==================== br_arb_pri_rr_aging_flat
==> br_arb_pri_rr_aging_flat/layer_met3.png <==
(8 px per um)
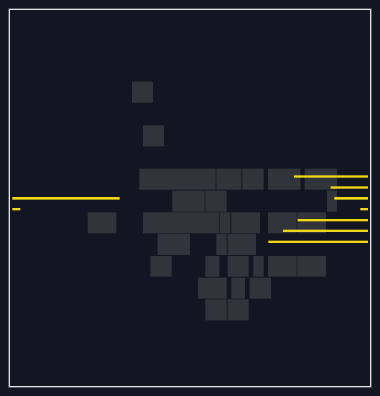

==> src/rtl/br_arb_pkg.sv <==
// Shared helpers for the Bedrock prioritized round-robin arbiters: cyclic search and one-hot decode.
// Vectors are zero-extended to MaxRequesters bits by the caller, so one function serves every width.
package br_arb_pkg;

   localparam int MaxRequesters = 32;
   localparam int MaxIdxW       = 5;

   // First set bit of req strictly after ptr, wrapping from n-1 to 0; returns 0 when none is set.
   function automatic logic [MaxIdxW-1:0] rr_first_after(input logic [MaxRequesters-1:0] req,
                                                          input logic [MaxIdxW-1:0]       ptr,
                                                          input int                       n);
      logic [MaxIdxW-1:0] idx;
      logic               found;
      int                 j;
      idx   = '0;
      found = 1'b0;
      for (int k = 1; k <= MaxRequesters; k++) begin
         j = int'(ptr) + k;
         if (j >= n) j = j - n;
         if (k <= n && j < MaxRequesters && !found && req[j[MaxIdxW-1:0]]) begin
            idx   = j[MaxIdxW-1:0];
            found = 1'b1;
         end
      end
      return idx;
   endfunction

   function automatic logic [MaxIdxW-1:0] onehot_to_index(input logic [MaxRequesters-1:0] onehot);
      logic [MaxIdxW-1:0] idx;
      idx = '0;
      for (int i = 0; i < MaxRequesters; i++) begin
         if (onehot[i]) idx = idx | i[MaxIdxW-1:0];
      end
      return idx;
   endfunction

endpackage

==> src/rtl/br_arb_pri_rr_aging_if.sv <==
// Request/grant bundle of br_arb_pri_rr_aging; master drives requests, slave is the arbiter.
interface br_arb_pri_rr_aging_if #(
   parameter int NumRequesters = 2,
   parameter int NumPriorities = 2
);
   localparam int PriW = $clog2(NumPriorities);

   logic                                enable_priority_update;
   logic [NumRequesters-1:0]            request;
   logic [NumRequesters-1:0][PriW-1:0]  request_priority;
   logic [NumRequesters-1:0]            grant;
   logic                                grant_promoted;

   modport master (
      output enable_priority_update, request, request_priority,
      input  grant, grant_promoted
   );

   modport slave (
      input  enable_priority_update, request, request_priority,
      output grant, grant_promoted
   );
endinterface

==> src/rtl/br_arb_age_counter.sv <==
// Saturating starvation counter for one requester; promoted while the count sits at AgeThreshold.
module br_arb_age_counter #(
   parameter int AgeThreshold = 8
) (
   input  logic clk,
   input  logic rst,
   input  logic clear,
   input  logic incr,
   output logic promoted
);
   localparam int                AgeW   = $clog2(AgeThreshold + 1);
   localparam logic [AgeW-1:0]   AgeMax = AgeW'(AgeThreshold);

   logic [AgeW-1:0] age;

   // NOTE: sequential state uses <= so every flop samples pre-edge values, independent of block order.
   always_ff @(posedge clk or posedge rst) begin
      if (rst)                            age <= '0;
      else if (clear)                     age <= '0;
      else if (incr && age != AgeMax)     age <= age + AgeW'(1);
   end

   assign promoted = (age == AgeMax);
endmodule

==> src/rtl/br_arb_pri_rr_aging.sv <==
// Prioritized round-robin arbiter with a pointer per level and optional starvation aging.
// Aging (promoted level, per-requester counters) is built only when BR_ARB_PRI_RR_AGING_EN is defined.
module br_arb_pri_rr_aging
   import br_arb_pkg::*;
#(
   parameter int NumRequesters = 2,
   parameter int NumPriorities = 2,
   parameter int AgeThreshold  = 8
) (
   input  logic                  clk,
   input  logic                  rst,
   br_arb_pri_rr_aging_if.slave  arb
);
   localparam int PriW = $clog2(NumPriorities);
   localparam int IdxW = $clog2(NumRequesters);
`ifdef BR_ARB_PRI_RR_AGING_EN
   localparam int NumLevels = NumPriorities + 1;
`else
   localparam int NumLevels = NumPriorities;
`endif
   localparam int              LvlW    = $clog2(NumLevels);
   localparam logic [IdxW-1:0] PtrInit = IdxW'(NumRequesters - 1);

   logic [LvlW-1:0]          eff_lvl [NumRequesters];
   logic [LvlW-1:0]          win_lvl;
   logic [NumRequesters-1:0] level_req;
   logic [NumRequesters-1:0] grant;
   logic [IdxW-1:0]          last_grant [NumLevels];
   logic [MaxIdxW-1:0]       pick_idx;
   logic [MaxIdxW-1:0]       grant_idx_full;
   logic                     unused_idx_bits;

`ifdef BR_ARB_PRI_RR_AGING_EN
   logic [NumRequesters-1:0] promoted;

   for (genvar i = 0; i < NumRequesters; i++) begin : g_age
      br_arb_age_counter #(.AgeThreshold(AgeThreshold)) u_age (
         .clk      (clk),
         .rst      (rst),
         .clear    (arb.enable_priority_update && (grant[i] || !arb.request[i])),
         .incr     (arb.enable_priority_update && arb.request[i] && !grant[i]),
         .promoted (promoted[i])
      );
   end
`endif

   always_comb begin
      for (int i = 0; i < NumRequesters; i++) begin
`ifdef BR_ARB_PRI_RR_AGING_EN
         eff_lvl[i] = promoted[i] ? LvlW'(NumPriorities) : LvlW'(arb.request_priority[i]);
`else
         eff_lvl[i] = LvlW'(arb.request_priority[i]);
`endif
      end
   end

   // NOTE: every always_comb output gets a default first, so no path leaves it unassigned (no latch).
   always_comb begin
      win_lvl = '0;
      for (int i = 0; i < NumRequesters; i++) begin
         if (arb.request[i] && eff_lvl[i] > win_lvl) win_lvl = eff_lvl[i];
      end
      level_req = '0;
      for (int i = 0; i < NumRequesters; i++) begin
         level_req[i] = arb.request[i] && (eff_lvl[i] == win_lvl);
      end
   end

   always_comb begin
      pick_idx = rr_first_after(MaxRequesters'(level_req), MaxIdxW'(last_grant[win_lvl]),
                                NumRequesters);
      grant    = '0;
      if (!rst && |level_req) grant[pick_idx[IdxW-1:0]] = 1'b1;
   end

   assign grant_idx_full  = onehot_to_index(MaxRequesters'(grant));
   assign unused_idx_bits = ^{pick_idx, grant_idx_full};

   // NOTE: the pointer array is reset because its start value decides the first winner at each level.
   always_ff @(posedge clk or posedge rst) begin
      if (rst) begin
         for (int l = 0; l < NumLevels; l++) last_grant[l] <= PtrInit;
      end else if (arb.enable_priority_update && |grant) begin
         last_grant[win_lvl] <= grant_idx_full[IdxW-1:0];
      end
   end

   assign arb.grant = grant;
`ifdef BR_ARB_PRI_RR_AGING_EN
   assign arb.grant_promoted = |grant && (win_lvl == LvlW'(NumPriorities));
`else
   assign arb.grant_promoted = 1'b0;
`endif

   localparam logic [PriW:0] NumPriExt = (PriW + 1)'(NumPriorities);

   assert property (@(posedge clk) NumRequesters >= 2 && NumRequesters <= MaxRequesters &&
                                   NumPriorities >= 2 && AgeThreshold >= 1)
      else $error("br_arb_pri_rr_aging: illegal parameter set");

   for (genvar i = 0; i < NumRequesters; i++) begin : g_prio_chk
      assert property (@(posedge clk) disable iff (rst)
                       arb.request[i] |-> ({1'b0, arb.request_priority[i]} < NumPriExt))
         else $error("br_arb_pri_rr_aging: request %0d has out-of-range priority", i);
   end
endmodule

==> src/flat_wrapper.sv <==
// flat-port wrapper written by rule: the top's interface ports become plain ports
module br_arb_pri_rr_aging_flat import br_arb_pkg::*;
#(
   parameter int NumRequesters = 2,
   parameter int NumPriorities = 2,
   parameter int AgeThreshold  = 8
)
  (clk, rst, arb_enable_priority_update, arb_request, arb_request_priority, arb_grant, arb_grant_promoted);
  br_arb_pri_rr_aging_if #(.NumRequesters(NumRequesters), .NumPriorities(NumPriorities)) arb_i ();
  input  logic clk;
  input  logic rst;
  input wire logic [$bits(arb_i.enable_priority_update)-1:0] arb_enable_priority_update;
  input wire logic [$bits(arb_i.request)-1:0] arb_request;
  input wire logic [$bits(arb_i.request_priority)-1:0] arb_request_priority;
  output wire logic [$bits(arb_i.grant)-1:0] arb_grant;
  output wire logic [$bits(arb_i.grant_promoted)-1:0] arb_grant_promoted;
  assign arb_i.enable_priority_update = arb_enable_priority_update;
  assign arb_i.request = arb_request;
  assign arb_i.request_priority = arb_request_priority;
  assign arb_grant = arb_i.grant;
  assign arb_grant_promoted = arb_i.grant_promoted;
  br_arb_pri_rr_aging #(.NumRequesters(NumRequesters), .NumPriorities(NumPriorities), .AgeThreshold(AgeThreshold)) u_core (.clk(clk), .rst(rst), .arb(arb_i));
endmodule
==> config.mk <==
export PLATFORM = sky130hd
export DESIGN_NAME = br_arb_pri_rr_aging_flat
export DESIGN_NICKNAME = d
export VERILOG_FILES = /design/src/rtl/br_arb_pkg.sv /design/src/rtl/br_arb_pri_rr_aging_if.sv /design/src/rtl/br_arb_age_counter.sv /design/src/rtl/br_arb_pri_rr_aging.sv /design/src/flat_wrapper.sv
export SDC_FILE = /design/constraint.sdc
export NUM_CORES = 1
export LEC_CHECK = 0
export CORE_AREA = 4 4 41 43
export CTS_CLUSTER_DIAMETER = 80
export DETAILED_ROUTE_END_ITERATION = 7
export DIE_AREA = 0 0 45 47
export HOLD_SLACK_MARGIN = 0.03
export PLACE_DENSITY = 0.45
export SYNTH_ARGS = -nofsm -noshare
export SYNTH_HDL_FRONTEND = slang
export SYNTH_SLANG_ARGS = --single-unit
==> constraint.sdc <==
create_clock -name clk -period 1.06 [get_ports clk]
set_input_delay 0.106 -clock clk [delete_from_list [all_inputs] [get_ports clk]]
set_output_delay 0.106 -clock clk [all_outputs]
set_load 0.02 [all_outputs]
==================== mult_seq
File: src/rtl/mult_seq.sv
// mult_seq: parametrised sequential shift-add multiplier (A/Q/M registers, counter, sequencer).
// Latency: START accepted at edge 0, AQ updated and DONE pulsed after exactly WIDTH clocks.
// Backpressure: READY low while BUSY; START ignored then. Optional two's-complement mode: MULT_SEQ_SIGNED_EN.
module mult_seq #(
    parameter int WIDTH = 4
) (
    input  logic                 clk,
    input  logic                 RESET,
    input  logic                 START,
    input  logic [WIDTH-1:0]     MULTIPLICAND,
    input  logic [WIDTH-1:0]     MULTIPLIER,
`ifdef MULT_SEQ_SIGNED_EN
    input  logic                 SIGNED,
`endif
    output logic [2*WIDTH-1:0]   AQ,
    output logic                 READY,
    output logic                 DONE
);

    localparam int CNT_W = (WIDTH > 1) ? $clog2(WIDTH) : 1;

    typedef enum logic {
        IDLE = 1'b0,
        BUSY = 1'b1
    } state_t;

    state_t               state_q, state_d;
    logic [WIDTH-1:0]     a_q, a_d;
    logic [WIDTH-1:0]     q_q, q_d;
    logic [WIDTH-1:0]     m_q, m_d;
    logic [CNT_W-1:0]     cnt_q, cnt_d;
    logic [2*WIDTH-1:0]   aq_q, aq_d;
    logic                 done_q, done_d;

    // {C,A} for this iteration before the right shift; the top bit is the carry
    // (unsigned) or the sign of the extended sum (signed) and becomes A's new MSB.
    logic [WIDTH:0]       sum_w;
    logic [WIDTH-1:0]     a_sh_w;
    logic [WIDTH-1:0]     q_sh_w;
    logic                 last_w;

    assign last_w = (cnt_q == '0);

`ifdef MULT_SEQ_SIGNED_EN
    logic signed_q, signed_d;
    logic ext_a_w, ext_m_w;

    assign ext_a_w = signed_q & a_q[WIDTH-1];
    assign ext_m_w = signed_q & m_q[WIDTH-1];

    // Signed partial sum: sign-extended add, with the final multiplier bit
    // carrying negative weight so it subtracts M instead of adding it.
    always_comb begin
        sum_w = {ext_a_w, a_q};
        if (q_q[0]) begin
            if (signed_q && last_w) begin
                sum_w = {ext_a_w, a_q} - {ext_m_w, m_q};
            end else begin
                sum_w = {ext_a_w, a_q} + {ext_m_w, m_q};
            end
        end
    end
`else
    // Unsigned partial sum: full WIDTH+1-bit add keeps the carry.
    always_comb begin
        sum_w = {1'b0, a_q};
        if (q_q[0]) begin
            sum_w = {1'b0, a_q} + {1'b0, m_q};
        end
    end
`endif

    // One-position right shift of {C,A,Q}: carry/sign into A's MSB, A[0] into Q's MSB.
    always_comb begin
        a_sh_w = sum_w[WIDTH:1];
        q_sh_w = {sum_w[0], q_q[WIDTH-1:1]};
    end

    // Sequencer: operand latch in IDLE, one shift-add iteration per cycle in BUSY.
    always_comb begin
        state_d  = state_q;
        a_d      = a_q;
        q_d      = q_q;
        m_d      = m_q;
        cnt_d    = cnt_q;
        aq_d     = aq_q;
        done_d   = 1'b0;
`ifdef MULT_SEQ_SIGNED_EN
        signed_d = signed_q;
`endif
        case (state_q)
            IDLE: begin
                if (START) begin
                    m_d      = MULTIPLICAND;
                    q_d      = MULTIPLIER;
                    a_d      = '0;
                    cnt_d    = CNT_W'(WIDTH - 1);
`ifdef MULT_SEQ_SIGNED_EN
                    signed_d = SIGNED;
`endif
                    state_d  = BUSY;
                end
            end
            BUSY: begin
                a_d   = a_sh_w;
                q_d   = q_sh_w;
                cnt_d = cnt_q - CNT_W'(1);
                if (last_w) begin
                    // Product becomes visible only once complete; AQ never shows partials.
                    aq_d    = {a_sh_w, q_sh_w};
                    done_d  = 1'b1;
                    state_d = IDLE;
                end
            end
            default: begin
                state_d = IDLE;
            end
        endcase
    end

    // State and datapath registers; RESET overrides everything and aborts any multiply.
    always_ff @(posedge clk) begin
        if (RESET) begin
            state_q  <= IDLE;
            a_q      <= '0;
            q_q      <= '0;
            m_q      <= '0;
            cnt_q    <= '0;
            aq_q     <= '0;
            done_q   <= 1'b0;
`ifdef MULT_SEQ_SIGNED_EN
            signed_q <= 1'b0;
`endif
        end else begin
            state_q  <= state_d;
            a_q      <= a_d;
            q_q      <= q_d;
            m_q      <= m_d;
            cnt_q    <= cnt_d;
            aq_q     <= aq_d;
            done_q   <= done_d;
`ifdef MULT_SEQ_SIGNED_EN
            signed_q <= signed_d;
`endif
        end
    end

    assign AQ    = aq_q;
    assign READY = (state_q == IDLE);
    assign DONE  = done_q;

endmodule

File: config.mk
export PLATFORM = sky130hd
export DESIGN_NAME = mult_seq
export DESIGN_NICKNAME = d
export VERILOG_FILES = /design/src/rtl/mult_seq.sv
export SDC_FILE = /design/constraint.sdc
export NUM_CORES = 1
export LEC_CHECK = 0
export ABC_AREA = 1
export CORE_MARGIN = 5
export CORE_UTILIZATION = 45
export CTS_CLUSTER_DIAMETER = 100
export DETAILED_ROUTE_END_ITERATION = 7
export GPL_ROUTABILITY_DRIVEN = 0
export GPL_TIMING_DRIVEN = 0
export PLACE_DENSITY = 0.76
export SYNTH_ARGS = -nofsm -noshare
export SYNTH_HDL_FRONTEND = slang
export SYNTH_SLANG_ARGS = --single-unit
File: constraint.sdc
create_clock -name clk -period 1.75 [get_ports clk]
set_clock_uncertainty 0.2 [all_clocks]
set_input_delay 0.175 -clock clk [delete_from_list [all_inputs] [get_ports clk]]
set_output_delay 0.175 -clock clk [all_outputs]
set_load 0.01 [all_outputs]
==================== mul_accumulator
[config.mk]
export PLATFORM = sky130hd
export DESIGN_NAME = mul_accumulator
export DESIGN_NICKNAME = d
export VERILOG_FILES = /design/src/rtl/mul_accumulator.sv
export SDC_FILE = /design/constraint.sdc
export NUM_CORES = 1
export LEC_CHECK = 0
export CAP_MARGIN = 5
export CORE_MARGIN = 10
export CORE_UTILIZATION = 40
export CTS_BUF_LIST = sky130_fd_sc_hd__clkbuf_2 sky130_fd_sc_hd__clkbuf_4 sky130_fd_sc_hd__clkbuf_8
export CTS_CLUSTER_DIAMETER = 50
export DETAILED_ROUTE_END_ITERATION = 7
export PLACE_DENSITY = 0.69
export RECOVER_POWER = 100
export SETUP_SLACK_MARGIN = 0.3
export SYNTH_ARGS = -nofsm -noshare
export SYNTH_HDL_FRONTEND = slang
export SYNTH_SLANG_ARGS = --single-unit
[constraint.sdc]
create_clock -name clk -period 7.2 [get_ports clk]
set_clock_uncertainty 0.15 [all_clocks]
set_input_delay 1.08 -clock clk [delete_from_list [all_inputs] [get_ports clk]]
set_output_delay 1.08 -clock clk [all_outputs]
set_load 0.005 [all_outputs]
[src/rtl/mul_accumulator.sv]
// rtl/mul_accumulator.sv - saturating block accumulator for the multiplier product stream
//
// Sums BLOCK_LEN accepted products into a saturating unsigned ACC_W-bit
// accumulator and presents each completed block on a valid/ready port.
// Products offered while a block result is waiting are discarded and
// recorded in the sticky drop flag.
//
// Ports:
//   clk          clock, all state changes on rising edge
//   reset        asynchronous active-high reset, clears all state
//   in_val       product valid (multiplier val)
//   in_res       product value, unsigned ACC_W bits
//   in_overflow  multiplier overflow for this product
//   in_ready     high when a product will be accepted
//   clear        synchronous flush of accumulator, pending result and drop
//   out_valid    block result available
//   out_ready    consumer accepts result
//   out_sum      saturated block sum
//   out_sat      block saturated or contained an overflowed product
//   out_count    products in the presented block
//   drop         sticky: a product arrived while in_ready was low
module mul_accumulator #(
    parameter int ACC_W     = 64,
    parameter int BLOCK_LEN = 8,
    parameter int CNT_W     = 8
) (
    input  logic             clk,
    input  logic             reset,
    input  logic             in_val,
    input  logic [ACC_W-1:0] in_res,
    input  logic             in_overflow,
    output logic             in_ready,
    input  logic             clear,
    output logic             out_valid,
    input  logic             out_ready,
    output logic [ACC_W-1:0] out_sum,
    output logic             out_sat,
    output logic [CNT_W-1:0] out_count,
    output logic             drop
);

    typedef enum logic {
        ACCUM = 1'b0,
        HOLD  = 1'b1
    } state_t;

    state_t           state;
    logic [ACC_W-1:0] acc;
    logic [CNT_W-1:0] cnt;
    logic             sat;

    // One extra bit catches the carry out of the unsigned add.
    logic [ACC_W:0]   sum_wide;
    logic             add_sat;
    logic [ACC_W-1:0] acc_next;
    logic             sat_next;
    logic             last;

    assign sum_wide = {1'b0, acc} + {1'b0, in_res};
    assign add_sat  = sum_wide[ACC_W] | in_overflow;
    assign acc_next = add_sat ? {ACC_W{1'b1}} : sum_wide[ACC_W-1:0];
    assign sat_next = sat | add_sat;
    assign last     = (cnt == CNT_W'(BLOCK_LEN - 1));

    // Decoded from the state register alone so the upstream handshake
    // never depends combinationally on in_val.
    assign in_ready = (state == ACCUM);

    always_ff @(posedge clk or posedge reset) begin
        if (reset) begin
            state     <= ACCUM;
            acc       <= '0;
            cnt       <= '0;
            sat       <= 1'b0;
            out_valid <= 1'b0;
            out_sum   <= '0;
            out_sat   <= 1'b0;
            out_count <= '0;
            drop      <= 1'b0;
        end else if (clear) begin
            // A product offered alongside clear is discarded silently.
            state     <= ACCUM;
            acc       <= '0;
            cnt       <= '0;
            sat       <= 1'b0;
            out_valid <= 1'b0;
            drop      <= 1'b0;
        end else begin
            case (state)
                ACCUM: begin
                    if (in_val) begin
                        if (last) begin
                            out_sum   <= acc_next;
                            out_sat   <= sat_next;
                            out_count <= CNT_W'(BLOCK_LEN);
                            out_valid <= 1'b1;
                            acc       <= '0;
                            cnt       <= '0;
                            sat       <= 1'b0;
                            state     <= HOLD;
                        end else begin
                            acc <= acc_next;
                            cnt <= cnt + 1'b1;
                            sat <= sat_next;
                        end
                    end
                end
                HOLD: begin
                    // in_ready is low here, so any offered product is lost.
                    if (in_val) begin
                        drop <= 1'b1;
                    end
                    if (out_ready) begin
                        out_valid <= 1'b0;
                        state     <= ACCUM;
                    end
                end
                default: begin
                    state <= ACCUM;
                end
            endcase
        end
    end

endmodule

==> mul_accumulator/clocks.png <==
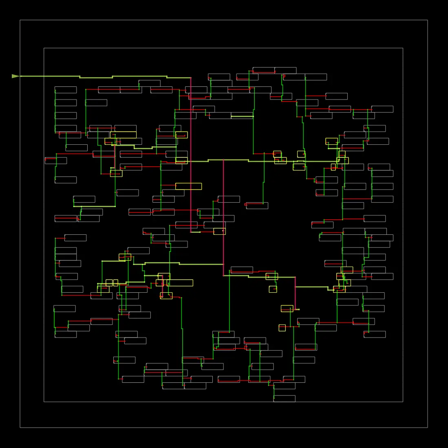
clock distribution power: 691 uW
clk latency of the worst-skew pair: 0.46 ns

==> mul_accumulator/metal_density.png <==
(2 px per um) 34 x 34 tiles, from dark purple (low) to yellow (high), scaled to the fullest tile. Values are wire area over tile area, all layers added.
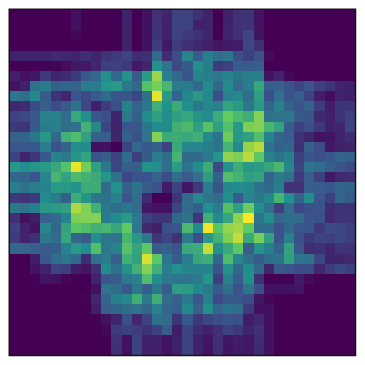
fullest tile = 0.54
mean over tiles = 0.14
nearly empty tiles = 22%

==> flow_results.org, mul_accumulator <==
* Flow results

** Logic synthesis
- The synthesis stat section lists a flop and latch total of about 140.
- In this run, distinct cell masters in the synthesized netlist total approximately 64.

** Power
- Net load switching power :: 851.1 uW
- The leakage power in the latest report is 0.005171 uW.

** Cells and area
- Number of standard cells in the final layout excluding fillers :: 1533
- Most frequent cells in the layout :: sky130_fd_sc_hd__nand2_1, sky130_fd_sc_hd__o21ai_0, sky130_fd_sc_hd__dfrtp_1
- Relative area change from synthesis to final layout :: 20.43%
- Dominant class by area :: logic gates
- Final-layout non-clock buffer area share :: about an eighth
- Multi-input logic portion of the cell area :: 48.02%

** Clock tree
- The tree is rooted in a sky130_fd_sc_hd__clkbuf_8.
- Looking at the post-CTS report, the setup buffer insertion count equals 0.
- In the CTS report, the clock slew at the register clock pins of the worst setup and hold paths is listed as 0.09 ns.
- CTS saw ~140 sinks.

** Setup path
- Looking at the critical path, the single cell with the biggest stage delay is sky130_fd_sc_hd__nor2_1.
- The setup path with the least slack is of type in2reg.
- The critical path crosses 6 cells after its start point.
- STA lists the maximum fanout along the critical path as 36.
- Number of buffer and inverter stages on the critical path :: 2

** Run status
- Failing checks :: max-capacitance violations, max-slew violations
- Outcome :: complete, but fails checks

** Worst hold path
- Hold analysis shows the worst path with a depth of 1.
- The launch point of the worst min-delay path is recorded as out_count[3].

** Floorplan
- From left edge to right edge, the die measures roughly 170 um.
- Die footprint :: 0.02970 mm2
- Vert. Die Dim :: 172.3 um
- I/O pin count :: 146

** Placed design
- I/O Buffers :: approximately 140
- Placer Congestion :: just over 0.9

** Final timing
- The routed design could run at a clock period as short as 5.381 ns.
- Number of slew-limit violations in the final report :: 366

** Flow run
- The tool flagged a number of max-cap violations equal to 6.
==> mul_accumulator: sequential cells by signal, indices dropped and copies added (netlist names) <==
register and flops:
out_sum 64, state 1, out_valid 1, drop 1
sat 1, out_count 1, cnt 8, out_sat 1
acc 64
==> mul_accumulator: cells by family (layout without fill, tap and decap cells) <==
| family | count (synthesis) | count (layout) | synth area share [%] |
|---|---|---|---|
| mux | 5 | 5 | 0.5526 |
| buf+inv | 80 | 196 | 3.962 |
| fa+ha+maj | 66 | 66 | 8.976 |
| other cells | 1 | 7 | 0.04039 |
| flops | 142 | 142 | 38.27 |
| simple gates | 392 | 392 | 17.90 |
| xor+xnor | 62 | 62 | 5.849 |
| compound gates | 378 | 378 | 24.45 |
==> mul_accumulator: per-layer routing <==
| metal | up-vias | global-route usage (%) | part of all wire, % |
|---|---|---|---|
| li1 | 4199 | - | - |
| met1 | 3993 | 23.45 | 46 |
| met2 | 248 | 29.36 | 46 |
| met3 | 15 | 5.654 | 7.9 |
| met4 | 0 | 3.523 | 0.65 |
| met5 | - | 0 | 0 |
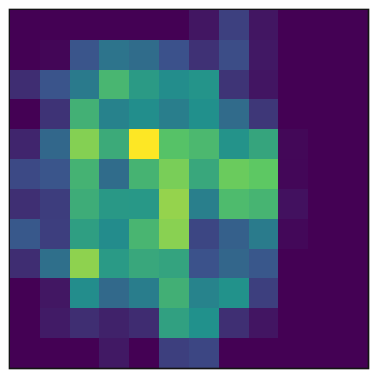
(mult_seq/metal_density.png)
(6 px per um) 12 x 12 tiles, from dark purple (low) to yellow (high), scaled to the fullest tile. Values are wire area over tile area, all layers added.
fullest tile = 0.42
densest ninth of the die = middle
nearly empty tiles = 35%
mean over tiles = 0.11
tiles over half the peak = 24%
emptiest ninth of the die = top right

==> flow_results.org, mult_seq <==
* Flow results

** Run status
- The flow ran to the end, and the final reports show no timing, DRC or antenna violations.

** Clock tree
- Number of buffers created by CTS :: 3
- After clock tree synthesis, the flow added hold-fix buffers numbering 0.
- Count of buffers added by post-CTS timing repair for setup :: 0

** Logic synthesis
- Counting every instance in the synthesized netlist gives approximately 140.
- Adder Share, Synth :: 7.449%
- For this run, the number of Yosys warnings is 0.
- Chip Area, Yosys :: ~0.0011 mm2

** Flow run
- The number of maximum-capacitance violations recorded for the run is 0.

** Final timing
- In this run the tightest slew margin relative to its limit is 77.68%.
- Final Hold Violation Tally :: 0
- Final worst-path cycle share :: 97.17%

** Worst hold path
- Hold path cells :: 3
- The tightest min-delay check is of the in2reg type.

** Power
- Reg power frac :: 54.8%
- Internal power comes to 779.3 uW.
- Largest power group :: registers
- Of the total power, combinational logic draws around 17%.
- Net load switching power :: 289.8 uW

** Route
- The detailed router put a total of 1071 um of wire on met1.
- Routed Wire Length :: 2436 um

** GRT
- For met1 alone, demand over resource in global routing was 18.93%.
- Total track usage :: 16.55%
- For this run the aggregate overflow at the end of global routing stands at 0.

** Setup path
- The cell family contributing the most delay on the critical path is adder cells.
- Data arrival time of the worst path :: approximately 1.8 ns
- Worst r2r dst :: a_q[1]
- Maximum fanout encountered on the critical timing path :: 3
- STA lists the startpoint of the worst register-to-register path as a_q[0].

** Floorplan
- X dimension of the die :: 59.64 um

** Cells and area
- Excluding fillers, the count of instances in the completed layout stands at ~190.
- Fraction of layout cells with a size suffix above 1 :: 15.53%
- Relative area change from synthesis to final layout :: 26.18%
- After the last flow step, the layout net total stands at 179.
- Number of flip-flops in the largest register :: 8

** Placed design
- Once placement completed, the tool counted placed cells totaling 187.
[mult_seq: Yosys cell counts (all sizes together)]
library cell	count	area share, %
a21oi	6	2.7
a221oi	1	0.79
a22oi	1	0.68
buf	3	2.5
dfxtp	24	43
fa	1	1.8
ha	5	5.6
inv	18	6.5
mux2i	1	0.90
nand2	26	10
nand3	14	6.3
nor2	18	8.2
o21a	2	1.4
o21ai	14	6.7
o221ai	2	1.6
or2	1	0.56
[mult_seq: area by class of cell]
cell class / instances / area, um2 / share of cell area, %
flip-flops and latches: 24 / 481.7 / 34.44
repair buffers: 20 / 198.9 / 14.22
multi-input cells: 92 / 544.3 / 38.91
plain buffers: 3 / 27.53 / 1.968
clock buffers: 4 / 36.28 / 2.594
inverters: 18 / 72.57 / 5.188
well taps: 30 / 37.54 / 2.683
[mult_seq: worst max path at each step]
stage | to | slack [ns] | cells past startpoint
2_1_floorplan | a_q[1] | 0.08 | 7
3_5_place_dp | a_q[1] | -0.06 | 8
4_1_cts | a_q[0] | 0.02 | 6
6_report | a_q[1] | 0.05 | 8
5_1_grt | a_q[1] | -0.002 | 8
3_3_place_gp | a_q[1] | -0.03 | 8
==> br_arb_pri_rr_aging_flat/placement_by_type.png <==
(10 px per um)
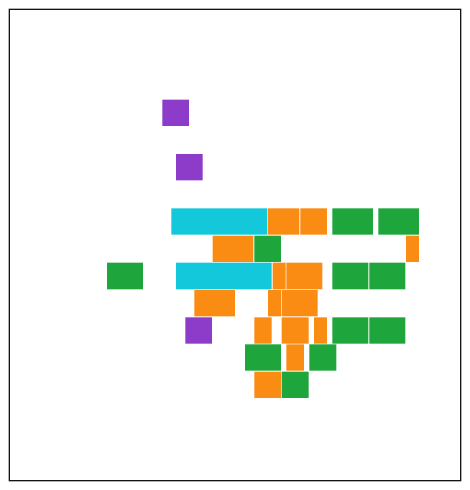
orange -> combinational and other logic  # cells 14
purple -> clock drivers  # cells 3
cyan -> sequential cells  # cells 2
green -> remaining buffers and delay cells  # cells 11

## Picture notes: br_arb_pri_rr_aging_flat/layer_met3.png
share of all routed wire = 14%
wire length on this layer = 62.8 um
longest straight run = 13.1 um
main direction = horizontal
Routed Wire Length: 435 um
met3 Usage GRT: 3.065%
number of vias in the routed layout: 162

==> flow_results.org, br_arb_pri_rr_aging_flat <==
* Flow results

** Route
- Highest metal layer with signal wires :: met3
- Avg WL per Cell :: 9.667 um
- The routed design shows a via density per instance of 3.600.

** Cells and area
- Per the cell usage report, the commonest logic cell in the layout is sky130_fd_sc_hd__clkdlybuf4s50_1.
- Top register by number of flip-flops :: u_core.last_grant

** Clock tree
- Total clock sinks :: 2

** GRT
- Largest net degree at the start of global routing :: 4

** Run status
- The flow ran to the end, but the final reports show violations.
- The checks that failed: negative setup slack.

** Logic synthesis
- Seq share, synth :: 33.07%
- The share of synthesized area in the top cell type comes to 33.07%.
- For reference, the mux area share after synthesis is 14.17%.

** Setup path
- The slowest stage of the critical path is the sky130_fd_sc_hd__dfstp_2 cell.
- The worst setup path is launched from a flop.

** Worst hold path
- The most critical min-delay path falls under in2async.

** Final timing
- Finish-stage setup viols :: 4
- Hold WS :: 0.2494 ns
- PnR worst setup slack :: -0.4648 ns

** Power
- The power report lists the sequential group at 124 uW.

** Placed design
- At the placement stage, the worst setup path has a slack of -0.8255 ns.
-- br_arb_pri_rr_aging_flat: worst max-delay path, delay by kind of cell (launching register included) --
family	cells	cell delay, ns
flip-flops	1	0.52
AND-OR/OR-AND	1	0.31
buffers and inverters	1	0.11
AND/OR/NAND/NOR	2	0.26
-- br_arb_pri_rr_aging_flat: worst paths after layout --
check                                                start                    to  slack (ns)  cells past startpoint
min in group clk                arb_enable_priority_update  u_core.last_grant[1]        0.58                      3
worst min-delay path                                   rst  u_core.last_grant[0]        0.25                      2
worst max-delay path                  u_core.last_grant[1]          arb_grant[0]       -0.46                      4
worst max register to register        u_core.last_grant[1]  u_core.last_grant[1]       -0.27                      4
worst min register to register        u_core.last_grant[1]  u_core.last_grant[1]        0.62                      1
max in group asynchronous                              rst  u_core.last_grant[1]        0.79                      2
-- br_arb_pri_rr_aging_flat: area by class of cell --
cell class	count	area share, %
Timing Repair Buffer	11	35.29
Multi-Input combinational cell	12	30.67
Sequential cell	2	17.65
Clock buffer	3	7.563
Tap cell	15	6.303
Inverter	2	2.521
-- br_arb_pri_rr_aging_flat: cell usage after synthesis (all sizes together) (2+ instances only) --
library cell / instances
nand3: 2
inv: 2
dfstp: 2
mux2: 2

## Gallery

Cells by drive strength.
panel A
(6 px per um)
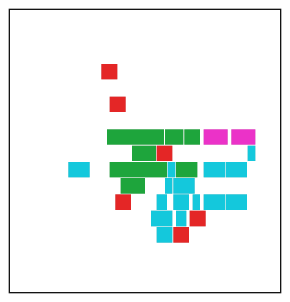
panel B
(1.5 px per um)
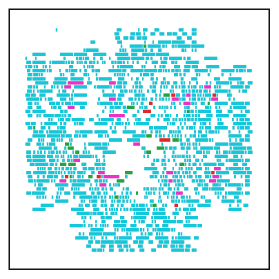
panel C
(4 px per um)
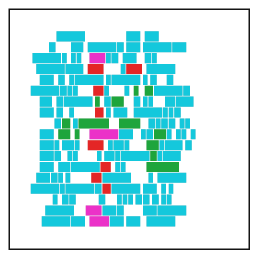
Of these, largest die: panel B
Of these, fewest cells: panel A
- panel A = br_arb_pri_rr_aging_flat
- panel C = mult_seq
- panel B = mul_accumulator

Key to panel A:
magenta -> _6 and larger  # cells 2, share 6.7%, most used buf_6
red -> _3 and _4 cells  # cells 6, share 20%
green -> _2 cells  # cells 7, share 23%
cyan -> _0 and _1 cells  # cells 15, share 50%, most used clkdlybuf4s50_1


==================== instr_encoder
==> instr_encoder/clocks.png <==
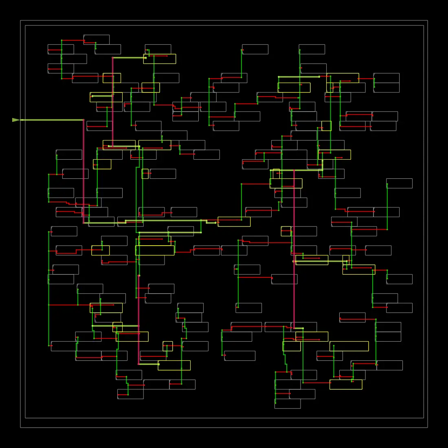

## config.mk

```make
export PLATFORM = sky130hd
export DESIGN_NAME = instr_encoder
export DESIGN_NICKNAME = d
export VERILOG_FILES = /design/src/rtl/instr_encoder.sv
export SDC_FILE = /design/constraint.sdc
export NUM_CORES = 1
export LEC_CHECK = 0
export CAP_MARGIN = 20
export CORE_MARGIN = 1
export CORE_UTILIZATION = 40
export DETAILED_ROUTE_END_ITERATION = 16
export GPL_TIMING_DRIVEN = 0
export PLACE_DENSITY = 0.66
export REMOVE_ABC_BUFFERS = 1
export SETUP_SLACK_MARGIN = 0.4
export SLEW_MARGIN = 20
export SYNTH_ARGS = -nofsm -noshare
export SYNTH_HDL_FRONTEND = slang
export SYNTH_SLANG_ARGS = --single-unit
```

## constraint.sdc

```tcl
create_clock -name clk -period 2.71 [get_ports clk]
set_input_delay 0.4065 -clock clk [delete_from_list [all_inputs] [get_ports clk]]
set_output_delay 0.4065 -clock clk [all_outputs]
set_load 0.02 [all_outputs]
```

## src/rtl/instr_encoder.sv

```systemverilog
// RV32I program loader: turns decoded instruction descriptors into machine words
// and streams them into instruction memory at consecutive word addresses.
module instr_encoder #(
    parameter int ADDR_WIDTH = 8,
    parameter int BASE_ADDR  = 0
) (
    input  logic                  clk,
    input  logic                  rst,
    input  logic                  start,
    input  logic                  in_valid,
    output logic                  in_ready,
    input  logic [2:0]            in_class,
    input  logic [3:0]            in_alu,
    input  logic                  in_addr_mode,
    input  logic [2:0]            in_br_funct3,
    input  logic [4:0]            in_rd,
    input  logic [4:0]            in_rs1,
    input  logic [4:0]            in_rs2,
    input  logic [31:0]           in_imm,
    input  logic                  in_last,
    output logic                  wr_en,
    output logic [ADDR_WIDTH-1:0] wr_addr,
    output logic [31:0]           wr_data,
    output logic [ADDR_WIDTH:0]   count,
    output logic                  busy,
    output logic                  done,
    output logic                  err
);

    typedef enum logic [1:0] {
        ST_IDLE = 2'd0,
        ST_RUN  = 2'd1,
        ST_DONE = 2'd2
    } state_t;

    localparam logic [2:0] CL_R      = 3'd0;
    localparam logic [2:0] CL_IALU   = 3'd1;
    localparam logic [2:0] CL_LOAD   = 3'd2;
    localparam logic [2:0] CL_JALR   = 3'd3;
    localparam logic [2:0] CL_STORE  = 3'd4;
    localparam logic [2:0] CL_BRANCH = 3'd5;
    localparam logic [2:0] CL_LUI    = 3'd6;
    localparam logic [2:0] CL_JAL    = 3'd7;

    localparam logic [6:0] OP_R      = 7'b0110011;
    localparam logic [6:0] OP_IALU   = 7'b0010011;
    localparam logic [6:0] OP_LOAD   = 7'b0000011;
    localparam logic [6:0] OP_JALR   = 7'b1100111;
    localparam logic [6:0] OP_STORE  = 7'b0100011;
    localparam logic [6:0] OP_BRANCH = 7'b1100011;
    localparam logic [6:0] OP_LUI    = 7'b0110111;
    localparam logic [6:0] OP_JAL    = 7'b1101111;

    localparam logic [3:0] ALU_ADD  = 4'b0000;
    localparam logic [3:0] ALU_SUB  = 4'b0001;
    localparam logic [3:0] ALU_AND  = 4'b0010;
    localparam logic [3:0] ALU_OR   = 4'b0011;
    localparam logic [3:0] ALU_XOR  = 4'b0100;
    localparam logic [3:0] ALU_SLL  = 4'b0101;
    localparam logic [3:0] ALU_SRA  = 4'b0110;
    localparam logic [3:0] ALU_SRL  = 4'b0111;
    localparam logic [3:0] ALU_SLT  = 4'b1000;
    localparam logic [3:0] ALU_SLTU = 4'b1001;

    localparam logic [ADDR_WIDTH-1:0] ADDR_TOP  = '1;
    localparam logic [ADDR_WIDTH-1:0] ADDR_ONE  = ADDR_WIDTH'(1);
    localparam logic [ADDR_WIDTH-1:0] ADDR_BASE = ADDR_WIDTH'(BASE_ADDR);
    localparam logic [ADDR_WIDTH:0]   CNT_ONE   = (ADDR_WIDTH + 1)'(1);

    function automatic logic [2:0] alu_funct3(input logic [3:0] alu);
        logic [2:0] f3;
        case (alu)
            ALU_ADD, ALU_SUB: f3 = 3'b000;
            ALU_SLL:          f3 = 3'b001;
            ALU_SLT:          f3 = 3'b010;
            ALU_SLTU:         f3 = 3'b011;
            ALU_XOR:          f3 = 3'b100;
            ALU_SRL, ALU_SRA: f3 = 3'b101;
            ALU_OR:           f3 = 3'b110;
            ALU_AND:          f3 = 3'b111;
            default:          f3 = 3'b000;
        endcase
        return f3;
    endfunction

    function automatic logic [6:0] alu_funct7(input logic [3:0] alu);
        logic [6:0] f7;
        case (alu)
            ALU_SUB, ALU_SRA: f7 = 7'b0100000;
            default:          f7 = 7'b0000000;
        endcase
        return f7;
    endfunction

    function automatic logic desc_legal(input logic [2:0] cls, input logic [3:0] alu,
                                        input logic [2:0] bf3);
        logic ok;
        case (cls)
            CL_R:      ok = (alu <= ALU_SLTU);
            CL_IALU:   ok = (alu <= ALU_SLTU) && (alu != ALU_SUB);
            CL_BRANCH: ok = (bf3 != 3'b010) && (bf3 != 3'b011);
            default:   ok = 1'b1;
        endcase
        return ok;
    endfunction

    function automatic logic [31:0] encode(input logic [2:0] cls, input logic [3:0] alu,
                                           input logic mode, input logic [2:0] bf3,
                                           input logic [4:0] rd, input logic [4:0] rs1,
                                           input logic [4:0] rs2, input logic [31:0] imm);
        logic [2:0]  f3;
        logic [6:0]  f7;
        logic [31:0] w;
        f3 = alu_funct3(alu);
        f7 = alu_funct7(alu);
        case (cls)
            CL_R:      w = {f7, rs2, rs1, f3, rd, OP_R};
            CL_IALU: begin
                // shift-immediates carry funct7 in the upper immediate bits
                if (alu == ALU_SLL || alu == ALU_SRL || alu == ALU_SRA) begin
                    w = {f7, imm[4:0], rs1, f3, rd, OP_IALU};
                end else begin
                    w = {imm[11:0], rs1, f3, rd, OP_IALU};
                end
            end
            CL_LOAD:   w = {imm[11:0], rs1, (mode ? 3'b100 : 3'b010), rd, OP_LOAD};
            CL_JALR:   w = {imm[11:0], rs1, 3'b000, rd, OP_JALR};
            CL_STORE:  w = {imm[11:5], rs2, rs1, (mode ? 3'b000 : 3'b010), imm[4:0], OP_STORE};
            CL_BRANCH: w = {imm[12], imm[10:5], rs2, rs1, bf3, imm[4:1], imm[11], OP_BRANCH};
            CL_LUI:    w = {imm[31:12], rd, OP_LUI};
            CL_JAL:    w = {imm[20], imm[10:1], imm[11], imm[19:12], rd, OP_JAL};
            default:   w = 32'd0;
        endcase
        return w;
    endfunction

    state_t                state_r, state_s;
    logic                  stg_valid_r, stg_valid_s;
    logic [2:0]            stg_class_r;
    logic [3:0]            stg_alu_r;
    logic                  stg_mode_r;
    logic [2:0]            stg_bf3_r;
    logic [4:0]            stg_rd_r, stg_rs1_r, stg_rs2_r;
    logic [31:0]           stg_imm_r;
    logic                  stg_last_r;
    logic [ADDR_WIDTH-1:0] addr_r, addr_s;
    logic [ADDR_WIDTH:0]   count_r, count_s;
    logic                  err_r, err_s;
    logic                  in_ready_r, in_ready_s;
    logic                  wr_en_r, wr_en_s;
    logic [ADDR_WIDTH-1:0] wr_addr_r, wr_addr_s;
    logic [31:0]           wr_data_r, wr_data_s;
    logic                  busy_r, done_r;
    logic                  stg_legal_s, in_legal_s, issue_s, final_s, accept_s;
    logic [31:0]           stg_word_s;

    // Next-state, write-port and handshake decisions for the coming edge.
    always_comb begin
        stg_legal_s = desc_legal(stg_class_r, stg_alu_r, stg_bf3_r);
        in_legal_s  = desc_legal(in_class, in_alu, in_br_funct3);
        stg_word_s  = encode(stg_class_r, stg_alu_r, stg_mode_r, stg_bf3_r,
                             stg_rd_r, stg_rs1_r, stg_rs2_r, stg_imm_r);
        issue_s     = stg_valid_r && stg_legal_s;
        final_s     = stg_valid_r && (stg_last_r || (stg_legal_s && (addr_r == ADDR_TOP)));
        accept_s    = in_valid && in_ready_r;
        state_s     = state_r;
        addr_s      = addr_r;
        count_s     = count_r;
        err_s       = err_r;
        stg_valid_s = 1'b0;
        wr_en_s     = 1'b0;
        wr_addr_s   = wr_addr_r;
        wr_data_s   = wr_data_r;
        case (state_r)
            ST_IDLE: begin
                if (start) begin
                    state_s = ST_RUN;
                    addr_s  = ADDR_BASE;
                    count_s = '0;
                    err_s   = 1'b0;
                end else begin
                    state_s = ST_IDLE;
                end
            end
            ST_RUN: begin
                if (issue_s) begin
                    wr_en_s   = 1'b1;
                    wr_addr_s = addr_r;
                    wr_data_s = stg_word_s;
                    count_s   = count_r + CNT_ONE;
                    if (addr_r == ADDR_TOP) begin
                        addr_s = addr_r;
                    end else begin
                        addr_s = addr_r + ADDR_ONE;
                    end
                end else if (stg_valid_r) begin
                    err_s = 1'b1;
                end else begin
                    err_s = err_r;
                end
                if (final_s) begin
                    state_s = ST_DONE;
                end else begin
                    state_s = ST_RUN;
                end
                if (accept_s) begin
                    stg_valid_s = 1'b1;
                end else begin
                    stg_valid_s = 1'b0;
                end
            end
            ST_DONE: state_s = ST_IDLE;
            default: state_s = ST_IDLE;
        endcase
        // stop accepting while the program's closing descriptor waits in the stage
        if ((state_s == ST_RUN) &&
            !(stg_valid_s && (in_last || (in_legal_s && (addr_s == ADDR_TOP))))) begin
            in_ready_s = 1'b1;
        end else begin
            in_ready_s = 1'b0;
        end
    end

    // State, stage register and registered outputs.
    always_ff @(posedge clk) begin
        if (rst) begin
            state_r     <= ST_IDLE;
            stg_valid_r <= 1'b0;
            stg_class_r <= 3'd0;
            stg_alu_r   <= 4'd0;
            stg_mode_r  <= 1'b0;
            stg_bf3_r   <= 3'd0;
            stg_rd_r    <= 5'd0;
            stg_rs1_r   <= 5'd0;
            stg_rs2_r   <= 5'd0;
            stg_imm_r   <= 32'd0;
            stg_last_r  <= 1'b0;
            addr_r      <= '0;
            count_r     <= '0;
            err_r       <= 1'b0;
            in_ready_r  <= 1'b0;
            wr_en_r     <= 1'b0;
            wr_addr_r   <= '0;
            wr_data_r   <= 32'd0;
            busy_r      <= 1'b0;
            done_r      <= 1'b0;
        end else begin
            state_r     <= state_s;
            stg_valid_r <= stg_valid_s;
            addr_r      <= addr_s;
            count_r     <= count_s;
            err_r       <= err_s;
            in_ready_r  <= in_ready_s;
            wr_en_r     <= wr_en_s;
            wr_addr_r   <= wr_addr_s;
            wr_data_r   <= wr_data_s;
            busy_r      <= (state_s != ST_IDLE);
            done_r      <= (state_s == ST_DONE);
            if (accept_s) begin
                stg_class_r <= in_class;
                stg_alu_r   <= in_alu;
                stg_mode_r  <= in_addr_mode;
                stg_bf3_r   <= in_br_funct3;
                stg_rd_r    <= in_rd;
                stg_rs1_r   <= in_rs1;
                stg_rs2_r   <= in_rs2;
                stg_imm_r   <= in_imm;
                stg_last_r  <= in_last;
            end
        end
    end

    assign in_ready = in_ready_r;
    assign wr_en    = wr_en_r;
    assign wr_addr  = wr_addr_r;
    assign wr_data  = wr_data_r;
    assign count    = count_r;
    assign busy     = busy_r;
    assign done     = done_r;
    assign err      = err_r;

endmodule

```

==================== gtech_nibble_feed_fifo_flat
==> src/rtl/gtech_nibble_feed_fifo_pkg.sv <==
// Shared constants and width helpers for the nibble feed FIFO and its storage.
package gtech_fifo_pkg;

    localparam int DEF_NIBBLE_W = 4;
    localparam int DEF_DEPTH    = 4;
    localparam int DEF_AF_LEVEL = 3;

    // Ceiling log2, usable in constant expressions (clog2(1) == 0).
    function automatic int clog2(input int value);
        int res;
        int v;
        res = 0;
        v   = value - 1;
        while (v > 0) begin
            res = res + 1;
            v   = v >> 1;
        end
        return res;
    endfunction

    // Address bits, pointer bits (address plus wrap bit) and occupancy bits.
    function automatic int addr_w(input int depth);
        return clog2(depth);
    endfunction

    function automatic int ptr_w(input int depth);
        return clog2(depth) + 1;
    endfunction

    function automatic int cnt_w(input int depth);
        return clog2(depth + 1);
    endfunction

endpackage

==> src/rtl/gtech_nibble_feed_fifo_if.sv <==
// Producer/consumer bundle of the nibble feed FIFO; master is the testbench or
// surrounding logic, slave is the FIFO itself.
interface gtech_nibble_feed_fifo_if
    import gtech_fifo_pkg::*;
#(
    parameter int WIDTH = DEF_NIBBLE_W,
    parameter int DEPTH = DEF_DEPTH
);

    localparam int CW = cnt_w(DEPTH);

    logic [WIDTH-1:0] in_data;
    logic             in_valid;
    logic             in_ready;
    logic [WIDTH-1:0] out_data;
    logic             out_valid;
    logic             out_ready;
    logic [CW-1:0]    count;
    logic             full;
    logic             empty;
    logic             almost_full;

    modport master (
        output in_data, in_valid, out_ready,
        input  in_ready, out_data, out_valid, count, full, empty, almost_full
    );

    modport slave (
        input  in_data, in_valid, out_ready,
        output in_ready, out_data, out_valid, count, full, empty, almost_full
    );

endinterface

==> src/rtl/gtech_nibble_feed_fifo_mem.sv <==
// DEPTH x WIDTH register file: one synchronous write port, one asynchronous
// read port so the FIFO head can fall through in the same cycle.
module gtech_fifo_mem
    import gtech_fifo_pkg::*;
#(
    parameter int WIDTH = DEF_NIBBLE_W,
    parameter int DEPTH = DEF_DEPTH
) (
    input  logic                      clk,
    input  logic                      we,
    input  logic [addr_w(DEPTH)-1:0]  waddr,
    input  logic [WIDTH-1:0]          wdata,
    input  logic [addr_w(DEPTH)-1:0]  raddr,
    output logic [WIDTH-1:0]          rdata
);

    logic [WIDTH-1:0] mem_reg [DEPTH];

    // Contents are deliberately not reset; emptiness is tracked by the pointers.
    always_ff @(posedge clk) begin
        if (we) begin
            mem_reg[waddr] <= wdata;
        end
    end

    assign rdata = mem_reg[raddr];

endmodule

==> src/rtl/gtech_nibble_feed_fifo.sv <==
// Valid/ready elastic buffer feeding the 4-bit register bank: pointers, count,
// flag decode and handshake; storage lives in gtech_fifo_mem.
module gtech_nibble_feed_fifo
    import gtech_fifo_pkg::*;
#(
    parameter int WIDTH    = DEF_NIBBLE_W,
    parameter int DEPTH    = DEF_DEPTH,
    parameter int AF_LEVEL = DEF_AF_LEVEL
) (
    input  logic                    CP,
    input  logic                    CD,
    gtech_nibble_feed_fifo_if.slave bus
);

    localparam int AW = addr_w(DEPTH);
    localparam int PW = ptr_w(DEPTH);
    localparam int CW = cnt_w(DEPTH);

    logic [PW-1:0]    wr_ptr_reg;
    logic [PW-1:0]    rd_ptr_reg;
    logic [CW-1:0]    count_reg;
    logic [WIDTH-1:0] mem_rdata;
    logic             empty_w;
    logic             full_w;
    logic             push;
    logic             pop;

    // Same address with differing wrap bits means the write side lapped the read side.
    assign empty_w = (wr_ptr_reg == rd_ptr_reg);
    assign full_w  = (wr_ptr_reg[AW-1:0] == rd_ptr_reg[AW-1:0]) &&
                     (wr_ptr_reg[AW] != rd_ptr_reg[AW]);

    // in_ready depends only on registered state, so out_ready never reaches it.
    assign push = bus.in_valid && !full_w;
    assign pop  = bus.out_ready && !empty_w;

    always_ff @(posedge CP or negedge CD) begin
        if (!CD) begin
            wr_ptr_reg <= '0;
            rd_ptr_reg <= '0;
            count_reg  <= '0;
        end else begin
            if (push) begin
                wr_ptr_reg <= wr_ptr_reg + PW'(1);
            end
            if (pop) begin
                rd_ptr_reg <= rd_ptr_reg + PW'(1);
            end
            case ({push, pop})
                2'b10:   count_reg <= count_reg + CW'(1);
                2'b01:   count_reg <= count_reg - CW'(1);
                default: count_reg <= count_reg;
            endcase
        end
    end

    gtech_fifo_mem #(
        .WIDTH (WIDTH),
        .DEPTH (DEPTH)
    ) u_mem (
        .clk   (CP),
        .we    (push),
        .waddr (wr_ptr_reg[AW-1:0]),
        .wdata (bus.in_data),
        .raddr (rd_ptr_reg[AW-1:0]),
        .rdata (mem_rdata)
    );

    // Stale storage is masked so the bank never sees leftover data while empty.
    assign bus.out_data    = empty_w ? '0 : mem_rdata;
    assign bus.out_valid   = !empty_w;
    assign bus.in_ready    = !full_w;
    assign bus.full        = full_w;
    assign bus.empty       = empty_w;
    assign bus.count       = count_reg;
    assign bus.almost_full = (count_reg >= CW'(AF_LEVEL));

endmodule

==> src/flat_wrapper.sv <==
// flat-port wrapper written by rule: the top's interface ports become plain ports
module gtech_nibble_feed_fifo_flat import gtech_fifo_pkg::*;
#(
    parameter int WIDTH    = DEF_NIBBLE_W,
    parameter int DEPTH    = DEF_DEPTH,
    parameter int AF_LEVEL = DEF_AF_LEVEL
)
  (CP, CD, bus_in_data, bus_in_valid, bus_out_ready, bus_in_ready, bus_out_data, bus_out_valid, bus_count, bus_full, bus_empty, bus_almost_full);
  gtech_nibble_feed_fifo_if #(.WIDTH(WIDTH), .DEPTH(DEPTH)) bus_i ();
  input  logic CP;
  input  logic CD;
  input wire logic [$bits(bus_i.in_data)-1:0] bus_in_data;
  input wire logic [$bits(bus_i.in_valid)-1:0] bus_in_valid;
  input wire logic [$bits(bus_i.out_ready)-1:0] bus_out_ready;
  output wire logic [$bits(bus_i.in_ready)-1:0] bus_in_ready;
  output wire logic [$bits(bus_i.out_data)-1:0] bus_out_data;
  output wire logic [$bits(bus_i.out_valid)-1:0] bus_out_valid;
  output wire logic [$bits(bus_i.count)-1:0] bus_count;
  output wire logic [$bits(bus_i.full)-1:0] bus_full;
  output wire logic [$bits(bus_i.empty)-1:0] bus_empty;
  output wire logic [$bits(bus_i.almost_full)-1:0] bus_almost_full;
  assign bus_i.in_data = bus_in_data;
  assign bus_i.in_valid = bus_in_valid;
  assign bus_i.out_ready = bus_out_ready;
  assign bus_in_ready = bus_i.in_ready;
  assign bus_out_data = bus_i.out_data;
  assign bus_out_valid = bus_i.out_valid;
  assign bus_count = bus_i.count;
  assign bus_full = bus_i.full;
  assign bus_empty = bus_i.empty;
  assign bus_almost_full = bus_i.almost_full;
  gtech_nibble_feed_fifo #(.WIDTH(WIDTH), .DEPTH(DEPTH), .AF_LEVEL(AF_LEVEL)) u_core (.CP(CP), .CD(CD), .bus(bus_i));
endmodule
==> config.mk <==
export PLATFORM = sky130hd
export DESIGN_NAME = gtech_nibble_feed_fifo_flat
export DESIGN_NICKNAME = d
export VERILOG_FILES = /design/src/rtl/gtech_nibble_feed_fifo_pkg.sv /design/src/rtl/gtech_nibble_feed_fifo_if.sv /design/src/rtl/gtech_nibble_feed_fifo_mem.sv /design/src/rtl/gtech_nibble_feed_fifo.sv /design/src/flat_wrapper.sv
export SDC_FILE = /design/constraint.sdc
export NUM_CORES = 1
export LEC_CHECK = 0
export ABC_AREA = 1
export CAP_MARGIN = 25
export CORE_MARGIN = 2
export CORE_UTILIZATION = 33
export CTS_CLUSTER_DIAMETER = 80
export DETAILED_ROUTE_END_ITERATION = 6
export PLACE_DENSITY = 0.6
export SLEW_MARGIN = 15
export SYNTH_ARGS = -nofsm -noshare
export SYNTH_HDL_FRONTEND = slang
export SYNTH_SLANG_ARGS = --single-unit
==> constraint.sdc <==
create_clock -name CP -period 1.78 [get_ports CP]
set_input_delay 0.178 -clock CP [delete_from_list [all_inputs] [get_ports CP]]
set_output_delay 0.178 -clock CP [all_outputs]
set_load 0.01 [all_outputs]
==================== directory_controller
## src/rtl/directory_controller.sv

```systemverilog
// directory_controller: two-cache coherence directory.
// It serves one request at a time. For each request it looks up the
// directory entry, sends any snoop to the other cache, then any memory
// operation, updates the entry, and returns a one-cycle response.
module directory_controller #(
  parameter int IDX_W = 4
) (
  input  logic             clk,
  input  logic             rst,
  input  logic             req1_valid,
  input  logic [2:0]       req1_op,
  input  logic [IDX_W-1:0] req1_idx,
  output logic             req1_ready,
  input  logic             req2_valid,
  input  logic [2:0]       req2_op,
  input  logic [IDX_W-1:0] req2_idx,
  output logic             req2_ready,
  output logic             snp_valid,
  output logic [1:0]       snp_dest,
  output logic [2:0]       snp_op,
  output logic [IDX_W-1:0] snp_idx,
  input  logic             snp_ack,
  output logic             mem_valid,
  output logic             mem_wr,
  output logic [IDX_W-1:0] mem_idx,
  input  logic             mem_ack,
  output logic             rsp_valid,
  output logic [1:0]       rsp_dest,
  output logic [2:0]       rsp_op,
  output logic [1:0]       rsp_state
);

  localparam int ENTRIES = 1 << IDX_W;

  localparam logic [2:0] OP_REPLY = 3'd2;
  localparam logic [2:0] OP_RD    = 3'd3;
  localparam logic [2:0] OP_WR    = 3'd4;
  localparam logic [2:0] OP_INV   = 3'd5;
  localparam logic [2:0] OP_UPD   = 3'd6;
  localparam logic [2:0] OP_RWITM = 3'd7;

  localparam logic [1:0] ST_I = 2'd0;
  localparam logic [1:0] ST_S = 2'd1;
  localparam logic [1:0] ST_M = 2'd2;

  typedef enum logic [2:0] {
    IDLE   = 3'd0,
    LOOKUP = 3'd1,
    SNOOP  = 3'd2,
    MEM    = 3'd3,
    UPDATE = 3'd4,
    RESP   = 3'd5
  } state_t;

  state_t state;
  state_t state_nxt;

  // Entry layout: [1:0] cache 1 state, [3:2] cache 2 state.
  logic [3:0]       dir_mem [ENTRIES];

  // ptr = 0 gives cache 1 priority on a tie; src_q = 0 means cache 1.
  logic             ptr;
  logic             src_q;
  logic [2:0]       op_q;
  logic [IDX_W-1:0] idx_q;

  logic             grant_any;
  logic             grant_sel;

  logic [3:0]       cur_ent;
  logic [1:0]       src_st;
  logic [1:0]       oth_st;
  logic             is_rd;
  logic             is_wr;
  logic             is_inv;
  logic             is_upd;
  logic             is_rwitm;
  logic             legal_op;
  logic             need_snp;
  logic [2:0]       snp_code;
  logic             mem_write_need;
  logic             mem_read_need;
  logic             need_mem;
  logic [1:0]       new_src;
  logic [1:0]       new_oth;
  logic [3:0]       new_ent;

  // Round-robin arbiter: a sole requester wins, on a tie the pointer decides.
  always_comb begin
    grant_any = req1_valid | req2_valid;
    grant_sel = (req1_valid & req2_valid) ? ptr : req2_valid;
  end

  // Decode of the captured request against its entry. The entry cannot change
  // until UPDATE writes it, so it is read straight from the array here.
  always_comb begin
    cur_ent  = dir_mem[idx_q];
    src_st   = src_q ? cur_ent[3:2] : cur_ent[1:0];
    oth_st   = src_q ? cur_ent[1:0] : cur_ent[3:2];
    is_rd    = (op_q == OP_RD);
    is_wr    = (op_q == OP_WR);
    is_inv   = (op_q == OP_INV);
    is_upd   = (op_q == OP_UPD);
    is_rwitm = (op_q == OP_RWITM);
    legal_op = (op_q >= OP_RD);

    need_snp = (is_rd & (oth_st == ST_M)) |
               ((is_upd | is_rwitm) & (oth_st != ST_I));
    snp_code = is_rd ? OP_RD : OP_INV;

    // Only RD/RWITM write back a modified line from the other cache;
    // UPD and INV never touch memory even if the other copy was M.
    mem_write_need = is_wr | ((is_rd | is_rwitm) & (oth_st == ST_M));
    mem_read_need  = (is_rd | is_rwitm) & (oth_st != ST_M);
    need_mem       = mem_write_need | mem_read_need;

    new_src = src_st;
    new_oth = oth_st;
    if (is_rd) begin
      new_src = ST_S;
      if (oth_st == ST_M) begin
        new_oth = ST_S;
      end
    end else if (is_upd | is_rwitm) begin
      new_src = ST_M;
      new_oth = ST_I;
    end else if (is_wr | is_inv) begin
      new_src = ST_I;
    end
    new_ent = src_q ? {new_src, new_oth} : {new_oth, new_src};
  end

  // State register; reset aborts any operation in flight.
  always_ff @(posedge clk or posedge rst) begin
    if (rst) begin
      state <= IDLE;
    end else begin
      state <= state_nxt;
    end
  end

  // Next-state logic for the request sequence.
  always_comb begin
    state_nxt = state;
    case (state)
      IDLE: begin
        if (grant_any) begin
          state_nxt = LOOKUP;
        end
      end
      LOOKUP: begin
        if (need_snp) begin
          state_nxt = SNOOP;
        end else if (need_mem) begin
          state_nxt = MEM;
        end else begin
          state_nxt = UPDATE;
        end
      end
      SNOOP: begin
        if (snp_ack) begin
          state_nxt = need_mem ? MEM : UPDATE;
        end
      end
      MEM: begin
        if (mem_ack) begin
          state_nxt = UPDATE;
        end
      end
      UPDATE:  state_nxt = RESP;
      RESP:    state_nxt = IDLE;
      default: state_nxt = IDLE;
    endcase
  end

  // Moore outputs per state; ready is also gated by rst so it stays low in reset.
  always_comb begin
    req1_ready = 1'b0;
    req2_ready = 1'b0;
    snp_valid  = 1'b0;
    snp_dest   = 2'd0;
    snp_op     = 3'd0;
    snp_idx    = '0;
    mem_valid  = 1'b0;
    mem_wr     = 1'b0;
    mem_idx    = '0;
    rsp_valid  = 1'b0;
    rsp_dest   = 2'd0;
    rsp_op     = 3'd0;
    rsp_state  = 2'd0;
    case (state)
      IDLE: begin
        req1_ready = grant_any & ~grant_sel & ~rst;
        req2_ready = grant_any & grant_sel & ~rst;
      end
      SNOOP: begin
        snp_valid = 1'b1;
        snp_dest  = src_q ? 2'd1 : 2'd2;
        snp_op    = snp_code;
        snp_idx   = idx_q;
      end
      MEM: begin
        mem_valid = 1'b1;
        mem_wr    = mem_write_need;
        mem_idx   = idx_q;
      end
      RESP: begin
        rsp_valid = 1'b1;
        rsp_dest  = src_q ? 2'd2 : 2'd1;
        rsp_op    = legal_op ? OP_REPLY : 3'd0;
        rsp_state = src_st;
      end
      default: begin
      end
    endcase
  end

  // Request capture, arbiter pointer and the single-cycle directory write.
  always_ff @(posedge clk or posedge rst) begin
    if (rst) begin
      ptr   <= 1'b0;
      src_q <= 1'b0;
      op_q  <= 3'd0;
      idx_q <= '0;
      for (int i = 0; i < ENTRIES; i++) begin
        dir_mem[i] <= 4'd0;
      end
    end else begin
      if (state == IDLE && grant_any) begin
        src_q <= grant_sel;
        op_q  <= grant_sel ? req2_op : req1_op;
        idx_q <= grant_sel ? req2_idx : req1_idx;
        ptr   <= ~grant_sel;
      end
      if (state == UPDATE && legal_op) begin
        dir_mem[idx_q] <= new_ent;
      end
    end
  end

endmodule

```

## config.mk

```make
export PLATFORM = sky130hd
export DESIGN_NAME = directory_controller
export DESIGN_NICKNAME = d
export VERILOG_FILES = /design/src/rtl/directory_controller.sv
export SDC_FILE = /design/constraint.sdc
export NUM_CORES = 1
export LEC_CHECK = 0
export ABC_CLOCK_PERIOD_IN_PS = 2490
export CAP_MARGIN = 20
export CORE_AREA = 2 2 85 108
export DETAILED_ROUTE_END_ITERATION = 8
export DIE_AREA = 0 0 87 110
export PLACE_DENSITY = 0.76
export REMOVE_ABC_BUFFERS = 1
export SLEW_MARGIN = 5
export SYNTH_ARGS = -nofsm -noshare
export SYNTH_HDL_FRONTEND = slang
export SYNTH_SLANG_ARGS = --single-unit
export TNS_END_PERCENT = 5
```

## constraint.sdc

```tcl
create_clock -name clk -period 2.49 [get_ports clk]
set_input_delay 0.498 -clock clk [delete_from_list [all_inputs] [get_ports clk]]
set_output_delay 0.498 -clock clk [all_outputs]
set_load 0.02 [all_outputs]
```

==> gtech_nibble_feed_fifo_flat/sizes.png <==
(4 px per um)
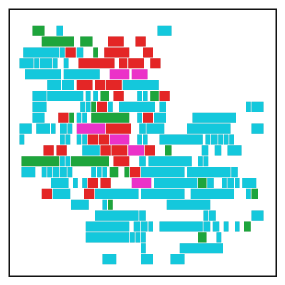
magenta -> _6 and larger  # cells 6, share 3.4%, most used clkbuf_8
red -> _3 and _4 cells  # cells 31, share 18%, most used buf_4
green -> _2 cells  # cells 19, share 11%, most used inv_2
cyan -> _0 and _1 cells  # cells 120, share 68%, most used nand2_1
PnR worst setup slack: -0.07054 ns
relative area change from synthesis to final layout: 40.25%

==> flow_results.org, gtech_nibble_feed_fifo_flat <==
* Flow results

** Run status
- The final reports fail on negative setup slack.
- The flow ran to the end, but the final reports show violations.

** Cells and area
- The layout report lists the multi-input gate area as 526.8 um2.
- Filler Cells Inserted :: approximately 370

** Final timing
- Finish-stage setup viols :: 1
- PnR worst setup slack :: -0.07054 ns
- The final timing report derives a shortest allowable period of 1.851 ns.

** GRT
- Largest net degree at the start of global routing :: 16

** Power
- Pwr dens :: 1758 mW/mm2

** Setup path
- Nature of the critical path startpoint :: flop

** Clock tree
- Clk latency of the worst-skew pair :: roughly 0.27 ns
- # H-tree levels :: 1

** Route
- Residual antenna-violating net count after detailed routing :: 0
- Per the log, the first TritonRoute iteration ended with a DRC count of 29.

** Floorplan
- I/O pin count :: 20
==> gtech_nibble_feed_fifo_flat: synthesized netlist by cell type <==
cell	number	area, um2
sky130_fd_sc_hd__fa_1	1	20.02
sky130_fd_sc_hd__nor2_1	15	56.30
sky130_fd_sc_hd__nand2_2	3	18.77
sky130_fd_sc_hd__nand3_1	6	30.03
sky130_fd_sc_hd__dfrtp_1	9	225.2
sky130_fd_sc_hd__nand3_4	2	35.03
sky130_fd_sc_hd__nand2_1	27	101.4
sky130_fd_sc_hd__buf_4	1	7.510
sky130_fd_sc_hd__edfxtp_1	16	480.5
sky130_fd_sc_hd__xor2_1	2	17.52
sky130_fd_sc_hd__o21ai_0	15	75.07
sky130_fd_sc_hd__inv_2	1	3.750
sky130_fd_sc_hd__a21oi_1	1	5.000
sky130_fd_sc_hd__ha_1	6	75.07
sky130_fd_sc_hd__buf_6	1	11.26
sky130_fd_sc_hd__nand2_4	3	33.78
sky130_fd_sc_hd__inv_1	21	78.83
sky130_fd_sc_hd__xnor2_1	1	8.760
==> gtech_nibble_feed_fifo_flat: report_power, final <==
part,internal [uW],total [uW],switching [uW]
registers,815,952,137
logic,905,1870,969
clock network,159,339,181
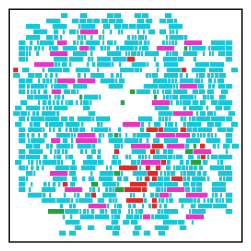
(instr_encoder/sizes.png)
(2 px per um)
magenta -> _6 and larger  # cells 31, share 4.1%, most used clkbuf_16
green -> _2 cells  # cells 13, share 1.7%, most used clkinv_2
cyan -> _0 and _1 cells  # cells 694, share 91%, most used nand2_1
red -> _3 and _4 cells  # cells 27, share 3.5%, most used buf_4
layout buffer count excluding clock buffers: 134
PnR worst setup slack: 0.3732 ns

==> instr_encoder/placement_by_type.png <==
(4 px per um)
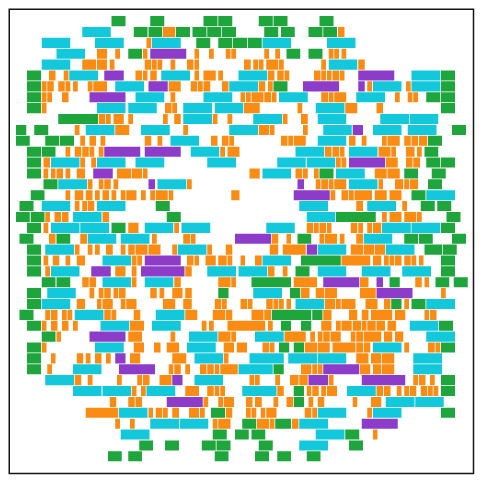
green -> remaining buffers and delay cells  # cells 134
orange -> combinational and other logic  # cells 473
cyan -> sequential cells  # cells 126
purple -> clock drivers and dummy loads  # cells 32
CORE AREA: 0.01262 mm2
core occupancy in the finished layout: 57.82%
final instance area: 0.007297 mm2
FP Rows: 41
sequential cell area share: 34.72%

About instr_encoder/clocks.png:
Clock Skew: 0.008566 ns
Layout clock buffers: 22

==> flow_results.org, instr_encoder <==
* Flow results

** Floorplan
- Vert. Die Dim :: around 120 um
- For this floorplan the total number of well-tap instances is 172.
- The share of the core area taken by cells at floorplan is between 40% and 50%.

** GRT
- Via count of the first global-routing pass :: 4752
- Entering global routing, the biggest net connects around 66 pins.

** Logic synthesis
- Simple-gate share of the synthesized area :: 23.46%

** Cells and area
- For this run, the post-layout net count is 817.
- Dominant class by area :: registers
- There are ~130 flip-flops and latches.

** Setup path
- Maximum fanout encountered on the critical timing path :: 12
- The worst setup path is captured at a flop.
- Slowest CP cell :: sky130_fd_sc_hd__dfxtp_4
- The setup path with the least slack is of type reg2reg.
- Number of buffer and inverter stages on the critical path :: 1

** Final timing
- The final critical path takes up 86.23% of the cycle.
- Final Hold Violation Tally :: 0

** Worst hold path
- The report gives the cell count of the worst hold path as 2.
- The path with the worst hold slack has its endpoint at wr_addr[4].

** Run status
- The flow ran to the end, and the final reports show no timing, DRC or antenna violations.

** Route
- The first detailed-routing pass took 4 iterations.
- For this block, the routed nets add up to 14410 um of wire.

** Flow run
- Tool warning count :: 27
instr_encoder: timing repair:
| action | in CTS | in global routing |
|---|---|---|
| endpoints found under the setup margin | 60 | 23 |
| resized | 10 | 7 |
| pin swaps | 3 | 2 |
| hold buffers | 0 | 0 |
| cloned | 1 | 2 |
| buffers inserted | 10 | 3 |
instr_encoder: metrics by stage:
step,hold slack (ns),util (%)
2_1_floorplan,0.4271,-
3_5_place_dp,0.4458,51.53
4_1_cts,0.4481,57.22
3_3_place_gp,0.4387,50.42
6_report,0.4501,57.82
5_1_grt,0.4623,57.82
instr_encoder: report_power, final:
| part | internal [uW] | switching [uW] | total, uW | leakage [uW] |
|---|---|---|---|---|
| Sequential | 1900 | 38.4 | 1940 | 0.00102 |
| Combinational | 171 | 181 | 351 | 0.00118 |
| Clock | 1470 | 800 | 2270 | 0.000290 |
| Total | 3540 | 1020 | 4560 | 0.00249 |
instr_encoder: flip-flops by register name, summed over array words and instances, names as in the netlist, 2 cells and up, named ones only:
register	count
addr_r	8
count	9
state_r	2
stg_alu_r	4
stg_bf3_r	3
stg_class_r	3
stg_imm_r	32
stg_rd_r	5
stg_rs1_r	5
stg_rs2_r	5
wr_addr	8
wr_data	31
==> directory_controller/metal_density.png <==
(3 px per um) 17 x 22 tiles, from dark purple (low) to yellow (high), scaled to the fullest tile. Values are wire area over tile area, all layers added.
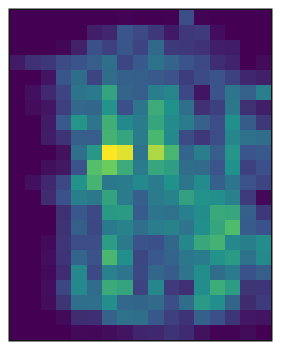
fullest tile = 0.70
mean over tiles = 0.18
nearly empty tiles = 20%
densest ninth of the die = middle
tiles over half the peak = 12%

==> directory_controller/placement_by_type.png <==
(4 px per um)
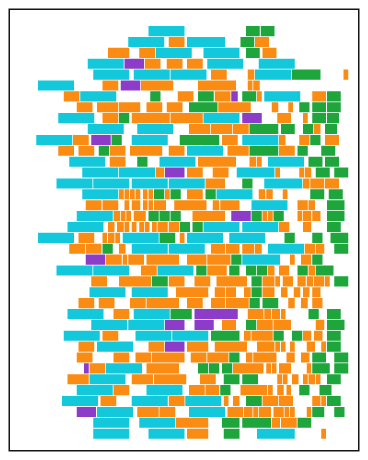
green -> remaining buffers and delay cells  # cells 100
cyan -> sequential cells  # cells 76
orange -> combinational and other logic  # cells 247
purple -> clock drivers and dummy loads  # cells 14

==> flow_results.org, directory_controller <==
* Flow results

** Run status
- The final reports fail on negative setup slack.
- Outcome :: complete, but fails checks

** Setup path
- Number of cells on the worst reg-to-reg path :: 11
- Counting buffers and inverters, the worst setup path is 9 cells deep.
- Cell class contributing the biggest share of worst-path delay :: multiplexers
- Crit end category :: primary output
- Traced cell by cell, the critical path runs through buf_12 -> buf_6 -> mux4_2 -> mux2i_2 -> mux2i_1 -> mux2i_1 -> nand3_1 -> a21boi_1 -> buf_4.
- Kind of critical path :: reg2out
- Critical register-to-register path startpoint :: idx_q[0]
- Number of buffer and inverter stages on the critical path :: 3

** Power
- The design draws 6134 uW.
- Largest power group :: combinational cells
- Looking at the power breakdown, the clock network takes 15.4% of the total.

** Final timing
- Pin slew with the least headroom to its limit :: around 0.62 ns
- Finish-stage setup viols :: about 68
- For the final routed database, the setup TNS stands at -5.751 ns.
- PnR worst setup slack :: -0.5498 ns

** Placed design
- The HPWL after detailed placement is 7622 um.

** Logic synthesis
- Post-synth design cell area :: ~0.0043 mm2
- Per Yosys stat, the portion of area used by sequential elements is 43.74%.
- The synthesis stat section lists a flop and latch total of 76.

** Worst hold path
- Along the worst hold path, the cell count comes to 1.

** Clock tree
- The clock net in this run drives a total of 76 sinks.
- In this run the clock root is driven by a sky130_fd_sc_hd__clkbuf_8.
- Post-cts sizing count :: 55

** Route
- Avg WL per Cell :: 19.92 um

** Flow run
- The stage logs contain a warning count of 27.
==> directory_controller: state kept, by name, indices dropped and copies added (netlist names) <==
name and cells:
ptr 1, state 3, idx_q 4, op_q 3
src_q 1, dir_mem 64
==> directory_controller: final cells by class <==
| class | count | area [um2] |
|---|---|---|
| fillers | 620 | 3009 |
| multi-input cells | 239 | 2252 |
| flip-flops and latches | 76 | 1908 |
| repair buffers | 100 | 996.0 |
| clock buffers | 12 | 155.1 |
| well taps | 100 | 125.1 |
| clock inverters | 2 | 35.03 |
| inverters | 8 | 30.03 |
==> directory_controller: metal layers <==
metal  vias to the layer above  global-route usage (%)  part of all wire [%]
met5                         -                       0                     0
met1                      1623                   27.67                    40
li1                       1422                       -                     -
met2                       118                   40.29                    51
met3                        29                   4.393                   5.5
met4                         0                   12.72                   2.9
==> directory_controller: logic make-up after synthesis <==
logic type,count (synthesis),synth area share (%)
flip-flops,76,43.74
AND/OR/NAND/NOR,88,9.612
other,1,0.08625
multiplexers,103,32.32
AND-OR/OR-AND,46,7.108
buffers and inverters,38,7.137


==> notes/layouts.md <==
Pictures saved along the way, in no particular order.

Cell classes on the final placement.
(a)
(8 px per um)
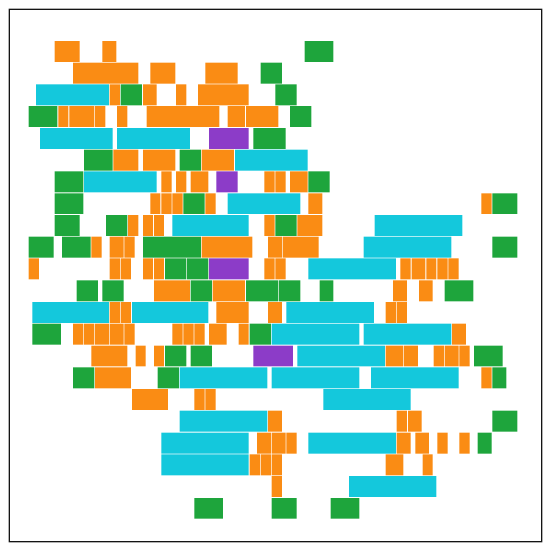
(b)
(8 px per um)
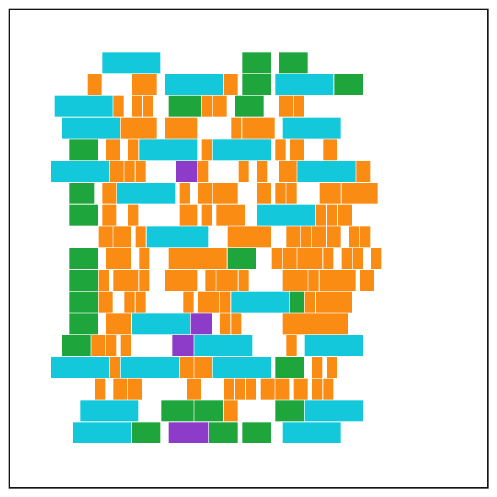
(c)
(3 px per um)
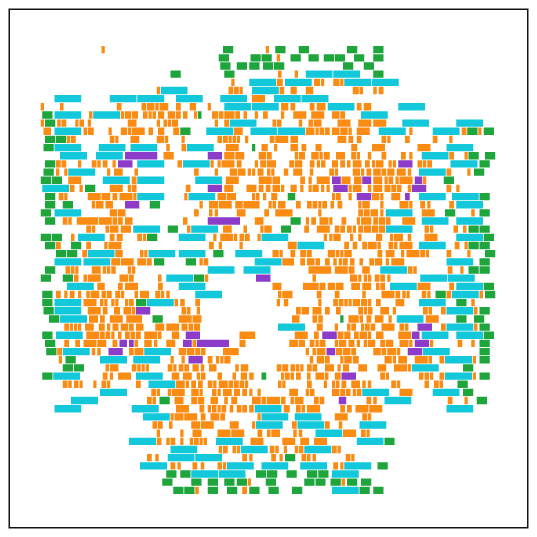
The one with the most cells is (c).
The one with the fewest cells is (b).
(b) comes from mult_seq.
(c) comes from mul_accumulator.
(a) comes from gtech_nibble_feed_fifo_flat.

Key to (c):
orange -> combinational and other logic  # cells 932
cyan -> sequential cells  # cells 142
green -> remaining buffers and delay cells  # cells 143
purple -> clock drivers and dummy loads  # cells 31


==> gallery <==
M3 wires.
picture 1
(3 px per um)
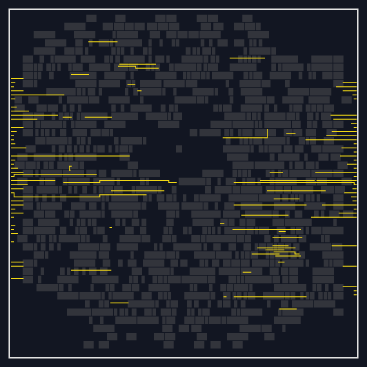
picture 2
(2 px per um)
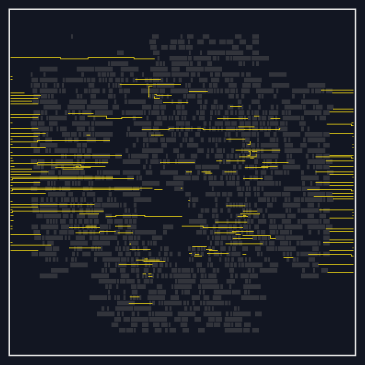
picture 3
(6 px per um)
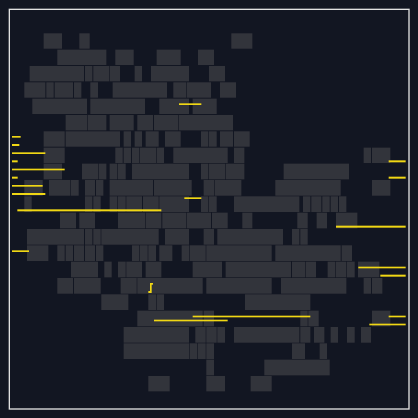
picture 4
(6 px per um)
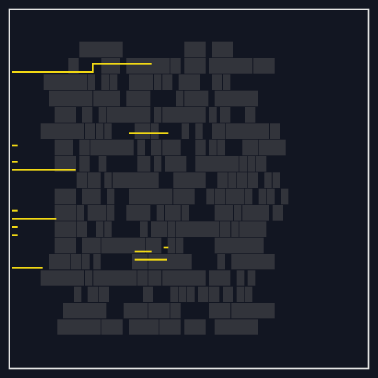
picture 5
(3 px per um)
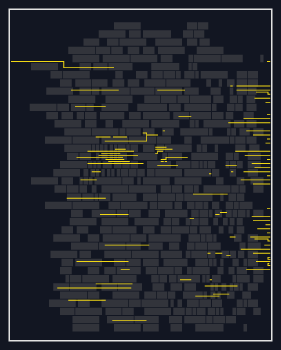
The one with the largest die is picture 2.
instr_encoder is picture 1.
directory_controller is picture 5.
mul_accumulator is picture 2.
gtech_nibble_feed_fifo_flat is picture 3.
mult_seq is picture 4.

Power and IR drop assume default switching activity.
